# seq_divider

[src/rtl/seq_divider.sv]
// rtl/seq_divider.sv - multi-cycle restoring divider with saturating quotient
//
// Divides a 2N-bit dividend by an N-bit divisor, one quotient bit per clock.
// If the quotient cannot fit in N bits, the fast path saturates it.
// Divide-by-zero also takes the fast path.
//
// Ports:
//   clk       rising-edge clock
//   r         asynchronous active-low reset
//   start     request, sampled only while idle
//   dividend  2N-bit numerator, captured on the accepted start edge
//   divisor   N-bit denominator, captured on the accepted start edge
//   q         N-bit quotient (registered, saturates to all ones on overflow)
//   rem       N-bit remainder (registered)
//   busy      high while an operation is in progress (RUN or DONE)
//   done      one-cycle pulse when q, rem and of are valid
//   of        overflow / divide-by-zero flag (registered)
module seq_divider #(
    parameter int N = 8
) (
    input  logic           clk,
    input  logic           r,
    input  logic           start,
    input  logic [2*N-1:0] dividend,
    input  logic [N-1:0]   divisor,
    output logic [N-1:0]   q,
    output logic [N-1:0]   rem,
    output logic           busy,
    output logic           done,
    output logic           of
);

    localparam int CW = $clog2(N + 1);

    typedef enum logic [1:0] {
        IDLE = 2'd0,
        RUN  = 2'd1,
        DONE = 2'd2
    } state_t;

    state_t        state_q, state_d;
    // The partial remainder is always below the divisor between iterations.
    // Its conceptual (N+1)th bit is therefore always zero and is not stored.
    logic [N-1:0]  r_q, r_d;
    logic [N-1:0]  sh_q, sh_d;
    logic [N-1:0]  d_q, d_d;
    logic [CW-1:0] cnt_q, cnt_d;
    logic [N-1:0]  q_q, q_d;
    logic [N-1:0]  rem_q, rem_d;
    logic          of_q, of_d;

    logic [N-1:0]  hi, lo;
    logic [N:0]    shifted;
    logic          ge;
    logic [N-1:0]  r_next;
    logic [N-1:0]  sh_next;

    assign hi = dividend[2*N-1:N];
    assign lo = dividend[N-1:0];

    // One restoring step: bring in the next dividend bit, then try to subtract D.
    // When the subtraction succeeds, the result is below D.
    // Modulo-2^N arithmetic on the low N bits is then exact.
    assign shifted = {r_q, sh_q[N-1]};
    assign ge      = (shifted >= {1'b0, d_q});
    assign r_next  = ge ? (shifted[N-1:0] - d_q) : shifted[N-1:0];
    assign sh_next = {sh_q[N-2:0], ge};

    always_comb begin
        state_d = state_q;
        r_d     = r_q;
        sh_d    = sh_q;
        d_d     = d_q;
        cnt_d   = cnt_q;
        q_d     = q_q;
        rem_d   = rem_q;
        of_d    = of_q;
        unique case (state_q)
            IDLE: begin
                if (start) begin
                    d_d = divisor;
                    // H >= D means the quotient needs more than N bits.
                    if ((divisor == '0) || (hi >= divisor)) begin
                        state_d = DONE;
                        q_d     = '1;
                        rem_d   = '0;
                        of_d    = 1'b1;
                    end else begin
                        state_d = RUN;
                        r_d     = hi;
                        sh_d    = lo;
                        cnt_d   = CW'(N);
                        of_d    = 1'b0;
                    end
                end
            end
            RUN: begin
                r_d   = r_next;
                sh_d  = sh_next;
                cnt_d = cnt_q - CW'(1);
                if (cnt_q == CW'(1)) begin
                    state_d = DONE;
                    q_d     = sh_next;
                    rem_d   = r_next;
                end
            end
            DONE: begin
                state_d = IDLE;
            end
            default: begin
                state_d = IDLE;
            end
        endcase
    end

    always_ff @(posedge clk or negedge r) begin
        if (!r) begin
            state_q <= IDLE;
            r_q     <= '0;
            sh_q    <= '0;
            d_q     <= '0;
            cnt_q   <= '0;
            q_q     <= '0;
            rem_q   <= '0;
            of_q    <= 1'b0;
        end else begin
            state_q <= state_d;
            r_q     <= r_d;
            sh_q    <= sh_d;
            d_q     <= d_d;
            cnt_q   <= cnt_d;
            q_q     <= q_d;
            rem_q   <= rem_d;
            of_q    <= of_d;
        end
    end

    assign q    = q_q;
    assign rem  = rem_q;
    assign of   = of_q;
    assign busy = (state_q != IDLE);
    assign done = (state_q == DONE);

endmodule

[config.mk]
export PLATFORM = sky130hd
export DESIGN_NAME = seq_divider
export DESIGN_NICKNAME = d
export VERILOG_FILES = /design/src/rtl/seq_divider.sv
export SDC_FILE = /design/constraint.sdc
export NUM_CORES = 1
export LEC_CHECK = 0
export CAP_MARGIN = 20
export CORE_ASPECT_RATIO = 1.4
export CORE_UTILIZATION = 50
export CTS_BUF_LIST = sky130_fd_sc_hd__clkbuf_4
export DETAILED_ROUTE_END_ITERATION = 16
export PLACE_DENSITY_LB_ADDON = 0.05
export REMOVE_ABC_BUFFERS = 1
export SYNTH_ARGS = -nofsm -noshare
export SYNTH_HDL_FRONTEND = slang
export SYNTH_SLANG_ARGS = --single-unit
[constraint.sdc]
create_clock -name clk -period 1.99 [get_ports clk]
set_input_delay 0.199 -clock clk [delete_from_list [all_inputs] [get_ports clk]]
set_output_delay 0.199 -clock clk [all_outputs]
set_load 0.005 [all_outputs]
# mul_pipe

[src/rtl/mul_pkg.sv]
// Shared types and arithmetic for the M-extension multiplier pipeline.
// Provides the op encoding, the stage-count ceiling and the product selector.
package mul_pkg;

  typedef enum logic [1:0] {
    MUL_OP_MUL    = 2'b00,
    MUL_OP_MULH   = 2'b01,
    MUL_OP_MULHSU = 2'b10,
    MUL_OP_MULHU  = 2'b11
  } mul_op_t;

  localparam int unsigned MUL_MAX_STAGES = 8;
  localparam int unsigned MUL_MAX_XLEN   = 64;

  // Computes the XLEN-bit result selection for an op. Operands arrive
  // zero-extended to MUL_MAX_XLEN; xlen is the real operand width, and
  // signed operands are re-extended from bit xlen-1 here.
  function automatic logic [MUL_MAX_XLEN-1:0] mul_sel(
    input mul_op_t              op,
    input logic [MUL_MAX_XLEN-1:0] a,
    input logic [MUL_MAX_XLEN-1:0] b,
    input int unsigned          xlen
  );
    logic                        a_sgn;
    logic                        b_sgn;
    logic [5:0]                  msb;
    logic [2*MUL_MAX_XLEN-1:0]   a_ext;
    logic [2*MUL_MAX_XLEN-1:0]   b_ext;
    logic [2*MUL_MAX_XLEN-1:0]   prod;
    a_sgn = (op != MUL_OP_MULHU);
    b_sgn = (op == MUL_OP_MUL) || (op == MUL_OP_MULH);
    msb   = 6'(xlen - 1);
    a_ext = {{MUL_MAX_XLEN{1'b0}}, a};
    b_ext = {{MUL_MAX_XLEN{1'b0}}, b};
    if (a_sgn && a[msb]) a_ext = a_ext | ({(2*MUL_MAX_XLEN){1'b1}} << xlen);
    if (b_sgn && b[msb]) b_ext = b_ext | ({(2*MUL_MAX_XLEN){1'b1}} << xlen);
    // Low 2*xlen bits of the wide product equal the exact 2*xlen product.
    prod = a_ext * b_ext;
    if (op == MUL_OP_MUL) begin
      return prod[MUL_MAX_XLEN-1:0];
    end
    return MUL_MAX_XLEN'(prod >> xlen);
  endfunction

endpackage

[src/rtl/mul_pipe_stage.sv]
// One pipeline slice holding {valid, rd, data}.
// Ports: clk, rst_n (async, active-low), en (advance), clr (kill valid),
//        valid_i/rd_i/data_i (upstream), valid_o/rd_o/data_o (registered).
module mul_pipe_stage
  import mul_pkg::*;
#(
  parameter int unsigned RW = 5,
  parameter int unsigned DW = 32
) (
  input  logic          clk,
  input  logic          rst_n,
  input  logic          en,
  input  logic          clr,
  input  logic          valid_i,
  input  logic [RW-1:0] rd_i,
  input  logic [DW-1:0] data_i,
  output logic          valid_o,
  output logic [RW-1:0] rd_o,
  output logic [DW-1:0] data_o
);

  logic          valid_q, valid_d;
  logic [RW-1:0] rd_q, rd_d;
  logic [DW-1:0] data_q, data_d;

  // Clear beats enable; payload is left as-is on clear.
  always_comb begin
    valid_d = valid_q;
    rd_d    = rd_q;
    data_d  = data_q;
    if (clr) begin
      valid_d = 1'b0;
    end else if (en) begin
      valid_d = valid_i;
      rd_d    = rd_i;
      data_d  = data_i;
    end
  end

  always_ff @(posedge clk or negedge rst_n) begin
    if (!rst_n) begin
      valid_q <= 1'b0;
      rd_q    <= '0;
      data_q  <= '0;
    end else begin
      valid_q <= valid_d;
      rd_q    <= rd_d;
      data_q  <= data_d;
    end
  end

  assign valid_o = valid_q;
  assign rd_o    = rd_q;
  assign data_o  = data_q;

endmodule

[src/rtl/mul_pipe.sv]
// Multi-cycle RISC-V MUL/MULH/MULHSU/MULHU unit for the EX stage.
// Result is computed at the input and carried through STAGES slices.
// Ports: clk, rst (async active-low); in_valid/in_ready/funct/a/b/rd (issue);
//        stall, flush (pipeline control); rs1_chk/rs2_chk (decode operands);
//        out_valid/result/out_rd (completion); stage_valid/stage_rd
//        (per-stage export); hazard_rs1/hazard_rs2 (in-flight RAW flags).
module mul_pipe
  import mul_pkg::*;
#(
  parameter int unsigned XLEN   = 32,
  parameter int unsigned STAGES = 4,
  parameter int unsigned REG_W  = 5
) (
  input  logic                    clk,
  input  logic                    rst,
  input  logic                    in_valid,
  output logic                    in_ready,
  input  logic [1:0]              funct,
  input  logic [XLEN-1:0]         a,
  input  logic [XLEN-1:0]         b,
  input  logic [REG_W-1:0]        rd,
  input  logic                    stall,
  input  logic                    flush,
  input  logic [REG_W-1:0]        rs1_chk,
  input  logic [REG_W-1:0]        rs2_chk,
  output logic                    out_valid,
  output logic [XLEN-1:0]         result,
  output logic [REG_W-1:0]        out_rd,
  output logic [STAGES-1:0]       stage_valid,
  output logic [STAGES*REG_W-1:0] stage_rd,
  output logic                    hazard_rs1,
  output logic                    hazard_rs2
);

  if (STAGES < 1 || STAGES > MUL_MAX_STAGES || XLEN > MUL_MAX_XLEN) begin : g_bad_cfg
    $error("mul_pipe: STAGES must be 1..8 and XLEN at most 64");
  end

  logic [XLEN-1:0]  sel_c;
  logic             s_valid [STAGES];
  logic [REG_W-1:0] s_rd    [STAGES];
  logic [XLEN-1:0]  s_data  [STAGES];

  assign sel_c    = XLEN'(mul_sel(mul_op_t'(funct), MUL_MAX_XLEN'(a),
                                  MUL_MAX_XLEN'(b), XLEN));
  assign in_ready = !stall;

  for (genvar i = 0; i < STAGES; i++) begin : g_stage
    logic             up_valid;
    logic [REG_W-1:0] up_rd;
    logic [XLEN-1:0]  up_data;

    // Stage 0 takes the issue port; later stages chain from their predecessor.
    if (i == 0) begin : g_head
      assign up_valid = in_valid;
      assign up_rd    = rd;
      assign up_data  = sel_c;
    end else begin : g_body
      assign up_valid = s_valid[i-1];
      assign up_rd    = s_rd[i-1];
      assign up_data  = s_data[i-1];
    end

    mul_pipe_stage #(
      .RW (REG_W),
      .DW (XLEN)
    ) u_stage (
      .clk     (clk),
      .rst_n   (rst),
      .en      (!stall),
      .clr     (flush),
      .valid_i (up_valid),
      .rd_i    (up_rd),
      .data_i  (up_data),
      .valid_o (s_valid[i]),
      .rd_o    (s_rd[i]),
      .data_o  (s_data[i])
    );

    assign stage_valid[i]              = s_valid[i];
    assign stage_rd[i*REG_W +: REG_W]  = s_rd[i];
  end

  assign out_valid = s_valid[STAGES-1];
  assign result    = s_data[STAGES-1];
  assign out_rd    = s_rd[STAGES-1];

  // x0 is never a real destination, so a zero check index never matches.
  always_comb begin
    hazard_rs1 = 1'b0;
    hazard_rs2 = 1'b0;
    for (int unsigned i = 0; i < STAGES; i++) begin
      if (s_valid[i] && (s_rd[i] == rs1_chk) && (rs1_chk != '0)) hazard_rs1 = 1'b1;
      if (s_valid[i] && (s_rd[i] == rs2_chk) && (rs2_chk != '0)) hazard_rs2 = 1'b1;
    end
  end

endmodule

[config.mk]
export PLATFORM = sky130hd
export DESIGN_NAME = mul_pipe
export DESIGN_NICKNAME = d
export VERILOG_FILES = /design/src/rtl/mul_pkg.sv /design/src/rtl/mul_pipe_stage.sv /design/src/rtl/mul_pipe.sv
export SDC_FILE = /design/constraint.sdc
export NUM_CORES = 2
export LEC_CHECK = 0
export CORE_MARGIN = 1
export CORE_UTILIZATION = 66
export CTS_CLUSTER_SIZE = 28
export DETAILED_ROUTE_END_ITERATION = 10
export GPL_TIMING_DRIVEN = 0
export HOLD_SLACK_MARGIN = 0.15
export PLACE_DENSITY = 0.87
export SETUP_SLACK_MARGIN = 0.3
export SLEW_MARGIN = 20
export SYNTH_ARGS = -nofsm -noshare
export SYNTH_HDL_FRONTEND = slang
export SYNTH_SLANG_ARGS = --single-unit
[constraint.sdc]
create_clock -name clk -period 1.8 [get_ports clk]
set_clock_uncertainty 0.15 [all_clocks]
set_input_delay 0.36 -clock clk [delete_from_list [all_inputs] [get_ports clk]]
set_output_delay 0.36 -clock clk [all_outputs]
set_load 0.01 [all_outputs]
# l2_sqrt_unit_flat

[src/rtl/l2_sqrt_unit_if.sv]
// Radicand-in / root-out handshake for the L2 square-root stage.
// The master drives operands; the slave returns root, remainder and a completion pulse.
interface l2_sqrt_unit_if #(
    parameter int IN_W = 20
);
    localparam int OUT_W = IN_W / 2;

    logic [IN_W-1:0]  f_in;
    logic             valid_in;
    logic             ready;
    logic [OUT_W-1:0] root;
    logic [OUT_W:0]   rem;
    logic             valid_out;

    modport master (
        output f_in, valid_in,
        input  ready, root, rem, valid_out
    );

    modport slave (
        input  f_in, valid_in,
        output ready, root, rem, valid_out
    );
endinterface

[src/rtl/l2_sqrt_unit.sv]
// Iterative restoring integer square root, two radicand bits per cycle.
// Completes the L2 norm on the sum of squares from the upstream accumulator.
//
// state | meaning
// IDLE  | ready high, waiting for valid_in to capture a radicand
// CALC  | one restoring step per edge, OUT_W steps, then pulse valid_out
module l2_sqrt_unit #(
    parameter int IN_W = 20
) (
    input  logic          clk,
    input  logic          reset,
    l2_sqrt_unit_if.slave bus
);
    localparam int OUT_W = IN_W / 2;
    localparam int CW    = (OUT_W > 1) ? $clog2(OUT_W) : 1;
    localparam int RW    = OUT_W + 2;

    typedef enum logic {IDLE, CALC} state_t;

    state_t           state, state_next;
    logic [CW-1:0]    count;
    logic [IN_W-1:0]  rad;
    logic [OUT_W-1:0] proot;
    logic [RW-1:0]    prem;
    logic [OUT_W-1:0] root_q;
    logic [OUT_W:0]   rem_q;
    logic             valid_q;
    logic             armed;
    logic             accept;
    logic             done;

    logic [RW-1:0]    shifted;
    logic [RW-1:0]    trial;
    logic [RW-1:0]    prem_next;
    logic [OUT_W-1:0] proot_next;

    // armed blocks the edge that coincides with reset release from accepting
    always_ff @(posedge clk or negedge reset) begin
        if (!reset) begin
            state <= IDLE;
            armed <= 1'b0;
        end else begin
            state <= state_next;
            armed <= 1'b1;
        end
    end

    always_comb begin
        state_next = state;
        accept     = 1'b0;
        done       = 1'b0;
        case (state)
            IDLE: begin
                if (bus.valid_in && armed) begin
                    accept     = 1'b1;
                    state_next = CALC;
                end
            end
            CALC: begin
                if (count == '0) begin
                    done       = 1'b1;
                    state_next = IDLE;
                end
            end
            default: state_next = IDLE;
        endcase
    end

    // Partial remainder never exceeds 2*partial_root, so its low OUT_W bits suffice here
    always_comb begin
        shifted    = {prem[OUT_W-1:0], rad[IN_W-1 -: 2]};
        trial      = shifted - {proot, 2'b01};
        prem_next  = trial[RW-1] ? shifted : trial;
        proot_next = {proot[OUT_W-2:0], ~trial[RW-1]};
    end

    always_ff @(posedge clk or negedge reset) begin
        if (!reset) begin
            count   <= '0;
            rad     <= '0;
            proot   <= '0;
            prem    <= '0;
            root_q  <= '0;
            rem_q   <= '0;
            valid_q <= 1'b0;
        end else begin
            valid_q <= 1'b0;
            if (accept) begin
                rad   <= bus.f_in;
                proot <= '0;
                prem  <= '0;
                count <= CW'(OUT_W - 1);
            end else if (state == CALC) begin
                rad   <= {rad[IN_W-3:0], 2'b00};
                proot <= proot_next;
                prem  <= prem_next;
                count <= count - 1'b1;
                if (done) begin
                    root_q  <= proot_next;
                    rem_q   <= prem_next[OUT_W:0];
                    valid_q <= 1'b1;
                end
            end
        end
    end

    assign bus.ready     = (state == IDLE);
    assign bus.root      = root_q;
    assign bus.rem       = rem_q;
    assign bus.valid_out = valid_q;
endmodule

[src/flat_wrapper.sv]
// flat-port wrapper written by rule: the top's interface ports become plain ports
module l2_sqrt_unit_flat 
#(
    parameter int IN_W = 20
)
  (clk, reset, bus_f_in, bus_valid_in, bus_ready, bus_root, bus_rem, bus_valid_out);
  l2_sqrt_unit_if #(.IN_W(IN_W)) bus_i ();
  input  logic clk;
  input  logic reset;
  input wire logic [$bits(bus_i.f_in)-1:0] bus_f_in;
  input wire logic [$bits(bus_i.valid_in)-1:0] bus_valid_in;
  output wire logic [$bits(bus_i.ready)-1:0] bus_ready;
  output wire logic [$bits(bus_i.root)-1:0] bus_root;
  output wire logic [$bits(bus_i.rem)-1:0] bus_rem;
  output wire logic [$bits(bus_i.valid_out)-1:0] bus_valid_out;
  assign bus_i.f_in = bus_f_in;
  assign bus_i.valid_in = bus_valid_in;
  assign bus_ready = bus_i.ready;
  assign bus_root = bus_i.root;
  assign bus_rem = bus_i.rem;
  assign bus_valid_out = bus_i.valid_out;
  l2_sqrt_unit #(.IN_W(IN_W)) u_core (.clk(clk), .reset(reset), .bus(bus_i));
endmodule
[config.mk]
export PLATFORM = sky130hd
export DESIGN_NAME = l2_sqrt_unit_flat
export DESIGN_NICKNAME = d
export VERILOG_FILES = /design/src/rtl/l2_sqrt_unit_if.sv /design/src/rtl/l2_sqrt_unit.sv /design/src/flat_wrapper.sv
export SDC_FILE = /design/constraint.sdc
export NUM_CORES = 1
export LEC_CHECK = 0
export CAP_MARGIN = 15
export CELL_PAD_IN_SITES_DETAIL_PLACEMENT = 1
export CELL_PAD_IN_SITES_GLOBAL_PLACEMENT = 1
export CORE_MARGIN = 2
export CORE_UTILIZATION = 30
export CTS_BUF_LIST = sky130_fd_sc_hd__clkbuf_16
export CTS_CLUSTER_SIZE = 40
export DETAILED_ROUTE_END_ITERATION = 10
export MAX_ROUTING_LAYER = met4
export PLACE_DENSITY = 0.59
export SYNTH_ARGS = -nofsm -noshare
export SYNTH_HDL_FRONTEND = slang
export SYNTH_SLANG_ARGS = --single-unit
[constraint.sdc]
create_clock -name clk -period 2.49 [get_ports clk]
set_input_delay 0.3735 -clock clk [delete_from_list [all_inputs] [get_ports clk]]
set_output_delay 0.3735 -clock clk [all_outputs]
set_load 0.02 [all_outputs]
# mem_port_arbiter_flat

<file path="src/rtl/mem_arb_pkg.sv">
// Shared encodings and constants for the two-lane data-memory port arbiter.
// Lane index 0 is the older pipeline lane (lane 1), index 1 the younger (lane 2).
package mem_arb_pkg;

  localparam logic [1:0] ST_IDLE = 2'd0;
  localparam logic [1:0] ST_ACC1 = 2'd1;
  localparam logic [1:0] ST_ACC2 = 2'd2;
  localparam logic [1:0] ST_DONE = 2'd3;

  localparam int          TIMEOUT_DEFAULT = 255;
  localparam logic [31:0] ERR_WORD        = 32'hDEADBEEF;
  localparam int          NUM_LANES       = 2;

  typedef struct packed {
    logic        rd;
    logic        wr;
    logic [31:0] addr;
    logic [31:0] wdata;
  } lane_req_t;

  // A lane asking for both a read and a write is demoted to a plain write,
  // so a latched request can never carry both commands.
  function automatic lane_req_t make_req(
    input logic        rd,
    input logic        wr,
    input logic [31:0] addr,
    input logic [31:0] wdata
  );
    lane_req_t r;
    r.rd    = rd & ~wr;
    r.wr    = wr;
    r.addr  = addr;
    r.wdata = wdata;
    return r;
  endfunction

  function automatic logic req_valid(input logic rd, input logic wr);
    return rd | wr;
  endfunction

endpackage

</file>
<file path="src/rtl/mem_port_arbiter_if.sv">
// Pipeline-side and data-memory-side signals of the arbiter, bundled together.
// The arbiter uses the slave view; the pipeline/memory environment uses master.
interface mem_port_arbiter_if;

  logic        MemRead1;
  logic        MemWrite1;
  logic        MemRead2;
  logic        MemWrite2;
  logic [31:0] aluResult1;
  logic [31:0] aluResult2;
  logic [31:0] writeData1;
  logic [31:0] writeData2;
  logic [31:0] data_read_fDM;
  logic        dm_ready;

  logic        MemRead_2DM;
  logic        MemWrite_2DM;
  logic [31:0] data_address_2DM;
  logic [31:0] data_write_2DM;
  logic        stall_MEM;
  logic [31:0] data_read1;
  logic [31:0] data_read2;
  logic        bundle_done;
  logic        mem_err;

  modport slave (
    input  MemRead1,
    input  MemWrite1,
    input  MemRead2,
    input  MemWrite2,
    input  aluResult1,
    input  aluResult2,
    input  writeData1,
    input  writeData2,
    input  data_read_fDM,
    input  dm_ready,
    output MemRead_2DM,
    output MemWrite_2DM,
    output data_address_2DM,
    output data_write_2DM,
    output stall_MEM,
    output data_read1,
    output data_read2,
    output bundle_done,
    output mem_err
  );

  modport master (
    output MemRead1,
    output MemWrite1,
    output MemRead2,
    output MemWrite2,
    output aluResult1,
    output aluResult2,
    output writeData1,
    output writeData2,
    output data_read_fDM,
    output dm_ready,
    input  MemRead_2DM,
    input  MemWrite_2DM,
    input  data_address_2DM,
    input  data_write_2DM,
    input  stall_MEM,
    input  data_read1,
    input  data_read2,
    input  bundle_done,
    input  mem_err
  );

endinterface

</file>
<file path="src/rtl/mem_arb_watchdog.sv">
// Counts cycles spent in one access state and flags the cycle on which the
// access has used up its TIMEOUT budget without a completion strobe.
module mem_arb_watchdog #(
  parameter int TIMEOUT = mem_arb_pkg::TIMEOUT_DEFAULT
) (
  input  logic clk,
  input  logic rst,
  input  logic active,
  input  logic ready,
  output logic expired
);

  // The counter holds (cycles already spent - 1), so the TIMEOUT-th cycle
  // is the last one the access is allowed to occupy.
  localparam logic [7:0] LIMIT = 8'(TIMEOUT - 1);

  logic [7:0] cnt_q;
  logic [7:0] cnt_d;

  assign expired = active & ~ready & (cnt_q == LIMIT);

  // Any completion (real or forced) changes state, so clearing here is the
  // same as clearing on every state entry.
  always_comb begin
    cnt_d = cnt_q + 8'd1;
    if (!active || ready || expired) begin
      cnt_d = 8'd0;
    end
  end

  always_ff @(posedge clk or posedge rst) begin
    if (rst) begin
      cnt_q <= 8'd0;
    end else begin
      cnt_q <= cnt_d;
    end
  end

endmodule

</file>
<file path="src/rtl/mem_port_arbiter.sv">
// Serialises the two pipeline lanes' memory requests onto one data-memory
// port, lane 1 first, stalling the MEM stage until the whole bundle is done.
module mem_port_arbiter #(
  parameter int TIMEOUT = mem_arb_pkg::TIMEOUT_DEFAULT
) (
  input logic               CLK,
  input logic               RESET,
  mem_port_arbiter_if.slave bus
);

  import mem_arb_pkg::*;

  logic [1:0]  state_q;
  logic [1:0]  state_d;
  logic        err_q;
  logic        err_d;

  logic        any_req;
  logic        conflict;
  logic        latch;
  logic        in_acc;
  logic        wd_expired;
  logic        advance;

  lane_req_t   lane_in    [NUM_LANES];
  lane_req_t   lane_cmd   [NUM_LANES];
  logic [31:0] lane_rdata [NUM_LANES];
  lane_req_t   cur;

  assign lane_in[0] = make_req(bus.MemRead1, bus.MemWrite1, bus.aluResult1, bus.writeData1);
  assign lane_in[1] = make_req(bus.MemRead2, bus.MemWrite2, bus.aluResult2, bus.writeData2);

  assign any_req  = bus.MemRead1 | bus.MemWrite1 | bus.MemRead2 | bus.MemWrite2;
  assign conflict = (bus.MemRead1 & bus.MemWrite1) | (bus.MemRead2 & bus.MemWrite2);
  assign in_acc   = (state_q == ST_ACC1) | (state_q == ST_ACC2);
  assign latch    = (state_q == ST_IDLE) & any_req;
  assign advance  = in_acc & (bus.dm_ready | wd_expired);

  mem_arb_watchdog #(
    .TIMEOUT (TIMEOUT)
  ) u_watchdog (
    .clk     (CLK),
    .rst     (RESET),
    .active  (in_acc),
    .ready   (bus.dm_ready),
    .expired (wd_expired)
  );

  generate
    for (genvar gi = 0; gi < NUM_LANES; gi++) begin : g_lane
      localparam logic [1:0] LANE_ST = (gi == 0) ? ST_ACC1 : ST_ACC2;

      lane_req_t   req_q;
      lane_req_t   req_d;
      logic [31:0] rdata_q;
      logic [31:0] rdata_d;

      // A forced completion (watchdog) returns the error word instead of
      // whatever happens to be on the memory read bus.
      always_comb begin
        req_d   = req_q;
        rdata_d = rdata_q;
        if (latch) begin
          req_d = lane_in[gi];
        end
        if (advance && (state_q == LANE_ST) && req_q.rd) begin
          rdata_d = bus.dm_ready ? bus.data_read_fDM : ERR_WORD;
        end
      end

      always_ff @(posedge CLK or posedge RESET) begin
        if (RESET) begin
          req_q   <= '0;
          rdata_q <= 32'd0;
        end else begin
          req_q   <= req_d;
          rdata_q <= rdata_d;
        end
      end

      assign lane_cmd[gi]   = req_q;
      assign lane_rdata[gi] = rdata_q;
    end
  endgenerate

  always_comb begin
    state_d = state_q;
    err_d   = err_q;
    unique case (state_q)
      ST_IDLE: begin
        if (any_req) begin
          state_d = req_valid(lane_in[0].rd, lane_in[0].wr) ? ST_ACC1 : ST_ACC2;
        end
      end
      ST_ACC1: begin
        if (advance) begin
          state_d = req_valid(lane_cmd[1].rd, lane_cmd[1].wr) ? ST_ACC2 : ST_DONE;
        end
      end
      ST_ACC2: begin
        if (advance) begin
          state_d = ST_DONE;
        end
      end
      default: begin
        // DONE: requests still asserted belong to the finished bundle.
        state_d = ST_IDLE;
      end
    endcase
    if ((latch && conflict) || (in_acc && wd_expired)) begin
      err_d = 1'b1;
    end
  end

  always_ff @(posedge CLK or posedge RESET) begin
    if (RESET) begin
      state_q <= ST_IDLE;
      err_q   <= 1'b0;
    end else begin
      state_q <= state_d;
      err_q   <= err_d;
    end
  end

  always_comb begin
    cur = '0;
    if (state_q == ST_ACC1) begin
      cur = lane_cmd[0];
    end else if (state_q == ST_ACC2) begin
      cur = lane_cmd[1];
    end
  end

  assign bus.MemRead_2DM      = cur.rd & ~cur.wr;
  assign bus.MemWrite_2DM     = cur.wr;
  assign bus.data_address_2DM = cur.addr;
  assign bus.data_write_2DM   = cur.wdata;
  // Reset gates the only path from raw request inputs to an output.
  assign bus.stall_MEM        = ~RESET & (latch | in_acc);
  assign bus.bundle_done      = (state_q == ST_DONE);
  assign bus.data_read1       = lane_rdata[0];
  assign bus.data_read2       = lane_rdata[1];
  assign bus.mem_err          = err_q;

endmodule

</file>
<file path="src/flat_wrapper.sv">
// flat-port wrapper written by rule: the top's interface ports become plain ports
module mem_port_arbiter_flat import mem_arb_pkg::*;
#(
  parameter int TIMEOUT = mem_arb_pkg::TIMEOUT_DEFAULT
)
  (CLK, RESET, bus_MemRead1, bus_MemWrite1, bus_MemRead2, bus_MemWrite2, bus_aluResult1, bus_aluResult2, bus_writeData1, bus_writeData2, bus_data_read_fDM, bus_dm_ready, bus_MemRead_2DM, bus_MemWrite_2DM, bus_data_address_2DM, bus_data_write_2DM, bus_stall_MEM, bus_data_read1, bus_data_read2, bus_bundle_done, bus_mem_err);
  mem_port_arbiter_if bus_i ();
  input logic CLK;
  input logic RESET;
  input wire logic [$bits(bus_i.MemRead1)-1:0] bus_MemRead1;
  input wire logic [$bits(bus_i.MemWrite1)-1:0] bus_MemWrite1;
  input wire logic [$bits(bus_i.MemRead2)-1:0] bus_MemRead2;
  input wire logic [$bits(bus_i.MemWrite2)-1:0] bus_MemWrite2;
  input wire logic [$bits(bus_i.aluResult1)-1:0] bus_aluResult1;
  input wire logic [$bits(bus_i.aluResult2)-1:0] bus_aluResult2;
  input wire logic [$bits(bus_i.writeData1)-1:0] bus_writeData1;
  input wire logic [$bits(bus_i.writeData2)-1:0] bus_writeData2;
  input wire logic [$bits(bus_i.data_read_fDM)-1:0] bus_data_read_fDM;
  input wire logic [$bits(bus_i.dm_ready)-1:0] bus_dm_ready;
  output wire logic [$bits(bus_i.MemRead_2DM)-1:0] bus_MemRead_2DM;
  output wire logic [$bits(bus_i.MemWrite_2DM)-1:0] bus_MemWrite_2DM;
  output wire logic [$bits(bus_i.data_address_2DM)-1:0] bus_data_address_2DM;
  output wire logic [$bits(bus_i.data_write_2DM)-1:0] bus_data_write_2DM;
  output wire logic [$bits(bus_i.stall_MEM)-1:0] bus_stall_MEM;
  output wire logic [$bits(bus_i.data_read1)-1:0] bus_data_read1;
  output wire logic [$bits(bus_i.data_read2)-1:0] bus_data_read2;
  output wire logic [$bits(bus_i.bundle_done)-1:0] bus_bundle_done;
  output wire logic [$bits(bus_i.mem_err)-1:0] bus_mem_err;
  assign bus_i.MemRead1 = bus_MemRead1;
  assign bus_i.MemWrite1 = bus_MemWrite1;
  assign bus_i.MemRead2 = bus_MemRead2;
  assign bus_i.MemWrite2 = bus_MemWrite2;
  assign bus_i.aluResult1 = bus_aluResult1;
  assign bus_i.aluResult2 = bus_aluResult2;
  assign bus_i.writeData1 = bus_writeData1;
  assign bus_i.writeData2 = bus_writeData2;
  assign bus_i.data_read_fDM = bus_data_read_fDM;
  assign bus_i.dm_ready = bus_dm_ready;
  assign bus_MemRead_2DM = bus_i.MemRead_2DM;
  assign bus_MemWrite_2DM = bus_i.MemWrite_2DM;
  assign bus_data_address_2DM = bus_i.data_address_2DM;
  assign bus_data_write_2DM = bus_i.data_write_2DM;
  assign bus_stall_MEM = bus_i.stall_MEM;
  assign bus_data_read1 = bus_i.data_read1;
  assign bus_data_read2 = bus_i.data_read2;
  assign bus_bundle_done = bus_i.bundle_done;
  assign bus_mem_err = bus_i.mem_err;
  mem_port_arbiter #(.TIMEOUT(TIMEOUT)) u_core (.CLK(CLK), .RESET(RESET), .bus(bus_i));
endmodule
</file>
<file path="config.mk">
export PLATFORM = sky130hd
export DESIGN_NAME = mem_port_arbiter_flat
export DESIGN_NICKNAME = d
export VERILOG_FILES = /design/src/rtl/mem_arb_pkg.sv /design/src/rtl/mem_port_arbiter_if.sv /design/src/rtl/mem_arb_watchdog.sv /design/src/rtl/mem_port_arbiter.sv /design/src/flat_wrapper.sv
export SDC_FILE = /design/constraint.sdc
export NUM_CORES = 1
export LEC_CHECK = 0
export CORE_MARGIN = 3
export CORE_UTILIZATION = 49
export CTS_CLUSTER_DIAMETER = 60
export DETAILED_ROUTE_END_ITERATION = 12
export PLACE_DENSITY = 0.85
export REMOVE_ABC_BUFFERS = 1
export SYNTH_ARGS = -nofsm -noshare
export SYNTH_HDL_FRONTEND = slang
export SYNTH_SLANG_ARGS = --single-unit
</file>
<file path="constraint.sdc">
create_clock -name CLK -period 10.45 [get_ports CLK]
set_input_delay 1.045 -clock CLK [delete_from_list [all_inputs] [get_ports CLK]]
set_output_delay 1.045 -clock CLK [all_outputs]
set_load 0.005 [all_outputs]
</file>
==> mul_pipe/pdn.png <==
Scale bar: 100 um. Pins as bars on the die edge. Tap cells in gray.
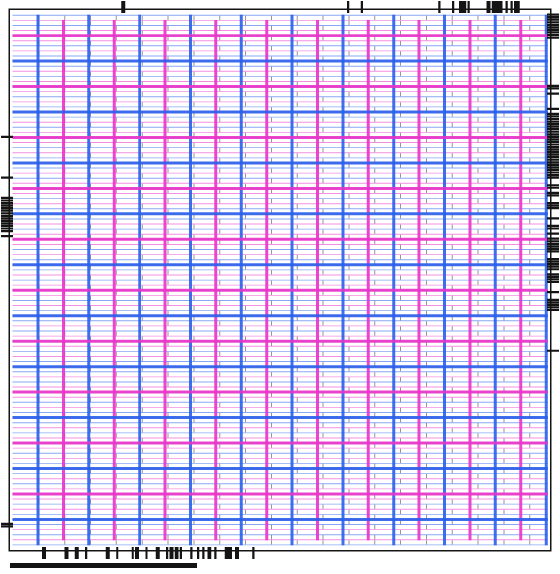
| net | color |
|---|---|
| VSS | blue |
| VDD | magenta |
met5 straps: 20
met4 straps: 21

==> impl_metrics.ini, mul_pipe <==
; physical design summary
[status]
run_status = complete, but fails checks
violations = design-rule violations, negative setup slack

[global_route]
grt_pass1_vias = 47904
grt_max_degree = 94

[worst_setup_path]
worstPathMaxFanout = 4
worstPathArrival_ns = 9.21
startpoint_type = input pin
reg2reg_to = g_stage[3].u_stage.valid_o
r2r-start = g_stage[3].u_stage.valid_o
critical-path-top-cell-by-count = fa_1
cp.depth = 34
path_class = input pin to register
crit_path_start = funct[1]

[floorplan]
ioPinCount = 151
well_tap_count = 1060
fp_util_pct = 67.00

[layout]
inverters = 1533
syn2layout_area_growth_pct = 20.10
clock_cell_area_share_pct = 0.9295
final_cell_area_um2 = 65020
regArea_um2 = 3834
logic_area_um2 = 44960
final-nonclk-buf-share_pct = 13.03
n_antenna_cell = 22
num-fill-cells = 4742
nMultiInputCombCells = 3880
lay_top_count = inv_1
seq_share_pct = 5.896

[clock_tree]
cts_max_level = 4
cts_buffers = 17
clock-root-buffer = clkbuf_16
cts.path.max_buffers = 2

[route]
drt-vias-per-instance = 6.230
vias = 46300
drc = 46

[synthesis]
simple_gate_area_share_pct = 14.10
top_area_share_pct = 52.47
ys_area_um2 = 54140
syn_inst = 5866
ys_sh_mux_pct = 0.1502
ys_top_cells_by_area = fa_1 (52%), inv_1 (11%), nand2_1 (7.4%), ha_1 (7.1%), dfrtp_1 (7.0%)
synthArstFlopShare_pct = 100.0

[hold_path]
holdPathEnd = g_stage[2].u_stage.valid_o
min_path_type = input pin to register

[place]
place_congestion = 1.107
dp_hpwl_um = 163100
pre_cts_ws_ns = -8.876
dpl_cell_area_um2 = 57520

[sta]
tns_ns = -214.41
finalSetupViolCount = 40
hold-worst-slack_ns = 0.1833
slew_headroom_pct = 28.88
fin_ws_ns = -7.200
fin_crit_ns = 9.000
-- mul_pipe: layer usage --
layer / GRT usage, % / vias to the layer above / routed length [um]
met1: 61.10 / 22855 / 69610
met2: 73.33 / 4254 / 88960
li1: - / 17697 / -
met4: 34.39 / 20 / 21500
met5: 0.2841 / - / 252
met3: 24.63 / 1474 / 37560
-- mul_pipe: per-stage QoR --
stage | util [%] | cells
after floorplan | - | 5866
after global placement | 71.11 | 7054
after detailed placement | 71.18 | 7056
after CTS | 78.14 | 7307
after global routing | 80.40 | 7414
final | 80.46 | 7432
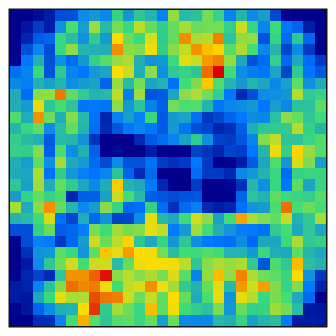
(mem_port_arbiter_flat/wire_density.png)
The die is cut into 28 by 28 equal tiles; dark blue is low, red is high, scaled to the fullest tile. Values are wire area over tile area, all layers added.
emptiest ninth of the die: center
fullest tile: 0.49
nearly empty tiles: 5.6%

==> mem_port_arbiter_flat/port_nets.png <==
Scale bar: 50 um.
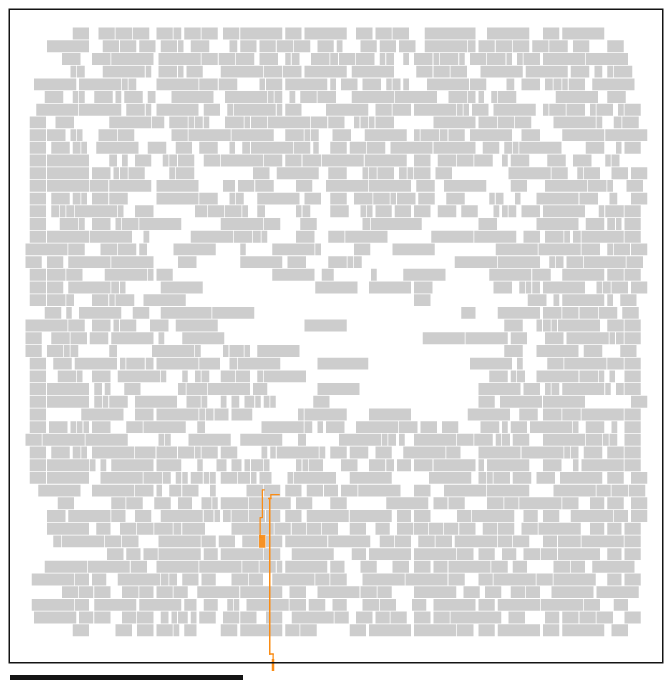
| port | color | bits | direction | edge | end cells | buffers | wire |
|---|---|---|---|---|---|---|---|
| bus_MemRead_2DM | orange | 1 | output | bottom | 1 | 1 | 49.9 um |

==> impl_metrics.ini, mem_port_arbiter_flat <==
; physical design summary
[hold_path]
holdPathEnd = u_core.bus.mem_err

[sta]
slew_headroom_pct = 23.93
fmax_ghz = 0.2211
tns_ns = 0

[route]
drt-vias-per-instance = 5.367
wl_um = 23420

[place]
dpl_cell_area_um2 = 11850
numPlacedInstances = 1205

[layout]
drive_gt1_share_pct = 16.76
regMostFlops = u_core.g_lane.req_q
final_cell_area_um2 = 12640
num-fill-cells = 1204
largest_register_ffs = 132
lay_top_count = clkdlybuf4s50_1
instances_no_fill = 1245

[job]
cap_viol_max_count = 0

[synthesis]
fa_ha_area_share_pct = 0.8573
ff_type = dfrtp_1
synth_area_um2 = 8757
ys_ff = 207
syn_inst = 723
synthArstFlopShare_pct = 100.0

[global_route]
grt.total_usage_pct = 23.71
globalRouteMet1Util_pct = 29.81
busiest_layer = met2
grt_pass1_vias = 6986
grt_pass1_wl_um = 37710
grt_max_degree = 131

[worst_setup_path]
critical_path.max_stage_delay_ns = 0.76
endpoint_kind = output port
cpMaxStageDelayCell = nand2b_4
worstSetupEndpoint = bus_stall_MEM
crit_chain = clkdlybuf4s50_1, nor4_1, nand2b_4, a21oi_1, clkdlybuf4s50_1
crit_path_start = bus_MemWrite1

[clock_tree]
clock_latency_ns = 0.49
cts.path.max_buffers = 3
clkTransAtPathRegs_ns = 0.05
ctsHoldBuffers = 0
cts_resized = 0

[floorplan]
dieHeight_um = 139.7
fp_util_pct = 50.28
die_x_um = 139.7

[status]
run_status = finished, final reports clean
[mem_port_arbiter_flat: cell type report]
class | instances | area, um^2 | share of cell area [%]
well taps | 225 | 281.5 | 2.227
multi-input cells | 463 | 3322 | 26.28
repair buffers | 305 | 3038 | 24.03
inverters | 5 | 26.28 | 0.2078
flip-flops and latches | 207 | 5180 | 40.97
clock inverters | 13 | 193.9 | 1.534
clock buffers | 27 | 600.6 | 4.751
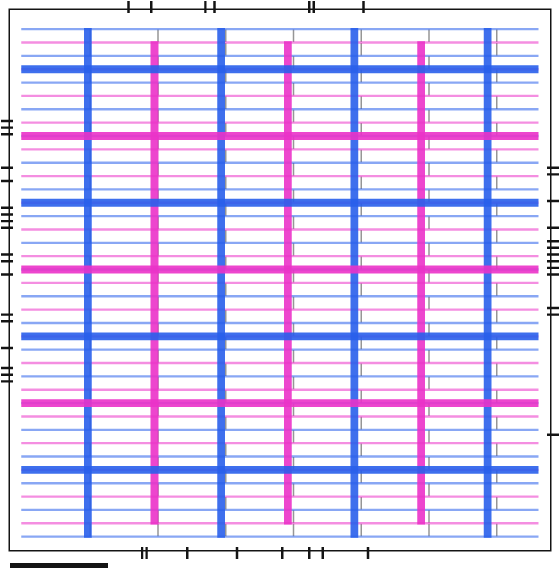
(l2_sqrt_unit_flat/pdn.png)
Scale bar: 20 um. Pins as bars on the die edge. Tap cells in gray.
| net | color |
|---|---|
| VSS | blue |
| VDD | magenta |
met1 rails: 39
signal pins: 46
met5 straps: 7
rows: 38

==> impl_metrics.ini, l2_sqrt_unit_flat <==
; physical design summary
[status]
run_status = finished, final reports clean

[sta]
rsz0062_at_grt = true
worstMarginPinSlew_ns = 0.6113
fin_crit_sh_pct = 95.77

[layout]
lay_top_count = nand2_1
dominant_cells = flip-flops and latches
comb_area_share_pct = 35.97
final-nonclk-buf-share_pct = 12.64
num-fill-cells = 1226
instances_no_fill = 538
nNetsFinal = 428

[global_route]
grt.met3_usage_pct = 4.409
grt_use_met2_pct = 25.20
grt_pass1_wl_um = 13820

[synthesis]
yosysTopAreaCell = dfrtp_1
yosys_warnings = 0
fa_ha_area_share_pct = 4.456
synth_area_um2 = 3369

[hold_path]
min_path_type = input pin to async pin

[route]
vias = 2620
maxUsedRoutingLayer = met4

[floorplan]
rows = 38

[clock_tree]
cts.path.max_buffers = 2

[worst_setup_path]
endpoint_kind = register
[l2_sqrt_unit_flat: worst max path at each step]
stage | endpoint | slack [ns] | cells past startpoint
2_1_floorplan | u_core.prem[4] | 0.28 | 8
3_3_place_gp | u_core.bus.rem[6] | 0.17 | 9
3_5_place_dp | u_core.bus.rem[6] | 0.08 | 9
4_1_cts | u_core.bus.rem[6] | 0.06 | 9
5_1_grt | u_core.bus.rem[6] | -0.03 | 9
6_report | u_core.bus.rem[8] | 0.11 | 9
==> seq_divider/wire_density.png <==
The die is cut into 13 by 18 equal tiles; dark blue is low, red is high, scaled to the fullest tile. Values are wire area over tile area, all layers added.
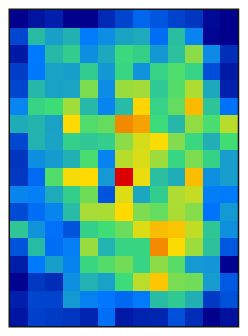
emptiest ninth of the die: lower left
densest ninth of the die: center
mean over tiles: 0.20

==> seq_divider/pdn.png <==
Scale bar: 20 um. Pins as bars on the die edge. Tap cells in gray.
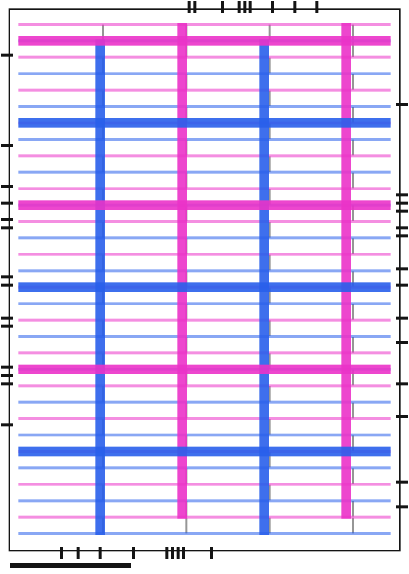
| net | color |
|---|---|
| VDD | magenta |
| VSS | blue |
rows: 31
met4 straps: 4

==> impl_metrics.ini, seq_divider <==
; physical design summary
[global_route]
busiest_layer = met2
antenna_found_initial = 0
grt_pass1_vias = 2529
grt_pass1_wl_um = 11520
grt-ovfl-total = 0
grt_max_degree = 28

[clock_tree]
clkTransAtPathRegs_ns = 0.15
cts_max_level = 2
cts_buffers = 5
postCtsSetupBuffers = 2
cts.path.max_buffers = 2
clock-root-buffer = clkbuf_4
clock_sinks = 47
cts_resized = 24

[synthesis]
simple_gate_area_share_pct = 11.64
avgSynthCellArea_um2 = 10.07
synth_area_um2 = 2730
ys_sh_mux_pct = 9.120
ff_type = dfrtp_1
fa_ha_area_share_pct = 8.983
yosys_warnings = 0
ys_ff = 47
synth_cell_types = 52
ys_top_cells_by_area = dfrtp_1 (43%), ha_1 (8.2%), mux2i_1 (6.2%), inv_1 (4.7%), mux2_2 (2.9%)
xor_share_pct = 1.283
syn_inst = 271

[place]
dpl_cell_area_um2 = 3576
place_congestion = 0.8678

[sta]
fin_crit_sh_pct = 99.85
hold_viol_final = 0
hold-worst-slack_ns = 0.1791
fin_skew_ns = 0.01611
slew_headroom_pct = 60.58

[floorplan]
dieHeight_um = 89.43
ioPinCount = 46
design.core.area_um2 = 5197
fp_util_pct = 52.53
rows = 31

[layout]
final_cell_area_um2 = 4050
lay_top_cells = buf_4 (48), dfrtp_1 (46), clkdlybuf4s50_1 (35)
syn2layout_area_growth_pct = 48.35
drive_gt1_share_pct = 31.62
nNetsFinal = 415

[worst_setup_path]
critical_path.max_stage_delay_ns = 0.39
path_class = register to register
worstSetupEndpoint = r_q[6]
crit_chain = inv_1, ha_2, buf_4, o21ai_1, a21oi_4, o31ai_1, a31oi_2, a222oi_1
r2r_cells = 8
r2r_slack_ns = 0.003

[route]
vias = 2421
firstDrtPassIters = 5
drc = 0

[status]
run_status = finished, final reports clean

[hold_path]
min_path_cells = 4
hp-start = divisor[3]

[job]
tool_warnings = 28
==> seq_divider: through the flow <==
step	util [%]
detailed placement	68.80
global placement	68.80
floorplan	-
CTS	72.99
finish	77.92
global route	77.92
==> seq_divider: final cells by class <==
| cell class | count | share of cell area (%) |
|---|---|---|
| Clock buffer | 5 | 0.9268 |
| Clock inverter | 3 | 0.4943 |
| Inverter | 34 | 3.151 |
| Multi-Input combinational cell | 181 | 41.89 |
| Sequential cell | 47 | 29.07 |
| Tap cell | 66 | 2.039 |
| Timing Repair Buffer | 100 | 22.43 |

# sfifo_gen

==> sfifo_gen/final_placement.png <==
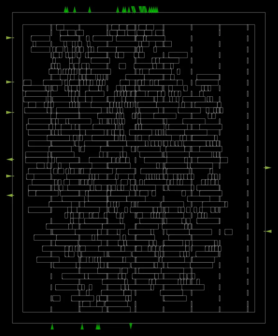

--- src/rtl/sfifo_gen_pkg.sv ---
// Shared constants and helpers for the sfifo_gen synchronous FIFO.
// Holds the level-width and wrapping pointer-increment functions plus default sizing.
package sfifo_gen_pkg;

    localparam int DEF_WIDTH     = 32'sd8;
    localparam int DEF_DEPTH     = 32'sd16;
    localparam int DEF_AF_MARGIN = 32'sd2;
    localparam int DEF_AE_LEVEL  = 32'sd2;

    // Bits needed to hold an occupancy of 0..depth inclusive.
    function automatic int level_w(input int depth);
        return $clog2(depth + 32'sd1);
    endfunction

    // Advance a pointer by one, wrapping at depth-1 so any depth works.
    function automatic int unsigned ptr_inc(input int unsigned ptr, input int unsigned depth);
        int unsigned nxt;
        if (ptr >= depth - 32'd1) begin
            nxt = 32'd0;
        end else begin
            nxt = ptr + 32'd1;
        end
        return nxt;
    endfunction

endpackage

--- src/rtl/sfifo_gen_mem.sv ---
// DEPTH x WIDTH storage for sfifo_gen: one synchronous write port, one asynchronous read port.
// Contents are deliberately not reset; the top level tracks which entries are valid.
module sfifo_gen_mem
    import sfifo_gen_pkg::*;
#(
    parameter int WIDTH = DEF_WIDTH,
    parameter int DEPTH = DEF_DEPTH,
    parameter int AW    = 32'sd4
) (
    input  logic             clk,
    input  logic             we,
    input  logic [AW-1:0]    waddr,
    input  logic [WIDTH-1:0] wdata,
    input  logic [AW-1:0]    raddr,
    output logic [WIDTH-1:0] rdata
);

    logic [WIDTH-1:0] mem_q [DEPTH];

    // Write port: store the accepted word on the rising edge.
    always_ff @(posedge clk) begin
        if (we) begin
            mem_q[waddr] <= wdata;
        end
    end

    assign rdata = mem_q[raddr];

endmodule

--- src/rtl/sfifo_gen.sv ---
// Parametrised single-clock FIFO with arbitrary depth, thresholds, level and rvalid.
// Define SFIFO_GEN_FWFT_EN for first-word-fall-through; default is registered read.
module sfifo_gen
    import sfifo_gen_pkg::*;
#(
    parameter int WIDTH    = DEF_WIDTH,
    parameter int DEPTH    = DEF_DEPTH,
    parameter int AF_LEVEL = DEPTH - DEF_AF_MARGIN,
    parameter int AE_LEVEL = DEF_AE_LEVEL
) (
    input  logic                        clk,
    input  logic                        res,
    input  logic                        wr_en,
    input  logic [WIDTH-1:0]            wdata,
    input  logic                        rd_en,
    output logic [WIDTH-1:0]            rdata,
    output logic                        rvalid,
    output logic                        empty,
    output logic                        full,
    output logic                        almost_full,
    output logic                        almost_empty,
    output logic [level_w(DEPTH)-1:0]   level,
    output logic                        overflow,
    output logic                        underflow
);

    localparam int LW = level_w(DEPTH);
    localparam int PW = (DEPTH > 32'sd2) ? $clog2(DEPTH) : 32'sd1;

    if (DEPTH < 32'sd2) begin : g_bad_depth
        $error("sfifo_gen: DEPTH must be at least 2");
    end
    if ((AF_LEVEL < 32'sd1) || (AF_LEVEL > DEPTH)) begin : g_bad_af
        $error("sfifo_gen: AF_LEVEL must lie in 1..DEPTH");
    end
    if ((AE_LEVEL < 32'sd0) || (AE_LEVEL >= DEPTH)) begin : g_bad_ae
        $error("sfifo_gen: AE_LEVEL must lie in 0..DEPTH-1");
    end

    logic [PW-1:0]    wr_ptr_q, wr_ptr_d, rd_ptr_q, rd_ptr_d;
    logic [LW-1:0]    level_q, level_d;
    logic             empty_q, empty_d, full_q, full_d;
    logic             af_q, af_d, ae_q, ae_d;
    logic             ovf_q, ovf_d, unf_q, unf_d;
    logic             rd_acc_s, wr_acc_s;
    logic [WIDTH-1:0] mem_rdata_s;

    sfifo_gen_mem #(
        .WIDTH (WIDTH),
        .DEPTH (DEPTH),
        .AW    (PW)
    ) u_mem (
        .clk   (clk),
        .we    (wr_acc_s),
        .waddr (wr_ptr_q),
        .wdata (wdata),
        .raddr (rd_ptr_q),
        .rdata (mem_rdata_s)
    );

    // Accept/reject decisions, next pointers, next level and next flags.
    always_comb begin
        rd_acc_s = rd_en && !empty_q;
        // A pop in the same cycle frees the slot, so a full FIFO can still take a write.
        wr_acc_s = wr_en && (!full_q || rd_acc_s);

        case ({wr_acc_s, rd_acc_s})
            2'b10:   level_d = level_q + LW'(32'd1);
            2'b01:   level_d = level_q - LW'(32'd1);
            default: level_d = level_q;
        endcase

        if (wr_acc_s) begin
            wr_ptr_d = PW'(ptr_inc(32'(wr_ptr_q), 32'(DEPTH)));
        end else begin
            wr_ptr_d = wr_ptr_q;
        end
        if (rd_acc_s) begin
            rd_ptr_d = PW'(ptr_inc(32'(rd_ptr_q), 32'(DEPTH)));
        end else begin
            rd_ptr_d = rd_ptr_q;
        end

        empty_d = (level_d == LW'(32'd0));
        full_d  = (level_d == LW'(DEPTH));
        af_d    = (level_d >= LW'(AF_LEVEL));
        ae_d    = (level_d <= LW'(AE_LEVEL));
        ovf_d   = wr_en && !wr_acc_s;
        unf_d   = rd_en && !rd_acc_s;
    end

    // Pointer, level and flag registers.
    always_ff @(posedge clk or posedge res) begin
        if (res) begin
            wr_ptr_q <= '0;
            rd_ptr_q <= '0;
            level_q  <= '0;
            empty_q  <= 1'b1;
            full_q   <= 1'b0;
            af_q     <= 1'b0;
            ae_q     <= 1'b1;
            ovf_q    <= 1'b0;
            unf_q    <= 1'b0;
        end else begin
            wr_ptr_q <= wr_ptr_d;
            rd_ptr_q <= rd_ptr_d;
            level_q  <= level_d;
            empty_q  <= empty_d;
            full_q   <= full_d;
            af_q     <= af_d;
            ae_q     <= ae_d;
            ovf_q    <= ovf_d;
            unf_q    <= unf_d;
        end
    end

`ifdef SFIFO_GEN_FWFT_EN
    assign rdata  = mem_rdata_s;
    assign rvalid = !empty_q;
`else
    logic [WIDTH-1:0] rdata_q, rdata_d;
    logic             rvalid_q, rvalid_d;

    // Next read-data register value: load on an accepted pop, otherwise hold.
    always_comb begin
        rvalid_d = rd_acc_s;
        if (rd_acc_s) begin
            rdata_d = mem_rdata_s;
        end else begin
            rdata_d = rdata_q;
        end
    end

    // Registered read data and its one-cycle valid.
    always_ff @(posedge clk or posedge res) begin
        if (res) begin
            rdata_q  <= '0;
            rvalid_q <= 1'b0;
        end else begin
            rdata_q  <= rdata_d;
            rvalid_q <= rvalid_d;
        end
    end

    assign rdata  = rdata_q;
    assign rvalid = rvalid_q;
`endif

    assign empty        = empty_q;
    assign full         = full_q;
    assign almost_full  = af_q;
    assign almost_empty = ae_q;
    assign level        = level_q;
    assign overflow     = ovf_q;
    assign underflow    = unf_q;

endmodule

--- config.mk ---
export PLATFORM = sky130hd
export DESIGN_NAME = sfifo_gen
export DESIGN_NICKNAME = d
export VERILOG_FILES = /design/src/rtl/sfifo_gen_pkg.sv /design/src/rtl/sfifo_gen_mem.sv /design/src/rtl/sfifo_gen.sv
export SDC_FILE = /design/constraint.sdc
export NUM_CORES = 1
export LEC_CHECK = 0
export ABC_AREA = 1
export CORE_ASPECT_RATIO = 1.25
export CORE_MARGIN = 5
export CORE_UTILIZATION = 40
export DETAILED_ROUTE_END_ITERATION = 10
export SYNTH_ARGS = -nofsm -noshare
export SYNTH_HDL_FRONTEND = slang
export SYNTH_SLANG_ARGS = --single-unit
--- constraint.sdc ---
create_clock -name clk -period 4.9 [get_ports clk]
set_clock_uncertainty 0.2 [all_clocks]
set_input_delay 0.49 -clock clk [delete_from_list [all_inputs] [get_ports clk]]
set_output_delay 0.49 -clock clk [all_outputs]
set_load 0.005 [all_outputs]
# til305_scan_sched_flat

==> config.mk <==
export PLATFORM = sky130hd
export DESIGN_NAME = til305_scan_sched_flat
export DESIGN_NICKNAME = d
export VERILOG_FILES = /design/src/rtl/til305_scan_sched_if.sv /design/src/rtl/til305_scan_sched.sv /design/src/flat_wrapper.sv
export SDC_FILE = /design/constraint.sdc
export NUM_CORES = 1
export LEC_CHECK = 0
export CORE_ASPECT_RATIO = 0.6
export CORE_MARGIN = 5
export CORE_UTILIZATION = 53
export DETAILED_ROUTE_END_ITERATION = 10
export GPL_ROUTABILITY_DRIVEN = 0
export PLACE_DENSITY_LB_ADDON = 0.1
export SETUP_SLACK_MARGIN = 0.5
export SLEW_MARGIN = 20
export SYNTH_ARGS = -nofsm -noshare
export SYNTH_HDL_FRONTEND = slang
export SYNTH_SLANG_ARGS = --single-unit
==> constraint.sdc <==
create_clock -name CLK -period 5.7 [get_ports CLK]
set_input_delay 1.425 -clock CLK [delete_from_list [all_inputs] [get_ports CLK]]
set_output_delay 1.425 -clock CLK [all_outputs]
set_load 0.05 [all_outputs]
==> src/rtl/til305_scan_sched_if.sv <==
// Update handshake and glyph ROM port of the TIL305 row-scan scheduler.
// The scheduler takes the slave view: it accepts display content and
// issues ROM reads. The environment (upstream + ROM) takes the master view.
interface til305_scan_sched_if;
    logic       upd_valid;
    logic       upd_ready;
    logic [3:0] upd_tens;
    logic [3:0] upd_units;
    logic [2:0] upd_scr_t;
    logic [2:0] upd_scr_u;
    logic       rom_rd;
    logic [5:0] rom_addr;
    logic [6:0] rom_data;

    modport slave (
        input  upd_valid,
        input  upd_tens,
        input  upd_units,
        input  upd_scr_t,
        input  upd_scr_u,
        input  rom_data,
        output upd_ready,
        output rom_rd,
        output rom_addr
    );

    modport master (
        output upd_valid,
        output upd_tens,
        output upd_units,
        output upd_scr_t,
        output upd_scr_u,
        output rom_data,
        input  upd_ready,
        input  rom_rd,
        input  rom_addr
    );
endinterface

==> src/rtl/til305_scan_sched.sv <==
// Row-scan scheduler for the TIL305 two-digit 5x7 matrix.
// Each row slot starts with a blanked window in which the single-port glyph
// ROM is read twice (tens digit, then units digit); the two halves are merged
// into one column pattern that is shown, PWM-gated by BRIGHT, for the rest of
// the slot. New content is parked in a one-deep pending slot and only moves
// to the active content at the start of row 0, so a frame is never mixed.
// All outputs are registered and computed from the next scan position, so
// they line up with the state/counter registers cycle for cycle.
module til305_scan_sched #(
    parameter int ROW_TICKS   = 8192,
    parameter int BLANK_TICKS = 64
) (
    input  logic               CLK,
    input  logic               RST,
    input  logic               EN,
    input  logic [3:0]         BRIGHT,
    til305_scan_sched_if.slave bus,
    output logic               frame_start,
    output logic [4:0]         ANODE,
    output logic [6:0]         CATHODE
);
    // Counter is at least 4 bits wide because the PWM compare uses count[3:0].
    localparam int CW = ($clog2(ROW_TICKS) < 4) ? 4 : $clog2(ROW_TICKS);
    localparam logic [CW-1:0] CNT_LAST = CW'(ROW_TICKS - 1);
    localparam logic [CW-1:0] CNT_SHOW = CW'(BLANK_TICKS);

    typedef enum logic [1:0] {
        ST_IDLE,
        ST_BLANK,
        ST_SHOW
    } state_t;

    typedef struct packed {
        logic [3:0] tens;
        logic [3:0] units;
        logic [2:0] scr_t;
        logic [2:0] scr_u;
    } content_t;

    state_t        state_q, state_d;
    logic [CW-1:0] cnt_q, cnt_d;
    logic [2:0]    row_q, row_d;
    logic [4:0]    anode_q, anode_d;
    logic [6:0]    cathode_q, cathode_d;
    logic          rom_rd_q, rom_rd_d;
    logic [5:0]    rom_addr_q, rom_addr_d;
    logic          frame_q, frame_d;
    logic [6:0]    pat_q, pat_d;
    content_t      act_q, act_d;
    content_t      pend_q, pend_d;
    logic          pend_full_q, pend_full_d;
    content_t      offer;
    logic          accept;

    function automatic logic [3:0] sat_glyph(input logic [3:0] g);
        return (g > 4'd9) ? 4'd9 : g;
    endfunction

    function automatic logic [2:0] sat_scroll(input logic [2:0] s);
        return (s > 3'd5) ? 3'd5 : s;
    endfunction

    // Largest address is 9*6+5+4 = 63, so 6-bit arithmetic never wraps.
    function automatic logic [5:0] glyph_addr(input logic [3:0] g,
                                              input logic [2:0] s,
                                              input logic [2:0] r);
        return 6'(g) * 6'd6 + 6'(s) + 6'(r);
    endfunction

    assign offer = '{tens:  sat_glyph(bus.upd_tens),
                     units: sat_glyph(bus.upd_units),
                     scr_t: sat_scroll(bus.upd_scr_t),
                     scr_u: sat_scroll(bus.upd_scr_u)};

    assign accept = bus.upd_valid & ~pend_full_q;

    // Scan position: IDLE until enabled, then BLANK/SHOW per slot, rows 0..4.
    always_comb begin
        state_d = state_q;
        cnt_d   = cnt_q;
        row_d   = row_q;
        if (!EN) begin
            state_d = ST_IDLE;
            cnt_d   = '0;
            row_d   = '0;
        end else if (state_q == ST_IDLE) begin
            state_d = ST_BLANK;
            cnt_d   = '0;
            row_d   = '0;
        end else begin
            if (cnt_q == CNT_LAST) begin
                cnt_d = '0;
                row_d = (row_q == 3'd4) ? 3'd0 : row_q + 3'd1;
            end else begin
                cnt_d = cnt_q + CW'(1);
            end
            state_d = (cnt_d < CNT_SHOW) ? ST_BLANK : ST_SHOW;
        end
    end

    // The next cycle is the start of row 0: frame pulse and commit point.
    assign frame_d = (state_d == ST_BLANK) && (cnt_d == '0) && (row_d == 3'd0);

    // Pending/active content: commit pending first, then take a new offer.
    always_comb begin
        act_d       = act_q;
        pend_d      = pend_q;
        pend_full_d = pend_full_q;
        if (frame_d && pend_full_q) begin
            act_d       = pend_q;
            pend_full_d = 1'b0;
        end
        if (accept) begin
            pend_d      = offer;
            pend_full_d = 1'b1;
        end
    end

    // Column pattern: upper three columns from the tens glyph, lower four from units.
    always_comb begin
        pat_d = pat_q;
        if (state_q == ST_BLANK) begin
            if (cnt_q == CW'(1)) begin
                pat_d = bus.rom_data & 7'h70;
            end else if (cnt_q == CW'(2)) begin
                pat_d = pat_q | (bus.rom_data & 7'h0F);
            end
        end
    end

    // Drive values for the next cycle: blank + ROM fetches, or PWM-gated show.
    always_comb begin
        anode_d    = 5'd0;
        cathode_d  = 7'h7F;
        rom_rd_d   = 1'b0;
        rom_addr_d = rom_addr_q;
        case (state_d)
            ST_BLANK: begin
                if (cnt_d == '0) begin
                    rom_rd_d   = 1'b1;
                    rom_addr_d = glyph_addr(act_d.tens, act_d.scr_t, row_d);
                end else if (cnt_d == CW'(1)) begin
                    rom_rd_d   = 1'b1;
                    rom_addr_d = glyph_addr(act_d.units, act_d.scr_u, row_d);
                end
            end
            ST_SHOW: begin
                cathode_d = ~pat_q;
                if (cnt_d[3:0] <= BRIGHT) begin
                    anode_d = 5'd1 << row_d;
                end
            end
            default: begin
                anode_d   = 5'd0;
                cathode_d = 7'h7F;
            end
        endcase
    end

    // State and output registers with synchronous reset.
    always_ff @(posedge CLK) begin
        if (RST) begin
            state_q     <= ST_IDLE;
            cnt_q       <= '0;
            row_q       <= '0;
            anode_q     <= 5'd0;
            cathode_q   <= 7'h7F;
            rom_rd_q    <= 1'b0;
            rom_addr_q  <= 6'd0;
            frame_q     <= 1'b0;
            pat_q       <= 7'd0;
            act_q       <= '0;
            pend_q      <= '0;
            pend_full_q <= 1'b0;
        end else begin
            state_q     <= state_d;
            cnt_q       <= cnt_d;
            row_q       <= row_d;
            anode_q     <= anode_d;
            cathode_q   <= cathode_d;
            rom_rd_q    <= rom_rd_d;
            rom_addr_q  <= rom_addr_d;
            frame_q     <= frame_d;
            pat_q       <= pat_d;
            act_q       <= act_d;
            pend_q      <= pend_d;
            pend_full_q <= pend_full_d;
        end
    end

    assign ANODE         = anode_q;
    assign CATHODE       = cathode_q;
    assign frame_start   = frame_q;
    assign bus.rom_rd    = rom_rd_q;
    assign bus.rom_addr  = rom_addr_q;
    assign bus.upd_ready = ~pend_full_q;
endmodule

==> src/flat_wrapper.sv <==
// flat-port wrapper written by rule: the top's interface ports become plain ports
module til305_scan_sched_flat 
#(
    parameter int ROW_TICKS   = 8192,
    parameter int BLANK_TICKS = 64
)
  (CLK, RST, EN, BRIGHT, frame_start, ANODE, CATHODE, bus_upd_valid, bus_upd_tens, bus_upd_units, bus_upd_scr_t, bus_upd_scr_u, bus_rom_data, bus_upd_ready, bus_rom_rd, bus_rom_addr);
  til305_scan_sched_if bus_i ();
  input  logic CLK;
  input  logic RST;
  input  logic EN;
  input  logic [3:0] BRIGHT;
  output logic frame_start;
  output logic [4:0] ANODE;
  output logic [6:0] CATHODE;
  input wire logic [$bits(bus_i.upd_valid)-1:0] bus_upd_valid;
  input wire logic [$bits(bus_i.upd_tens)-1:0] bus_upd_tens;
  input wire logic [$bits(bus_i.upd_units)-1:0] bus_upd_units;
  input wire logic [$bits(bus_i.upd_scr_t)-1:0] bus_upd_scr_t;
  input wire logic [$bits(bus_i.upd_scr_u)-1:0] bus_upd_scr_u;
  input wire logic [$bits(bus_i.rom_data)-1:0] bus_rom_data;
  output wire logic [$bits(bus_i.upd_ready)-1:0] bus_upd_ready;
  output wire logic [$bits(bus_i.rom_rd)-1:0] bus_rom_rd;
  output wire logic [$bits(bus_i.rom_addr)-1:0] bus_rom_addr;
  assign bus_i.upd_valid = bus_upd_valid;
  assign bus_i.upd_tens = bus_upd_tens;
  assign bus_i.upd_units = bus_upd_units;
  assign bus_i.upd_scr_t = bus_upd_scr_t;
  assign bus_i.upd_scr_u = bus_upd_scr_u;
  assign bus_i.rom_data = bus_rom_data;
  assign bus_upd_ready = bus_i.upd_ready;
  assign bus_rom_rd = bus_i.rom_rd;
  assign bus_rom_addr = bus_i.rom_addr;
  til305_scan_sched #(.ROW_TICKS(ROW_TICKS), .BLANK_TICKS(BLANK_TICKS)) u_core (.CLK(CLK), .RST(RST), .EN(EN), .BRIGHT(BRIGHT), .bus(bus_i), .frame_start(frame_start), .ANODE(ANODE), .CATHODE(CATHODE));
endmodule
==> sfifo_gen/wire_density.png <==
The die is cut into 25 by 31 equal tiles; dark blue is low, red is high, scaled to the fullest tile. Values are wire area over tile area, all layers added.
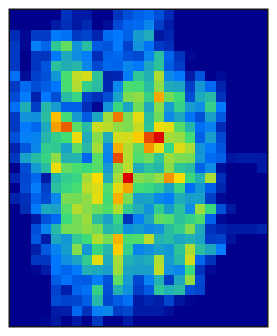
tiles over half the peak: 17%
nearly empty tiles: 29%
fullest tile: 0.50
emptiest ninth of the die: upper right
densest ninth of the die: center
mean over tiles: 0.12

Notes on sfifo_gen/final_placement.png above:
tap cells: 216
Fill cells: 1494
utilization after layout: 47.10%
Seq/total area: 59.85%

==> impl_metrics.ini, sfifo_gen <==
; physical design summary
[layout]
nNetsFinal = 621
lay_top_cells = edfxtp_1 (128), nor2_1 (111), nand2_1 (89)
n_antenna_cell = 0
final_cell_area_um2 = 7600

[floorplan]
rows = 52
die_x_um = 124.3

[worst_setup_path]
worstPathMaxFanout = 27
path_delay_family = buffers and inverters
cpMaxStageDelayCell = clkdlybuf4s50_1
worstSetupEndpoint = empty
path_class = input pin to register
worstPathRequired_ns = 5.04
reg2reg_to = empty
crit_path_start = rd_en
r2r_cells = 14
crit_chain = clkdlybuf4s50_1, inv_1, nor2_2, buf_4, o21ai_2, ha_1, nand2_1, inv_2, nor2_2, ha_1, inv_1, o21a_1, nand2_1, nor2_1, nand3_1, nor2_1
startpoint_type = input pin
r2r_slack_ns = 2.03
cp.depth = 16

[global_route]
grt.met3_usage_pct = 3.211
grt_pass1_wl_um = 23650
antenna_found_initial = 0
grt_pass1_vias = 4300
busiest_layer = met2

[sta]
drv_slew = 0
fin_crit_sh_pct = 58.86
fin_crit_ns = 2.884
fmax_ghz = 0.3467
hold_viol_final = 0

[hold_path]
min_path_type = register to register

[synthesis]
fa_ha_area_share_pct = 1.724
post_synth_most_frequent_cells = edfxtp_1 (128), nor2_1 (111), nand2_1 (89)
edf_count = 128
ff_type = edfxtp_1
simple_gate_area_share_pct = 16.20
synth_cell_types = 30
ys_area_um2 = 6533

[pwr]
pwr-share-comb_pct = 31.8
power_w = 0.004649
p_leak_nw = 2.771
powerDensity_nw_per_um2 = 611.8

[place]
numPlacedInstances = 797
pre_cts_ws_ns = 1.578
port_buffers = 31

[clock_tree]
cts_tree = built
cts_buffers = 17
cts_resized = 0
postCtsSetupBuffers = 0
clkTransAtPathRegs_ns = 0.06
clock_latency_ns = 0.42
cts.path.max_buffers = 2

[status]
run_status = finished, final reports clean

[job]
cap_viol_max_count = 0
## sfifo_gen: sequential cells by signal, indices dropped and copies added (netlist names)
register / count
almost_empty: 1
almost_full: 1
empty: 1
full: 1
level: 5
overflow: 1
rd_ptr_q: 4
rdata: 8
rvalid: 1
u_mem.mem_q: 128
underflow: 1
wr_ptr_q: 4
## sfifo_gen: area by class of cell
cell class	instances	area share (%)
tap	216	3.556
sequential	156	59.85
multi-input combinational	361	22.60
inverter	30	1.482
clock buffer	20	5.878
timing repair buffer	34	4.379
clock inverter	12	2.256
==> til305_scan_sched_flat/wire_density.png <==
The die is cut into 24 by 15 equal tiles; dark blue is low, red is high, scaled to the fullest tile. Values are wire area over tile area, all layers added.
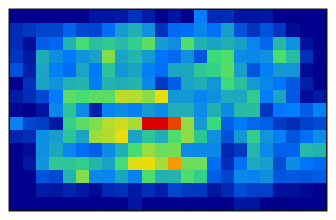
mean over tiles: 0.15
nearly empty tiles: 14%
fullest tile: 0.60
densest ninth of the die: center
tiles over half the peak: 12%

==> til305_scan_sched_flat/port_nets.png <==
Scale bar: 20 um.
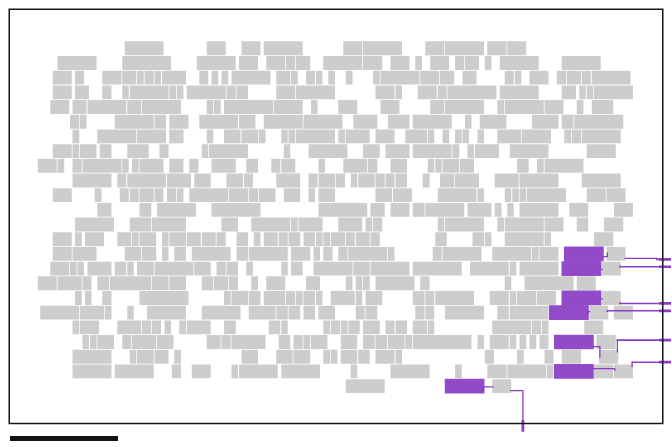
| port | color | bits | direction | edge | end cells | buffers | wire |
|---|---|---|---|---|---|---|---|
| CATHODE | purple | 7 | output | 6 right, 1 bottom | 7 | 7 | 69.8 um |

==> impl_metrics.ini, til305_scan_sched_flat <==
; physical design summary
[sta]
drv_slew = 0
fin_ws_ns = 0.7246

[synthesis]
fa_ha_area_share_pct = 11.49
post_synth_most_frequent_cells = dfxtp_1 (74), nor2_1 (54), nand2_1 (39)
yosys_warnings = 0
avgSynthCellArea_um2 = 8.965
ys_sh_mux_pct = 7.411

[layout]
lay_top_count = dfxtp_1
drive_gt1_share_pct = 9.388
dominant_cells = combinational gates
inverters = 30

[clock_tree]
clkTransAtPathRegs_ns = 0.06
cts.path.max_buffers = 2

[global_route]
globalRouteMet1Util_pct = 31.08
grt.met3_usage_pct = 7.047

[worst_setup_path]
crit_buf_inv = 3

[pwr]
power_leader = the clock network

[place]
pre_cts_ws_ns = 0.1803

[status]
run_status = finished, final reports clean
til305_scan_sched_flat: flip-flops by register name, summed over array words and instances (netlist names):
signal               flops
u_core.CATHODE           7
u_core.state_q           2
u_core.pend_q           14
u_core.bus.rom_addr      6
u_core.pend_full_q       1
u_core.bus.rom_rd        1
u_core.ANODE             5
u_core.cnt_q            13
u_core.pat_q             7
u_core.frame_start       1
u_core.act_q            14
u_core.row_q             3

# cabin_motion_ctrl

==> cabin_motion_ctrl/pdn.png <==
Scale bar: 20 um. Pins as bars on the die edge. Tap cells in gray.
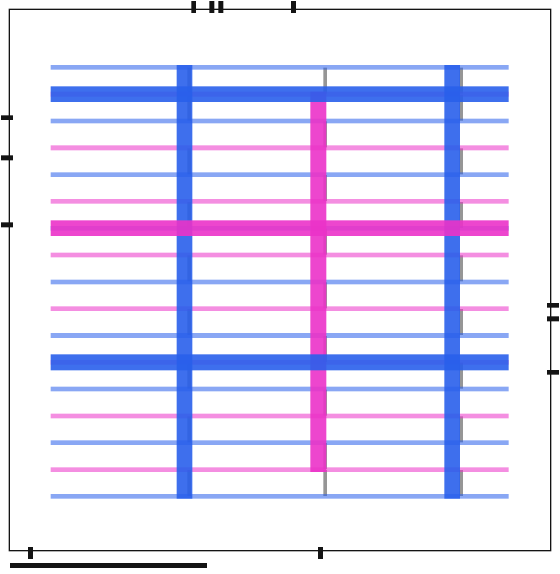

**config.mk**
```make
export PLATFORM = sky130hd
export DESIGN_NAME = cabin_motion_ctrl
export DESIGN_NICKNAME = d
export VERILOG_FILES = /design/src/rtl/cabin_motion_ctrl.sv
export SDC_FILE = /design/constraint.sdc
export NUM_CORES = 1
export LEC_CHECK = 0
export ABC_AREA = 1
export CORE_MARGIN = 4
export CORE_UTILIZATION = 45
export CTS_CLUSTER_SIZE = 28
export DETAILED_ROUTE_END_ITERATION = 10
export GPL_TIMING_DRIVEN = 0
export PLACE_DENSITY = 0.69
export SLEW_MARGIN = 20
export SYNTH_ARGS = -nofsm -noshare
export SYNTH_HDL_FRONTEND = slang
export SYNTH_SLANG_ARGS = --single-unit
```
**constraint.sdc**
```tcl
create_clock -name clk -period 1.58 [get_ports clk]
set_input_delay 0.237 -clock clk [delete_from_list [all_inputs] [get_ports clk]]
set_output_delay 0.237 -clock clk [all_outputs]
set_load 0.01 [all_outputs]
```
**src/rtl/cabin_motion_ctrl.sv**
```systemverilog
// rtl/cabin_motion_ctrl.sv - elevator cabin motion and door sequencer
// Optional overload door hold and departure block: define OVERLOAD_HOLD_EN.
module cabin_motion_ctrl #(
  parameter int TRAVEL_TICKS = 3,
  parameter int DOOR_TICKS   = 4
) (
  input  logic       clk,
  input  logic       nreset,
  input  logic [1:0] alvo,
  input  logic       cheio,
  output logic [1:0] andar,
  output logic       subindo,
  output logic       descendo,
  output logic       porta_aberta,
  output logic       chegada,
  output logic       ocupado
);

  localparam int MAXT = (TRAVEL_TICKS > DOOR_TICKS) ? TRAVEL_TICKS : DOOR_TICKS;
  localparam int CW   = $clog2(MAXT) + 1;
  localparam logic [CW-1:0] TRAVEL_LOAD = CW'(TRAVEL_TICKS - 1);
  localparam logic [CW-1:0] DOOR_LOAD   = CW'(DOOR_TICKS - 1);

  typedef enum logic [1:0] {
    PARADO   = 2'd0,
    SUBINDO  = 2'd1,
    DESCENDO = 2'd2,
    PORTA    = 2'd3
  } state_t;

  state_t          state, state_nxt;
  logic [1:0]      andar_nxt;
  logic [1:0]      alvo_lat, alvo_lat_nxt;
  logic [CW-1:0]   cnt, cnt_nxt;
  logic [CW-1:0]   dcnt, dcnt_nxt;
  logic            chegada_nxt;
  logic            hold;

`ifdef OVERLOAD_HOLD_EN
  assign hold = cheio;
`else
  logic unused_cheio;
  assign unused_cheio = cheio;
  assign hold = 1'b0;
`endif

  always_ff @(posedge clk or posedge nreset) begin
    if (nreset) begin
      state        <= PARADO;
      andar        <= 2'b00;
      alvo_lat     <= 2'b00;
      cnt          <= '0;
      dcnt         <= '0;
      subindo      <= 1'b0;
      descendo     <= 1'b0;
      porta_aberta <= 1'b0;
      chegada      <= 1'b0;
      ocupado      <= 1'b0;
    end else begin
      state        <= state_nxt;
      andar        <= andar_nxt;
      alvo_lat     <= alvo_lat_nxt;
      cnt          <= cnt_nxt;
      dcnt         <= dcnt_nxt;
      subindo      <= (state_nxt == SUBINDO);
      descendo     <= (state_nxt == DESCENDO);
      porta_aberta <= (state_nxt == PORTA);
      chegada      <= chegada_nxt;
      ocupado      <= (state_nxt != PARADO);
    end
  end

  always_comb begin
    state_nxt    = state;
    andar_nxt    = andar;
    alvo_lat_nxt = alvo_lat;
    cnt_nxt      = cnt;
    dcnt_nxt     = dcnt;
    chegada_nxt  = 1'b0;
    case (state)
      PARADO: begin
        // Target is latched only here; changes while moving are ignored.
        if (!hold && alvo != 2'b11 && alvo != andar) begin
          alvo_lat_nxt = alvo;
          cnt_nxt      = TRAVEL_LOAD;
          state_nxt    = (alvo > andar) ? SUBINDO : DESCENDO;
        end
      end
      SUBINDO, DESCENDO: begin
        if (cnt != '0) begin
          cnt_nxt = cnt - 1'b1;
        end else begin
          andar_nxt = (state == SUBINDO) ? andar + 2'd1 : andar - 2'd1;
          if (andar_nxt == alvo_lat) begin
            state_nxt   = PORTA;
            dcnt_nxt    = DOOR_LOAD;
            chegada_nxt = 1'b1;
          end else begin
            cnt_nxt = TRAVEL_LOAD;
          end
        end
      end
      PORTA: begin
        if (dcnt != '0) begin
          dcnt_nxt = dcnt - 1'b1;
        end else if (hold) begin
          dcnt_nxt = DOOR_LOAD;
        end else begin
          state_nxt = PARADO;
        end
      end
      default: state_nxt = PARADO;
    endcase
  end

endmodule

```
# agro_vote_monitor_flat

### config.mk
export PLATFORM = sky130hd
export DESIGN_NAME = agro_vote_monitor_flat
export DESIGN_NICKNAME = d
export VERILOG_FILES = /design/src/rtl/agro_pkg.sv /design/src/rtl/agro_vote_monitor_if.sv /design/src/rtl/agro_popcount.sv /design/src/rtl/agro_vote_monitor.sv /design/src/flat_wrapper.sv
export SDC_FILE = /design/constraint.sdc
export NUM_CORES = 1
export LEC_CHECK = 0
export CORE_MARGIN = 5
export CORE_UTILIZATION = 45
export CTS_BUF_LIST = sky130_fd_sc_hd__clkbuf_4 sky130_fd_sc_hd__clkbuf_8
export CTS_CLUSTER_SIZE = 12
export DETAILED_ROUTE_END_ITERATION = 12
export DONT_BUFFER_PORTS = 1
export PLACE_DENSITY_LB_ADDON = 0.3
export SKIP_LAST_GASP = 1
export SLEW_MARGIN = 40
export SYNTH_ARGS = -nofsm -noshare
export SYNTH_HDL_FRONTEND = slang
export SYNTH_SLANG_ARGS = --single-unit
export TNS_END_PERCENT = 5
### constraint.sdc
create_clock -name clk -period 4.79 [get_ports clk]
set_clock_uncertainty 0.15 [all_clocks]
set_input_delay 1.437 -clock clk [delete_from_list [all_inputs] [get_ports clk]]
set_output_delay 1.437 -clock clk [all_outputs]
set_load 0.005 [all_outputs]
### src/rtl/agro_pkg.sv
// Shared definitions for the vote monitor slice.
// Provides default parameter values and the alarm FSM state type.
package agro_pkg;

  localparam int unsigned N_BITS_DEF = 5;
  localparam int unsigned CNT_W_DEF  = 8;
  localparam int unsigned EVT_W_DEF  = 16;

  // StIdle: pcount 0, alarm low. StArming: counting up, alarm low.
  // StAlarm: level alarm. StLatched: alarm held until clr or reset.
  typedef enum logic [1:0] {
    StIdle,
    StArming,
    StAlarm,
    StLatched
  } agro_state_e;

endpackage

### src/rtl/agro_vote_monitor_if.sv
// Bundles the control inputs and status outputs of agro_vote_monitor.
// master: drives en/bits/thresh/limit/mode/clr, observes vote/pcount/alarm/events.
// slave:  the monitor itself (reverse directions).
interface agro_vote_monitor_if
  import agro_pkg::*;
#(
  parameter int unsigned N_BITS = N_BITS_DEF,
  parameter int unsigned CNT_W  = CNT_W_DEF,
  parameter int unsigned EVT_W  = EVT_W_DEF
) ();

  localparam int unsigned TW = $clog2(N_BITS + 1);

  logic              en;
  logic [N_BITS-1:0] bits;
  logic [TW-1:0]     thresh;
  logic [CNT_W-1:0]  limit;
  logic              mode;
  logic              clr;
  logic              vote;
  logic [CNT_W-1:0]  pcount;
  logic              alarm;
  logic [EVT_W-1:0]  events;

  modport master (
    output en, bits, thresh, limit, mode, clr,
    input  vote, pcount, alarm, events
  );

  modport slave (
    input  en, bits, thresh, limit, mode, clr,
    output vote, pcount, alarm, events
  );

endinterface

### src/rtl/agro_popcount.sv
// Combinational k-of-N vote: vote = (popcount(bits) >= thresh).
// Ports: bits (raw sensor bits), thresh (vote threshold), vote (compare result).
module agro_popcount
  import agro_pkg::*;
#(
  parameter int unsigned N_BITS = N_BITS_DEF
) (
  input  logic [N_BITS-1:0]            bits,
  input  logic [$clog2(N_BITS+1)-1:0]  thresh,
  output logic                         vote
);

  localparam int unsigned TW = $clog2(N_BITS + 1);

  logic [TW-1:0] count;

  always_comb begin
    count = '0;
    for (int i = 0; i < int'(N_BITS); i++) begin
      count = count + TW'(bits[i]);
    end
  end

  // thresh == 0 always passes; thresh > N_BITS can never be met.
  assign vote = (count >= thresh);

endmodule

### src/rtl/agro_vote_monitor.sv
// Sensor vote monitor with persistence counting and level/latched alarm.
// Ports: clk, rst (async active-low), bus (slave modport of agro_vote_monitor_if):
//   inputs en, bits, thresh, limit, mode, clr; registered outputs vote, pcount,
//   alarm, events.
// The registered vote (not the raw compare) drives the persistence counter, so a
// change on bits reaches pcount two enabled edges later.
module agro_vote_monitor
  import agro_pkg::*;
#(
  parameter int unsigned N_BITS = N_BITS_DEF,
  parameter int unsigned CNT_W  = CNT_W_DEF,
  parameter int unsigned EVT_W  = EVT_W_DEF
) (
  input  logic                clk,
  input  logic                rst,
  agro_vote_monitor_if.slave  bus
);

  logic             vote_comb;
  logic [CNT_W-1:0] limit_eff;

  logic             vote_q, vote_d;
  logic [CNT_W-1:0] pcount_q, pcount_d;
  logic             alarm_q, alarm_d;
  logic [EVT_W-1:0] events_q, events_d;
  agro_state_e      state_q, state_d;

  agro_popcount #(
    .N_BITS (N_BITS)
  ) u_popcount (
    .bits   (bus.bits),
    .thresh (bus.thresh),
    .vote   (vote_comb)
  );

  assign limit_eff = (bus.limit == '0) ? CNT_W'(1) : bus.limit;

  always_ff @(posedge clk or negedge rst) begin
    if (!rst) begin
      vote_q   <= 1'b0;
      pcount_q <= '0;
      alarm_q  <= 1'b0;
      events_q <= '0;
      state_q  <= StIdle;
    end else begin
      vote_q   <= vote_d;
      pcount_q <= pcount_d;
      alarm_q  <= alarm_d;
      events_q <= events_d;
      state_q  <= state_d;
    end
  end

  always_comb begin
    vote_d   = bus.en ? vote_comb : vote_q;
    pcount_d = pcount_q;
    state_d  = state_q;
    events_d = events_q;

    if (bus.clr) begin
      pcount_d = '0;
      state_d  = StIdle;
    end else if (bus.en) begin
      // Saturating up/down count; the >= clamp also pulls pcount down when the
      // limit has been lowered below the current count.
      if (vote_q) begin
        pcount_d = (pcount_q >= limit_eff) ? limit_eff : pcount_q + CNT_W'(1);
      end else begin
        pcount_d = (pcount_q == '0) ? '0 : pcount_q - CNT_W'(1);
      end

      unique case (state_q)
        StIdle, StArming: begin
          if (pcount_d >= limit_eff) begin
            state_d = bus.mode ? StLatched : StAlarm;
          end else if (pcount_d == '0) begin
            state_d = StIdle;
          end else begin
            state_d = StArming;
          end
        end
        StAlarm: begin
          if (bus.mode) begin
            state_d = StLatched;
          end else if (pcount_d == '0) begin
            state_d = StIdle;
          end
        end
        StLatched: begin
          if (!bus.mode) begin
            state_d = StAlarm;
          end
        end
        default: state_d = StIdle;
      endcase
    end

    alarm_d = (state_d == StAlarm) || (state_d == StLatched);

    if (alarm_d && !alarm_q && (events_q != '1)) begin
      events_d = events_q + EVT_W'(1);
    end
  end

  assign bus.vote   = vote_q;
  assign bus.pcount = pcount_q;
  assign bus.alarm  = alarm_q;
  assign bus.events = events_q;

endmodule

### src/flat_wrapper.sv
// flat-port wrapper written by rule: the top's interface ports become plain ports
module agro_vote_monitor_flat import agro_pkg::*;
#(
  parameter int unsigned N_BITS = N_BITS_DEF,
  parameter int unsigned CNT_W  = CNT_W_DEF,
  parameter int unsigned EVT_W  = EVT_W_DEF
)
  (clk, rst, bus_en, bus_bits, bus_thresh, bus_limit, bus_mode, bus_clr, bus_vote, bus_pcount, bus_alarm, bus_events);
  agro_vote_monitor_if #(.N_BITS(N_BITS), .CNT_W(CNT_W), .EVT_W(EVT_W)) bus_i ();
  input  logic clk;
  input  logic rst;
  input wire logic [$bits(bus_i.en)-1:0] bus_en;
  input wire logic [$bits(bus_i.bits)-1:0] bus_bits;
  input wire logic [$bits(bus_i.thresh)-1:0] bus_thresh;
  input wire logic [$bits(bus_i.limit)-1:0] bus_limit;
  input wire logic [$bits(bus_i.mode)-1:0] bus_mode;
  input wire logic [$bits(bus_i.clr)-1:0] bus_clr;
  output wire logic [$bits(bus_i.vote)-1:0] bus_vote;
  output wire logic [$bits(bus_i.pcount)-1:0] bus_pcount;
  output wire logic [$bits(bus_i.alarm)-1:0] bus_alarm;
  output wire logic [$bits(bus_i.events)-1:0] bus_events;
  assign bus_i.en = bus_en;
  assign bus_i.bits = bus_bits;
  assign bus_i.thresh = bus_thresh;
  assign bus_i.limit = bus_limit;
  assign bus_i.mode = bus_mode;
  assign bus_i.clr = bus_clr;
  assign bus_vote = bus_i.vote;
  assign bus_pcount = bus_i.pcount;
  assign bus_alarm = bus_i.alarm;
  assign bus_events = bus_i.events;
  agro_vote_monitor #(.N_BITS(N_BITS), .CNT_W(CNT_W), .EVT_W(EVT_W)) u_core (.clk(clk), .rst(rst), .bus(bus_i));
endmodule
# instruction_decode_stage

File: config.mk
export PLATFORM = sky130hd
export DESIGN_NAME = instruction_decode_stage
export DESIGN_NICKNAME = d
export VERILOG_FILES = /design/src/rtl/instruction_decode_stage.sv
export SDC_FILE = /design/constraint.sdc
export NUM_CORES = 1
export LEC_CHECK = 0
export ABC_CLOCK_PERIOD_IN_PS = 16100
export CAP_MARGIN = 20
export CORE_ASPECT_RATIO = 0.5
export CORE_MARGIN = 4
export CORE_UTILIZATION = 45
export CTS_BUF_LIST = sky130_fd_sc_hd__clkbuf_8
export CTS_CLUSTER_DIAMETER = 200
export DETAILED_ROUTE_END_ITERATION = 10
export PLACE_DENSITY = 0.69
export SYNTH_ARGS = -nofsm -noshare
export SYNTH_HDL_FRONTEND = slang
export SYNTH_SLANG_ARGS = --single-unit
export TNS_END_PERCENT = 100
File: constraint.sdc
create_clock -name clk -period 16.1 [get_ports clk]
set_input_delay 3.22 -clock clk [delete_from_list [all_inputs] [get_ports clk]]
set_output_delay 3.22 -clock clk [all_outputs]
set_load 0.01 [all_outputs]
File: src/rtl/instruction_decode_stage.sv
// rtl/instruction_decode_stage.sv - decode stage with main + skid entry buffering
module instruction_decode_stage (
    input  logic        clk,
    input  logic        rst,
    input  logic        instr_valid,
    input  logic [31:0] instr,
    input  logic [31:0] instr_pc,
    output logic        instr_ready,
    input  logic        flush,
    input  logic        out_ready,
    output logic        out_valid,
    output logic [4:0]  operand_1,
    output logic [4:0]  operand_2,
    output logic [31:0] gpr_destination_address,
    output logic [3:0]  alu_control,
    output logic        reg_write,
    output logic [15:0] immediate_value,
    output logic [31:0] PC,
    output logic        illegal,
    output logic [7:0]  illegal_count
);

    typedef struct packed {
        logic [4:0]  op1;
        logic [4:0]  op2;
        logic [31:0] dest;
        logic [3:0]  alu;
        logic        rw;
        logic [15:0] imm;
        logic [31:0] pc;
        logic        ill;
    } entry_t;

    typedef enum logic [1:0] {EMPTY, ONE, FULL} state_t;

    state_t     state;
    entry_t     main_q;
    entry_t     skid_q;
    entry_t     dec;
    logic       instr_ready_q;
    logic       out_valid_q;
    logic [7:0] illegal_count_q;
    logic       accept;
    logic       consume;

    always_comb begin
        dec      = '0;
        dec.op1  = instr[25:21];
        dec.pc   = instr_pc;
        if (instr[31:26] == 6'b000000 && instr[5:0] == 6'b100000) begin
            dec.op2  = instr[20:16];
            dec.dest = {27'd0, instr[15:11]};
            dec.alu  = 4'b0001;
            dec.rw   = 1'b1;
        end else if (instr[31:26] == 6'b000000 && instr[5:0] == 6'b100010) begin
            dec.op2  = instr[20:16];
            dec.dest = {27'd0, instr[15:11]};
            dec.alu  = 4'b0010;
            dec.rw   = 1'b1;
        end else if (instr[31:26] == 6'b001000) begin
            dec.dest = {27'd0, instr[20:16]};
            dec.alu  = 4'b0011;
            dec.rw   = 1'b1;
            dec.imm  = instr[15:0];
        end else if (instr[31:26] == 6'b000010) begin
            dec.dest = {6'd0, instr[25:0]};
            dec.alu  = 4'b0100;
        end else begin
            dec.ill  = 1'b1;
        end
    end

    assign accept  = instr_valid && instr_ready_q;
    assign consume = out_valid_q && out_ready;

    // Main is cleared whenever the stage empties so idle outputs read as zero.
    always_ff @(posedge clk or posedge rst) begin
        if (rst) begin
            state         <= EMPTY;
            main_q        <= '0;
            skid_q        <= '0;
            instr_ready_q <= 1'b0;
            out_valid_q   <= 1'b0;
        end else if (flush) begin
            state         <= EMPTY;
            main_q        <= '0;
            skid_q        <= '0;
            instr_ready_q <= 1'b1;
            out_valid_q   <= 1'b0;
        end else begin
            case (state)
                EMPTY: begin
                    instr_ready_q <= 1'b1;
                    if (accept) begin
                        main_q      <= dec;
                        state       <= ONE;
                        out_valid_q <= 1'b1;
                    end
                end
                ONE: begin
                    if (accept && !consume) begin
                        skid_q        <= dec;
                        state         <= FULL;
                        instr_ready_q <= 1'b0;
                    end else if (consume && !accept) begin
                        main_q      <= '0;
                        state       <= EMPTY;
                        out_valid_q <= 1'b0;
                    end else if (consume && accept) begin
                        main_q <= dec;
                    end
                end
                FULL: begin
                    if (consume) begin
                        main_q        <= skid_q;
                        skid_q        <= '0;
                        state         <= ONE;
                        instr_ready_q <= 1'b1;
                    end
                end
                default: begin
                    state         <= EMPTY;
                    main_q        <= '0;
                    skid_q        <= '0;
                    instr_ready_q <= 1'b1;
                    out_valid_q   <= 1'b0;
                end
            endcase
        end
    end

    // Counts consumed illegal entries even on a flushing edge.
    always_ff @(posedge clk or posedge rst) begin
        if (rst) begin
            illegal_count_q <= 8'd0;
        end else if (consume && main_q.ill && illegal_count_q != 8'hFF) begin
            illegal_count_q <= illegal_count_q + 8'd1;
        end
    end

    assign instr_ready             = instr_ready_q;
    assign out_valid               = out_valid_q;
    assign operand_1               = main_q.op1;
    assign operand_2               = main_q.op2;
    assign gpr_destination_address = main_q.dest;
    assign alu_control             = main_q.alu;
    assign reg_write               = main_q.rw;
    assign immediate_value         = main_q.imm;
    assign PC                      = main_q.pc;
    assign illegal                 = main_q.ill;
    assign illegal_count           = illegal_count_q;

endmodule

# deserializer

[config.mk]
export PLATFORM = sky130hd
export DESIGN_NAME = deserializer
export DESIGN_NICKNAME = d
export VERILOG_FILES = /design/src/rtl/deserializer.sv
export SDC_FILE = /design/constraint.sdc
export NUM_CORES = 1
export LEC_CHECK = 0
export CORE_MARGIN = 5
export CORE_UTILIZATION = 33
export CTS_BUF_LIST = sky130_fd_sc_hd__clkbuf_4 sky130_fd_sc_hd__clkbuf_8
export DETAILED_ROUTE_END_ITERATION = 10
export GPL_ROUTABILITY_DRIVEN = 0
export PLACE_DENSITY = 0.62
export SYNTH_ARGS = -nofsm -noshare
export SYNTH_HDL_FRONTEND = slang
export SYNTH_SLANG_ARGS = --single-unit
[constraint.sdc]
create_clock -name clk -period 2.5 [get_ports clk]
set_clock_uncertainty 0.15 [all_clocks]
set_input_delay 0.5 -clock clk [delete_from_list [all_inputs] [get_ports clk]]
set_output_delay 0.5 -clock clk [all_outputs]
set_load 0.005 [all_outputs]
[src/rtl/deserializer.sv]
// Serial-to-parallel receiver: start bit, SIZE data bits MSB first, optional even-parity bit.
// Define DESERIALIZER_PARITY_EN to add the parity bit and the PARITY state.
module deserializer #(
    parameter int SIZE = 32
) (
    input  logic            clk,
    input  logic            reset,
    input  logic            serial_in,
    input  logic            read_enable,
    output logic [SIZE-1:0] data_out,
    output logic            valid,
    output logic            busy,
    output logic            overrun,
    output logic            parity_error
);
    localparam int CW = (SIZE > 2) ? $clog2(SIZE) : 1;
    localparam logic [CW-1:0] LAST = CW'(SIZE - 1);

`ifdef DESERIALIZER_PARITY_EN
    typedef enum logic [1:0] {IDLE, SHIFT, PARITY} state_t;
`else
    typedef enum logic [1:0] {IDLE, SHIFT} state_t;
`endif

    state_t          state;
    logic [CW-1:0]   cnt;
    logic [SIZE-1:0] shreg;
    logic [SIZE-1:0] shreg_next;

    assign shreg_next = {shreg[SIZE-2:0], serial_in};

`ifdef DESERIALIZER_PARITY_EN
    logic perr;
    assign parity_error = perr;
`else
    assign parity_error = 1'b0;
`endif

    always_ff @(posedge clk or posedge reset) begin
        if (reset) begin
            state    <= IDLE;
            cnt      <= '0;
            shreg    <= '0;
            data_out <= '0;
            valid    <= 1'b0;
            busy     <= 1'b0;
            overrun  <= 1'b0;
`ifdef DESERIALIZER_PARITY_EN
            perr     <= 1'b0;
`endif
        end else begin
            overrun <= 1'b0;
            // An acknowledge clears valid unless a word completes on this same edge.
            if (read_enable && valid)
                valid <= 1'b0;
            case (state)
                IDLE: begin
                    if (serial_in) begin
                        state <= SHIFT;
                        busy  <= 1'b1;
                        cnt   <= '0;
                    end
                end
                SHIFT: begin
                    shreg <= shreg_next;
                    if (cnt == LAST) begin
                        cnt <= '0;
`ifdef DESERIALIZER_PARITY_EN
                        state <= PARITY;
`else
                        state    <= IDLE;
                        busy     <= 1'b0;
                        data_out <= shreg_next;
                        valid    <= 1'b1;
                        overrun  <= valid && !read_enable;
`endif
                    end else begin
                        cnt <= cnt + 1'b1;
                    end
                end
`ifdef DESERIALIZER_PARITY_EN
                PARITY: begin
                    state    <= IDLE;
                    busy     <= 1'b0;
                    data_out <= shreg;
                    perr     <= (^shreg) ^ serial_in;
                    valid    <= 1'b1;
                    overrun  <= valid && !read_enable;
                end
`endif
                default: begin
                    state <= IDLE;
                    busy  <= 1'b0;
                end
            endcase
        end
    end

endmodule


## Gallery

Wiring heat map.
Plate I
The die is cut into 17 by 17 equal tiles; dark blue is low, red is high, scaled to the fullest tile. Values are wire area over tile area, all layers added.
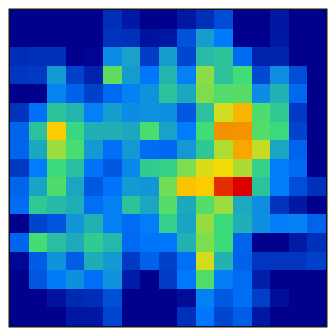
Plate II
The die is cut into 21 by 21 equal tiles; dark blue is low, red is high, scaled to the fullest tile. Values are wire area over tile area, all layers added.
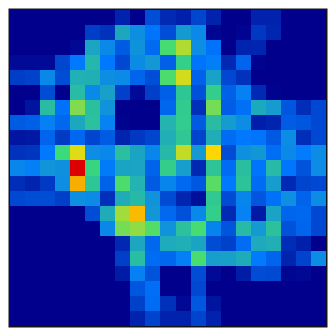
Plate III
The die is cut into 39 by 20 equal tiles; dark blue is low, red is high, scaled to the fullest tile. Values are wire area over tile area, all layers added.
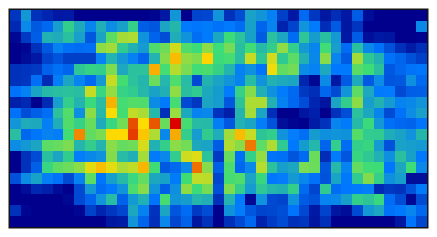
Plate IV
The die is cut into 11 by 11 equal tiles; dark blue is low, red is high, scaled to the fullest tile. Values are wire area over tile area, all layers added.
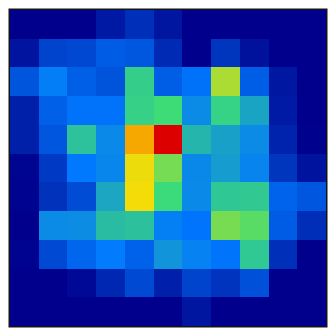
- agro_vote_monitor_flat = Plate I
- cabin_motion_ctrl = Plate IV
- instruction_decode_stage = Plate III
- deserializer = Plate II

Key to Plate I:
fullest tile: 0.56
densest ninth of the die: center
mean over tiles: 0.14
emptiest ninth of the die: upper left
tiles over half the peak: 13%

==> agro_vote_monitor_flat/port_nets.png <==
Scale bar: 20 um.
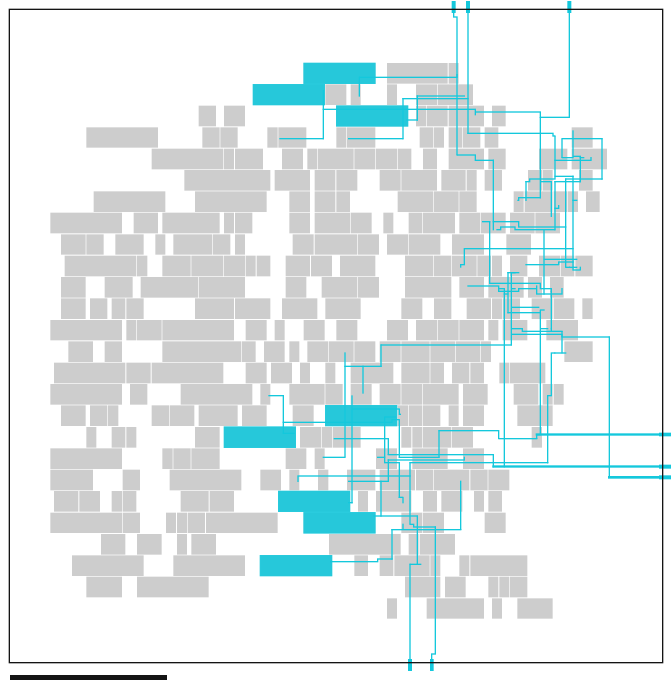
| port | color | bits | direction | edge | end cells | buffers | wire |
|---|---|---|---|---|---|---|---|
| bus_pcount | cyan | 8 | output | 3 right, 3 top, 2 bottom | 8 | 4 | 809 um |

==> impl_metrics.ini, agro_vote_monitor_flat <==
; physical design summary
[worst_setup_path]
cp.depth = 21
r2r_slack_ns = 0.44
worstSetupEndpoint = u_core.bus.events[4]
crit_chain = nor4_4, a41o_1, ha_1, nor2b_1, o21a_1, or3_4, a21oi_2, o21ai_2, inv_1, ha_1, nand2b_1, a21o_1, a21o_1, a211oi_1, o31a_1, or4_4, a21oi_4, buf_12, buf_16, nand3_2, xnor2_1

[floorplan]
die_x_um = 82.84
fp_util_pct = 46.45

[pwr]
powerDensity_nw_per_um2 = 354.4
p_int_w = 0.0006562
powerComb_w = 0.000534
pwr-share-comb_pct = 51.7
ir_drop_mv = 0.2080

[status]
run_status = complete, but fails checks
violations = negative setup slack

[synthesis]
ys_cells = 267
syn_inst = 267
edf_count = 0

[layout]
largest_register_ffs = 16
lay_top_cells = buf_4 (39), dfrtp_1 (28), nor2_1 (24)
final_cell_area_um2 = 2915

[hold_path]
min_path_type = register to register

[clock_tree]
cts_tree = built

[place]
port_buffers = 0

[sta]
finalSetupViolCount = 16
fin_crit_sh_pct = 106.1
fin_ws_ns = -0.2930
-- agro_vote_monitor_flat: final cells by class --
type	count	area [um^2]
clock inverters	1	30.03
fillers	482	2225
multi-input cells	202	1593
repair buffers	43	371.6
clock buffers	3	41.29
well taps	70	87.58
inverters	24	91.34
flip-flops and latches	28	700.7
-- agro_vote_monitor_flat: cells by family (layout without fill, tap and decap cells) --
logic type	after synthesis	after routing
and+or+nand+nor	96	96
buffers and inverters	37	71
DFF	28	28
xor gates and xnor gates	22	22
AOI/OAI and AO/OA	50	50
muxes	8	8
adders and majority gates	26	26
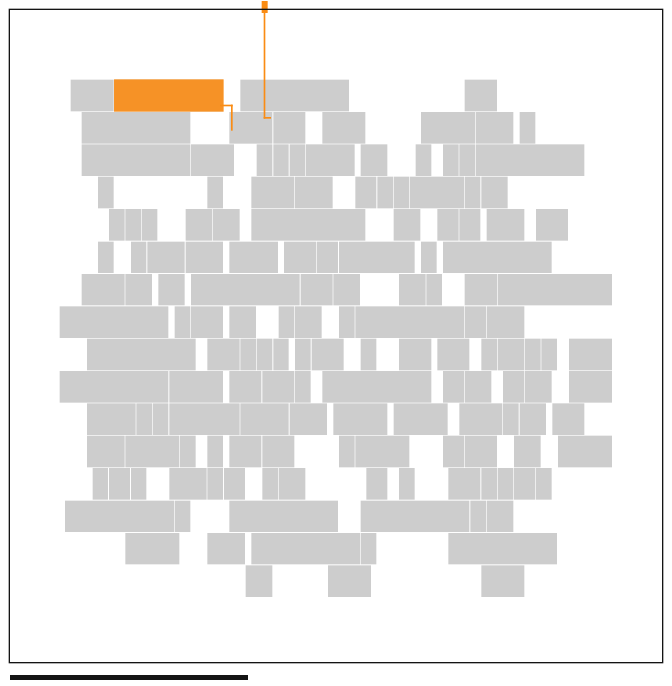
(cabin_motion_ctrl/port_nets.png)
Scale bar: 20 um.
| port | color | bits | direction | edge | end cells | buffers | wire |
|---|---|---|---|---|---|---|---|
| ocupado | orange | 1 | output | top | 1 | 1 | 12.2 um |

==> cabin_motion_ctrl/final_placement.png <==
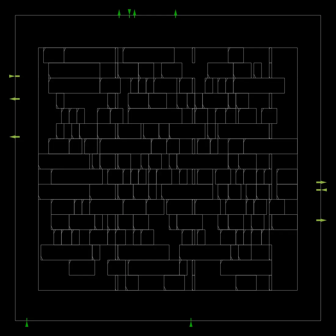
Fill cells: 159
non-filler cells, final: 179

## Picture notes: cabin_motion_ctrl/pdn.png
| net | color |
|---|---|
| VDD | magenta |
| VSS | blue |
rows: 16
met1 rails: 17
tap cells: 27
met5 straps: 3

==> impl_metrics.ini, cabin_motion_ctrl <==
; physical design summary
[sta]
hold_viol_final = 0
fin_ws_ns = -0.02126
finalSetupViolCount = 6
worstMarginPinSlew_ns = 0.6380
hold-worst-slack_ns = 0.3119

[clock_tree]
clock_latency_ns = 0.30
clock-root-buffer = clkbuf_4
ctsHoldBuffers = 0
cts_resized = 24
cts_buffers = 3

[layout]
top_regs = cnt: 3 flops, dcnt: 3 flops
ff_count = 17
clock_cell_area_share_pct = 1.883
syn2layout_area_growth_pct = 41.68
inverters = 25

[synthesis]
ys_cells = 125
synth_seq_share_pct = 43.20
ys_top_cells_by_area = dfrtp_1 (43%), nand2_1 (12%), ha_1 (11%), inv_1 (8.8%), a21oi_1 (5.1%)
avgSynthCellArea_um2 = 7.878
yosysTopAreaCell = dfrtp_1
synth_cell_types = 20
most_common_cell = nand2_1
aoi_share_pct = 10.80

[status]
run_status = complete, but fails checks
violations = negative setup slack

[global_route]
globalRouteMet1Util_pct = 16.97
antenna_found_initial = 0
grt.total_usage_pct = 15.58

[pwr]
p_leak_nw = 0.7140

[route]
dr_wl_met3_um = 74
m1WireLength_um = 916

[worst_setup_path]
reg2reg_to = porta_aberta
worstPathArrival_ns = 1.85
worstPathMaxFanout = 4
worstPathRequired_ns = 1.82

[place]
place_congestion = 0.7497
numPlacedInstances = 162

[floorplan]
dieArea_um2 = 3001

[job]
cap_viol_max_count = 0
-- cabin_motion_ctrl: power by group --
part           switching, W  internal [W]
logic               0.00109      0.000811
registers          0.000110      0.000602
clock network      0.000143     0.0000985
-- cabin_motion_ctrl: worst max path at each step --
stage	startpoint	end	slack [ns]	cells past startpoint
after CTS	alvo[0]	porta_aberta	0.005	12
after floorplan	andar[1]	ocupado	0.0002	9
after detailed placement	alvo[0]	cnt[1]	-0.48	11
after global routing	cnt[1]	dcnt[1]	-0.14	11
final	state[0]	porta_aberta	-0.02	12
after global placement	alvo[0]	cnt[1]	-0.43	11
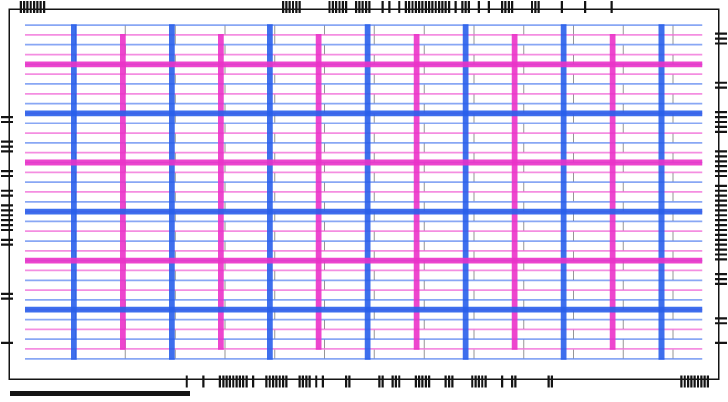
(instruction_decode_stage/pdn.png)
Scale bar: 50 um. Pins as bars on the die edge. Tap cells in gray.
| net | color |
|---|---|
| VDD | magenta |
| VSS | blue |
met4 straps: 13
tap cells: 234
signal pins: 175

==> impl_metrics.ini, instruction_decode_stage <==
; physical design summary
[status]
run_status = finished, final reports clean

[layout]
clkbuf_count = 17
seq_share_pct = 46.22
num-nonclk-buffers = 179
dominant_cells = flip-flops and latches
inverters = 8
nNetsFinal = 914

[job]
cap_viol_max_count = 0
tool_warnings = 27

[synthesis]
edf_count = 0
top_area_share_pct = 59.65
simple_gate_area_share_pct = 8.587
ys_ff = 190
fa_ha_area_share_pct = 0.1570
avgSynthCellArea_um2 = 11.32
ys_area_um2 = 7970
xor_share_pct = 0.7692
synthArstFlopShare_pct = 100.0

[route]
m1WireLength_um = 10370
drt-vias-per-instance = 5.811
maxUsedRoutingLayer = met4

[pwr]
powerDensity_nw_per_um2 = 94.95
power_leader = sequential cells
power_w = 0.0009768

[worst_setup_path]
r2r-start = state[1]
worstPathArrival_ns = 5.70
cpMaxStageDelayCell = and2_1
worstSetupEndpoint = skid_q[35]
r2r_cells = 5
path_delay_family = simple AND/OR/NAND/NOR gates

[sta]
tns_ns = 0
fmax_ghz = 0.1884
finalSetupViolCount = 0
hold_viol_final = 0
worstMarginPinSlew_ns = 0.9886

[clock_tree]
clock_latency_ns = 0.45

[floorplan]
die_x_um = 196.2
dieArea_um2 = 20030
[instruction_decode_stage: placed cells by master, fill, tap and decap left out, types with 3 or more instances in the layout]
master and count:
nand2_1 103, o21bai_1 3, xnor2_1 5, a32o_1 6, clkinv_8 3, clkinv_4 5
and3_1 4, buf_4 8, a21o_1 3, dfrtp_1 190, clkbuf_8 17, a21oi_1 10
nand4_1 3, a22oi_1 69, nor2_1 4, inv_1 8, a31oi_1 4, buf_16 3
clkdlybuf4s50_1 167, nand2b_1 4, conb_1 7, o2bb2ai_1 8, o21ai_0 54, nand3_1 6
a32oi_1 17, inv_8 4, o21ai_1 20, a22o_1 77
==> deserializer/pdn.png <==
Scale bar: 20 um. Pins as bars on the die edge. Tap cells in gray.
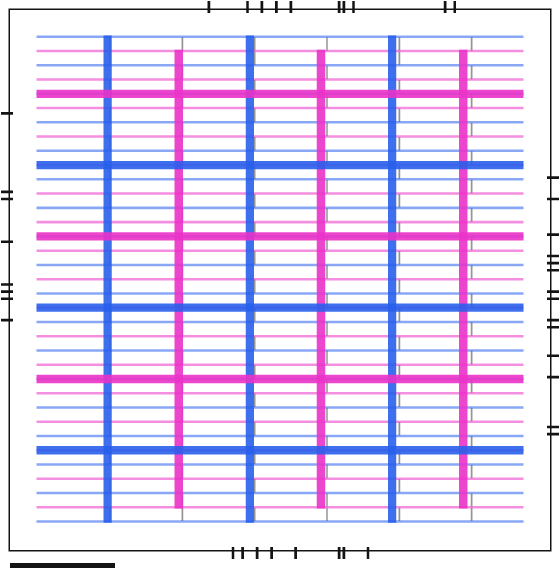
| net | color |
|---|---|
| VDD | magenta |
| VSS | blue |
met5 straps: 6
rows: 34
signal pins: 40

==> impl_metrics.ini, deserializer <==
; physical design summary
[status]
run_status = finished, final reports clean

[layout]
inverters = 3
n_antenna_cell = 0
regArea_um2 = 1778
final_core_util_pct = 41.35
lay_top_cells = dfrtp_1 (70), clkdlybuf4s50_1 (38), mux2_2 (34)
dominant_cells = flip-flops and latches
nMultiInputCombCells = 89
lay_top_count = dfrtp_1
nNetsFinal = 223
comb_area_share_pct = 27.92

[pwr]
power.switching_w = 0.001164
p_int_w = 0.003120
powerComb_w = 0.00135
ir_drop_mv = 0.3453
power_w = 0.004284

[sta]
tns_ns = 0
rsz0062_at_grt = false
fin_crit_ns = 2.222
fin_crit_sh_pct = 88.89

[synthesis]
edf_count = 0
xor_share_pct = 0.6132
post_synth_most_frequent_cells = dfrtp_1 (71), mux2_2 (34), mux2_4 (29)
yosys_warnings = 0
ys_cells = 172
synthTopLogicFamily = multiplexers
most_common_cell = dfrtp_1
ff_type = dfrtp_1
fp_nets = 179
synthArstFlopShare_pct = 100.0

[route]
dr_wl_met3_um = 295
drt-vias-per-instance = 4.459
maxUsedRoutingLayer = met4
ant_nets = 0
vias = 1467
drt_iter0_drc = 34
m1WireLength_um = 2052

[place]
numPlacedInstances = 313
dpl_cell_area_um2 = 3352
dp_hpwl_um = 2877
port_buffers = 38

[clock_tree]
clkTransAtPathRegs_ns = 0.07
cts_max_level = 3
clock-root-buffer = clkbuf_8
clock_latency_ns = 0.34

[floorplan]
die_x_um = 103.0
rows = 34
dieHeight_um = 103.0
well_tap_count = 108

[worst_setup_path]
endpoint_kind = output port
crit_chain = clkdlybuf4s50_1
worstPathArrival_ns = 1.57
critical_path.max_stage_delay_ns = 0.64
crit_buf_inv = 1

[global_route]
globalRouteMet1Util_pct = 12.17
busiest_layer = met2
grt_pass1_wl_um = 7438
[deserializer: path summary, 6_finish.rpt]
check                           from           end  slack [ns]  cells after the start
setup / recovery                busy          busy        0.28                      1
hold / removal             shreg[30]  data_out[31]        0.35                      1
setup reg to reg              cnt[0]   data_out[2]        0.39                      6
hold reg to reg            shreg[30]  data_out[31]        0.35                      1
max in group asynchronous      reset          busy        1.48                      3
min in group asynchronous      reset  data_out[16]        0.41                      3

# prio_dec_4to2_pend

File: src/rtl/prio_pkg.sv
// Shared constants and helpers for the priority encode/decode pair.
// The default code width sets a 4-entry one-hot space.
package prio_pkg;

    localparam int CODE_W_DEF = 2;
    localparam int N_DEF      = 2 ** CODE_W_DEF;

    function automatic logic [N_DEF-1:0] onehot_decode(input logic [CODE_W_DEF-1:0] code);
        logic [N_DEF-1:0] res;
        res = '0;
        for (int unsigned i = 0; i < N_DEF; i++) begin
            if (code == CODE_W_DEF'(i)) begin
                res[i] = 1'b1;
            end
        end
        return res;
    endfunction

endpackage

File: src/rtl/prio_dec_2to4.sv
// Purely combinational code-to-one-hot decoder, the inverse of the priority encoder.
// The output is always exactly one-hot for any input code.
module prio_dec_2to4
    import prio_pkg::*;
#(
    parameter int CODE_W = CODE_W_DEF
) (
    input  logic [CODE_W-1:0]      code,
    output logic [(2**CODE_W)-1:0] onehot
);

    localparam int N = 2 ** CODE_W;

    always_comb begin
        onehot = '0;
        for (int unsigned i = 0; i < N; i++) begin
            if (code == CODE_W'(i)) begin
                onehot[i] = 1'b1;
            end
        end
    end

endmodule

File: src/rtl/prio_dec_4to2_pend.sv
// Registered code-to-one-hot decoder with a single-entry output stage,
// sticky write-1-to-clear pending bits and a sticky overflow flag.
module prio_dec_4to2_pend
    import prio_pkg::*;
#(
    parameter int CODE_W = CODE_W_DEF
) (
    input  logic                    clk,
    input  logic                    rst,
    input  logic                    in_valid,
    input  logic [CODE_W-1:0]       in_code,
    output logic                    in_ready,
    output logic                    out_valid,
    output logic [(2**CODE_W)-1:0]  out_onehot,
    input  logic                    out_ready,
    input  logic [(2**CODE_W)-1:0]  pend_clr,
    output logic [(2**CODE_W)-1:0]  pend,
    output logic                    ovf,
    input  logic                    ovf_clr
);

    localparam int N = 2 ** CODE_W;

    logic [N-1:0] dec;
    logic [N-1:0] set_mask;
    logic         accept;
    logic         ovf_set;

    prio_dec_2to4 #(
        .CODE_W(CODE_W)
    ) u_dec (
        .code   (in_code),
        .onehot (dec)
    );

    assign in_ready = !rst && (!out_valid || out_ready);
    assign accept   = in_valid && in_ready;
    assign set_mask = accept ? dec : '0;
    // Repeat arrival only counts if this cycle's clear is not already retiring the bit.
    assign ovf_set  = accept && |(dec & pend & ~pend_clr);

    always_ff @(posedge clk) begin
        if (rst) begin
            out_valid  <= 1'b0;
            out_onehot <= '0;
            pend       <= '0;
            ovf        <= 1'b0;
        end else begin
            if (accept) begin
                out_valid  <= 1'b1;
                out_onehot <= dec;
            end else if (out_ready) begin
                out_valid  <= 1'b0;
                out_onehot <= '0;
            end
            pend <= (pend & ~pend_clr) | set_mask;
            ovf  <= ovf_set | (ovf & !ovf_clr);
        end
    end

endmodule

File: config.mk
export PLATFORM = sky130hd
export DESIGN_NAME = prio_dec_4to2_pend
export DESIGN_NICKNAME = d
export VERILOG_FILES = /design/src/rtl/prio_pkg.sv /design/src/rtl/prio_dec_2to4.sv /design/src/rtl/prio_dec_4to2_pend.sv
export SDC_FILE = /design/constraint.sdc
export NUM_CORES = 1
export LEC_CHECK = 0
export ABC_AREA = 1
export CAP_MARGIN = 20
export CORE_AREA = 2 2 39 41
export DETAILED_ROUTE_END_ITERATION = 8
export DIE_AREA = 0 0 41 43
export PLACE_DENSITY = 0.71
export SYNTH_ARGS = -nofsm -noshare
export SYNTH_HDL_FRONTEND = slang
export SYNTH_SLANG_ARGS = --single-unit
File: constraint.sdc
create_clock -name clk -period 1.1 [get_ports clk]
set_clock_uncertainty 0.1 [all_clocks]
set_input_delay 0.11 -clock clk [delete_from_list [all_inputs] [get_ports clk]]
set_output_delay 0.11 -clock clk [all_outputs]
set_load 0.01 [all_outputs]
# arb_mux

`src/rtl/mux_pkg.sv`:
```
// Shared arbitration-mode constants for the mux/arbiter family.
package mux_pkg;

  typedef enum logic {
    ARB_RR    = 1'b0,
    ARB_FIXED = 1'b1
  } arb_mode_e;

endpackage

```
`src/rtl/mux.sv`:
```
// Generic N:1 combinational data select over a flat bus; channel k at [k*WIDTH +: WIDTH].
// Zero latency, no flow control.
module mux #(
  parameter int WIDTH = 8,
  parameter int SIZE  = 3
) (
  input  logic [WIDTH*(1<<SIZE)-1:0] in,
  input  logic [SIZE-1:0]            sel,
  output logic [WIDTH-1:0]           out
);

  localparam int N = 1 << SIZE;

  always_comb begin
    out = '0;
    for (int i = 0; i < N; i++) begin
      if (sel == SIZE'(i)) out = in[i*WIDTH +: WIDTH];
    end
  end

endmodule

```
`src/rtl/rr_arbiter.sv`:
```
// Combinational grant: first requester searching up from pointer (round-robin) or from 0 (fixed).
// Zero latency; grant is all-zero when nothing requests.
module rr_arbiter
  import mux_pkg::*;
#(
  parameter int        SIZE = 3,
  parameter arb_mode_e MODE = ARB_RR
) (
  input  logic [(1<<SIZE)-1:0] request,
  input  logic [SIZE-1:0]      pointer,
  output logic [(1<<SIZE)-1:0] grant,
  output logic [SIZE-1:0]      grant_idx
);

  localparam int N = 1 << SIZE;

  logic             found;
  logic [SIZE-1:0]  cand;

  always_comb begin
    grant     = '0;
    grant_idx = '0;
    found     = 1'b0;
    cand      = '0;
    for (int i = 0; i < N; i++) begin
      // SIZE-bit addition wraps N-1 back to 0 for free.
      cand = (MODE == ARB_RR) ? pointer + SIZE'(i) : SIZE'(i);
      if (!found && request[cand]) begin
        found       = 1'b1;
        grant[cand] = 1'b1;
        grant_idx   = cand;
      end
    end
  end

endmodule

```
`src/rtl/arb_mux.sv`:
```
// Arbitrated N:1 mux into a one-entry output register; 1-cycle latency, 1 beat/cycle.
// Backpressure: in_ready drops to zero whenever the held beat is not being consumed.
module arb_mux
  import mux_pkg::*;
#(
  parameter int        WIDTH = 8,
  parameter int        SIZE  = 3,
  parameter arb_mode_e MODE  = ARB_RR
) (
  input  logic                       clk,
  input  logic                       reset,
  input  logic [WIDTH*(1<<SIZE)-1:0] in,
  input  logic [(1<<SIZE)-1:0]       in_valid,
  output logic [(1<<SIZE)-1:0]       in_ready,
  output logic [WIDTH-1:0]           out,
  output logic                       out_valid,
  input  logic                       out_ready,
  output logic [SIZE-1:0]            out_sel
);

  logic                 rst_q;
  logic [SIZE-1:0]      ptr;
  logic [(1<<SIZE)-1:0] grant;
  logic [SIZE-1:0]      grant_idx;
  logic [WIDTH-1:0]     sel_dat;
  logic                 reg_free;
  logic                 xfer;

  rr_arbiter #(
    .SIZE (SIZE),
    .MODE (MODE)
  ) u_arb (
    .request   (in_valid),
    .pointer   (ptr),
    .grant     (grant),
    .grant_idx (grant_idx)
  );

  mux #(
    .WIDTH (WIDTH),
    .SIZE  (SIZE)
  ) u_mux (
    .in  (in),
    .sel (grant_idx),
    .out (sel_dat)
  );

  assign reg_free = !out_valid || out_ready;
  // rst_q holds off transfers on the edge that samples reset release.
  assign xfer     = reset && rst_q && reg_free && (|in_valid);
  assign in_ready = xfer ? grant : '0;

  always_ff @(posedge clk or negedge reset) begin
    if (!reset) begin
      rst_q     <= 1'b0;
      out_valid <= 1'b0;
      out       <= '0;
      out_sel   <= '0;
      ptr       <= '0;
    end else begin
      rst_q <= 1'b1;
      if (xfer) begin
        out_valid <= 1'b1;
        out       <= sel_dat;
        out_sel   <= grant_idx;
        ptr       <= grant_idx + 1'b1;
      end else if (out_valid && out_ready) begin
        out_valid <= 1'b0;
      end
    end
  end

endmodule

```
`config.mk`:
```
export PLATFORM = sky130hd
export DESIGN_NAME = arb_mux
export DESIGN_NICKNAME = d
export VERILOG_FILES = /design/src/rtl/mux_pkg.sv /design/src/rtl/mux.sv /design/src/rtl/rr_arbiter.sv /design/src/rtl/arb_mux.sv
export SDC_FILE = /design/constraint.sdc
export NUM_CORES = 1
export LEC_CHECK = 0
export CAP_MARGIN = 40
export CORE_ASPECT_RATIO = 1.75
export CORE_UTILIZATION = 40
export DETAILED_ROUTE_END_ITERATION = 8
export PLACE_DENSITY = 0.71
export SYNTH_ARGS = -nofsm -noshare
export SYNTH_HDL_FRONTEND = slang
export SYNTH_SLANG_ARGS = --single-unit
export TNS_END_PERCENT = 10
```
`constraint.sdc`:
```
create_clock -name clk -period 5.35 [get_ports clk]
set_clock_uncertainty 0.15 [all_clocks]
set_input_delay 1.3375 -clock clk [delete_from_list [all_inputs] [get_ports clk]]
set_output_delay 1.3375 -clock clk [all_outputs]
set_load 0.005 [all_outputs]
```
==> arb_mux/pdn.png <==
Scale bar: 20 um. Pins as bars on the die edge. Tap cells in gray.
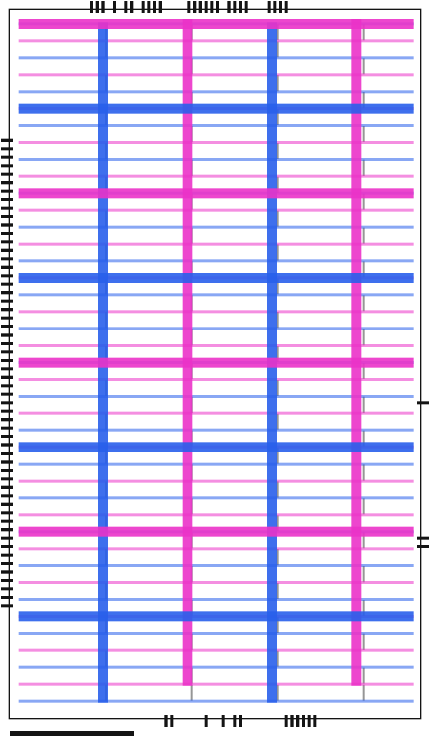
| net | color |
|---|---|
| VDD | magenta |
| VSS | blue |
met4 straps: 4
met5 straps: 8

==> arb_mux/wire_density.png <==
The die is cut into 13 by 23 equal tiles; dark blue is low, red is high, scaled to the fullest tile. Values are wire area over tile area, all layers added.
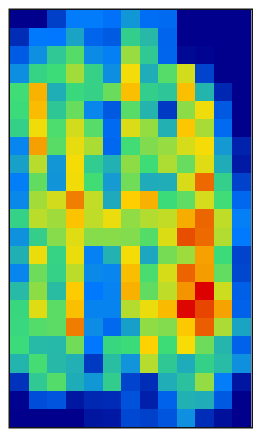
nearly empty tiles: 8.7%
tiles over half the peak: 42%
mean over tiles: 0.22

==> impl_metrics.ini, arb_mux <==
; physical design summary
[worst_setup_path]
worstPathRequired_ns = 3.86
worstPathMaxFanout = 4
crit_path_start = in_valid[5]

[clock_tree]
cts_resized = 80
clock-root-buffer = clkbuf_16
cts_max_level = 1

[layout]
top_regs = out: 8 flops, out_sel: 3 flops, ptr: 3 flops
regMostFlops = out
nNetsFinal = 607
final_core_util_pct = 67.54

[place]
dpl_cell_area_um2 = 4393
numPlacedInstances = 594
port_buffers = 94

[synthesis]
ff_type = dfrtp_1
most_common_cell = nand2_1
xor_share_pct = 1.753
ys_cells = 363
syn_inst = 363
ys_area_um2 = 2855
yosys_warnings = 0
ys_ff = 16

[sta]
fin_ws_ns = -0.04455
worstMarginPinSlew_ns = 0.5114
tns_ns = -0.05790
finalSetupViolCount = 2
drv_slew = 0

[hold_path]
hp-start = out_sel[2]
min_path_type = register to register

[route]
vias = 3533
drt_iter0_drc = 190

[floorplan]
fp_util_pct = 41.34

[job]
cap_viol_max_count = 0

[status]
run_status = complete, but fails checks
violations = negative setup slack
arb_mux: layout make-up:
cell class              count  area, um^2
clock buffers               4       88.84
fillers                   612        2242
inverters                  19       72.57
multi-input cells         299        2394
flip-flops and latches     16       400.4
well taps                  84       105.1
repair buffers            183        1604
arb_mux: per-layer routing:
metal / track usage [%] / routed length, um
met3: 3.200 / 344
met1: 26.74 / 3567
met2: 55.92 / 6050
met5: 0 / 0
met4: 15.07 / 458
==> prio_dec_4to2_pend/cell_classes.png <==
Fill, decap, tap and diode cells in gray.
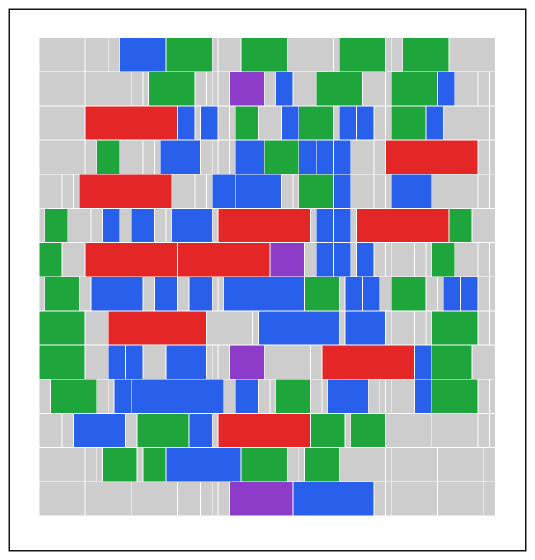
| class | color | cells | share of their area |
|---|---|---|---|
| flip-flops | red | 10 | 24% |
| all other logic | blue | 49 | 39% |
| other buffers and delay cells | green | 34 | 33% |
| clock drivers and dummy loads | purple | 4 | 4.3% |

==> impl_metrics.ini, prio_dec_4to2_pend <==
; physical design summary
[global_route]
grt-ovfl-total = 0
grt_pass1_vias = 500

[place]
port_buffers = 21
pre_cts_ws_ns = -0.4107
numPlacedInstances = 109
dp_hpwl_um = 871.2

[job]
cap_viol_max_count = 0
tool_warnings = 28

[sta]
worstMarginPinSlew_ns = 0.2217
finalSetupViolCount = 10
slew_headroom_pct = 85.18
rsz0062_at_grt = true
fin_ws_ns = -0.05710
fmax_ghz = 0.8642
fin_crit_ns = 1.157

[route]
drc = 0

[clock_tree]
postCtsSetupBuffers = 0
cts_buffers = 3
cts_tree = built
clock-root-buffer = clkbuf_4
cts.path.max_buffers = 2
clkTransAtPathRegs_ns = 0.07

[synthesis]
top_area_share_pct = 43.84
synth_cell_types = 14
ys_top_cells_by_area = dfxtp_1 (44%), nand2_1 (9.0%), a21oi_1 (8.8%), nand3_2 (8.8%), nor2_1 (6.6%)
simple_gate_area_share_pct = 35.07
ys_sh_mux_pct = 0
avgSynthCellArea_um2 = 7.611
fa_ha_area_share_pct = 0
ys_cells = 60
aoi_share_pct = 10.68
most_common_cell = nand2_1
yosysTopAreaCell = dfxtp_1
yosys_warnings = 0
fp_nets = 71

[layout]
nNetsFinal = 109
seq_share_pct = 23.57
num-fill-cells = 143
clkbuf_count = 4
lay_top_cells = buf_4 (12), nand2_1 (10), clkdlybuf4s50_1 (10)
num-nonclk-buffers = 34
lay_top_count = buf_4
instances_no_fill = 113
dominant_cells = non-clock buffers
nMultiInputCombCells = 39
drive_gt1_share_pct = 45.36
n_antenna_cell = 0
inverters = 10

[floorplan]
dieArea_um2 = 1763
rows = 14
well_tap_count = 16

[worst_setup_path]
critical-path-top-cell-by-count = nor2_4
crit_chain = inv_2, nor2_4, nor2_4, buf_6, nand2_8, clkinv_8, nand3_4, a21oi_2
path_delay_family = flip-flops
path_class = register to register
worstPathArrival_ns = 1.22
endpoint_kind = register

[status]
violations = negative setup slack
run_status = complete, but fails checks

[hold_path]
min_path_type = register to register
-- prio_dec_4to2_pend: routing by layer --
layer,track usage [%],wire (um),up-vias
met2,27.81,733,13
met5,0,0,-
met1,19.09,469,239
met3,2.094,51,0
li1,-,-,262
met4,10.00,0,0
-- prio_dec_4to2_pend: final timing paths --
path	end	startpoint	slack (ns)	depth (start not counted)
setup reg to reg	out_onehot[3]	out_valid	-0.06	8
setup / recovery	out_onehot[3]	out_valid	-0.06	8
hold reg to reg	ovf	ovf	0.38	2
hold / removal	ovf	ovf	0.38	2


==> layout pictures side by side <==
Placed standard cells.
(a)
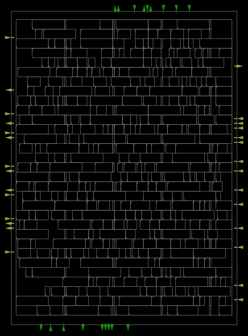
(b)
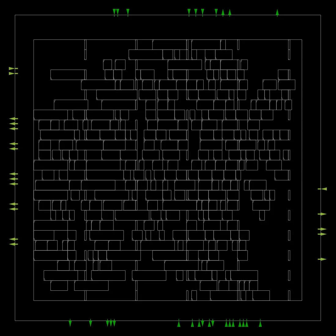
(c)
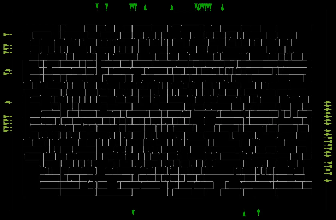
(d)
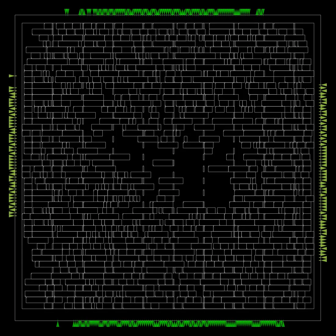
(e)
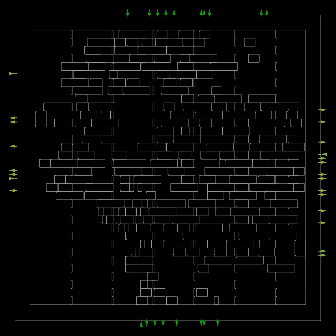
(f)
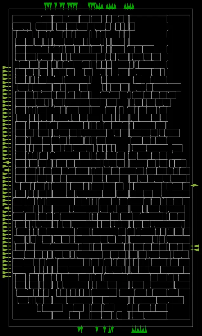
(a) -> seq_divider
(b) -> agro_vote_monitor_flat
(c) -> til305_scan_sched_flat
(f) -> arb_mux
(e) -> deserializer
(d) -> mem_port_arbiter_flat
Of these, fewest sequential cells: (f)
Of these, lowest utilization: (e)


==> gallery <==
PDN straps and rails.
shot_01.png
Scale bar: 20 um. Pins as bars on the die edge. Tap cells in gray.
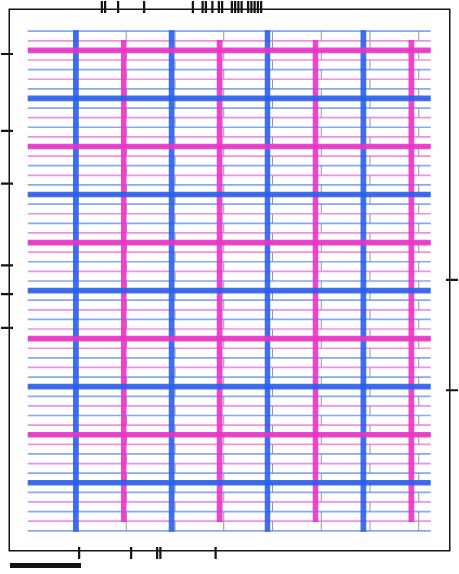
shot_02.png
Scale bar: 20 um. Pins as bars on the die edge. Tap cells in gray.
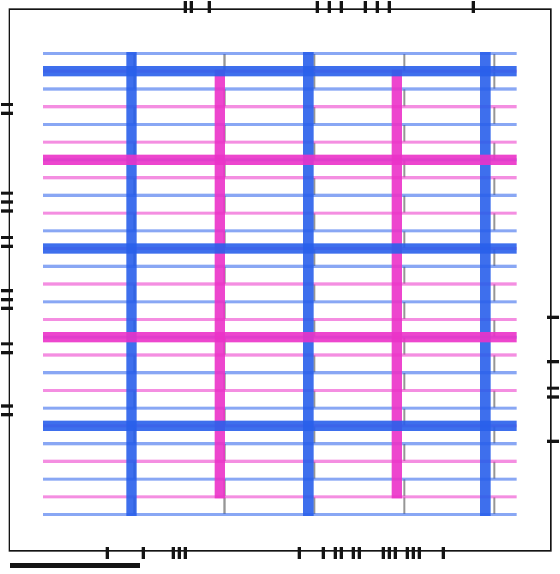
shot_03.png
Scale bar: 50 um. Pins as bars on the die edge. Tap cells in gray.
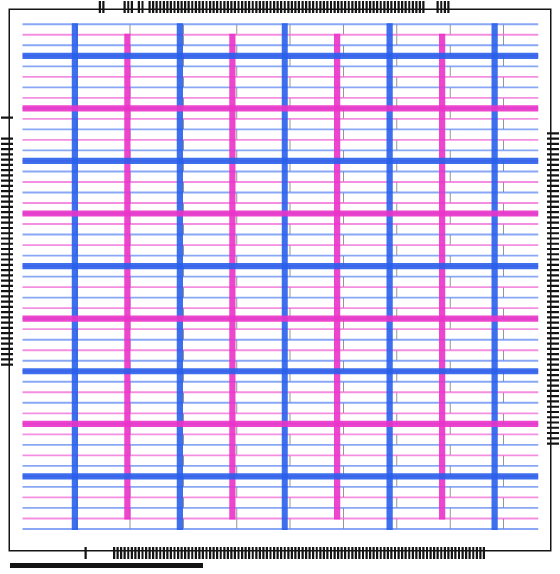
shot_04.png
Scale bar: 20 um. Pins as bars on the die edge. Tap cells in gray.
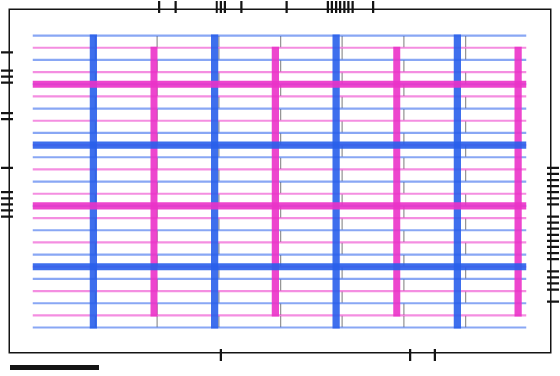
shot_05.png
Scale bar: 10 um. Pins as bars on the die edge. Tap cells in gray.
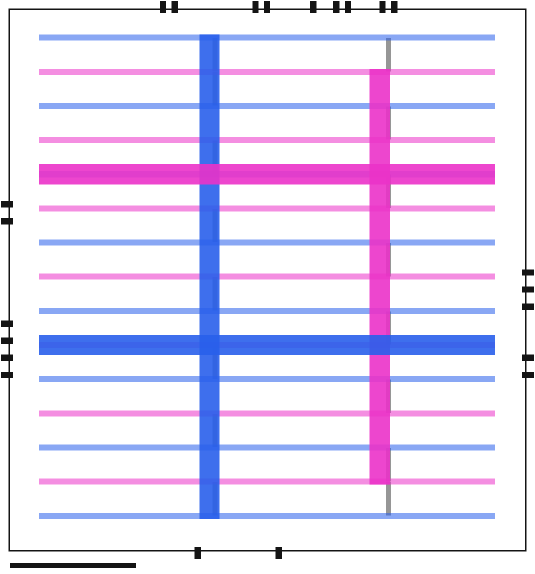
Of these, smallest die: shot_05.png
Of these, most pins: shot_03.png
shot_02.png: agro_vote_monitor_flat
shot_03.png: mem_port_arbiter_flat
shot_04.png: til305_scan_sched_flat
shot_01.png: sfifo_gen
shot_05.png: prio_dec_4to2_pend

Key to shot_01.png:
| net | color |
|---|---|
| VDD | magenta |
| VSS | blue |
met5 straps: 10
met4 straps: 8

Power and IR drop assume default switching activity.
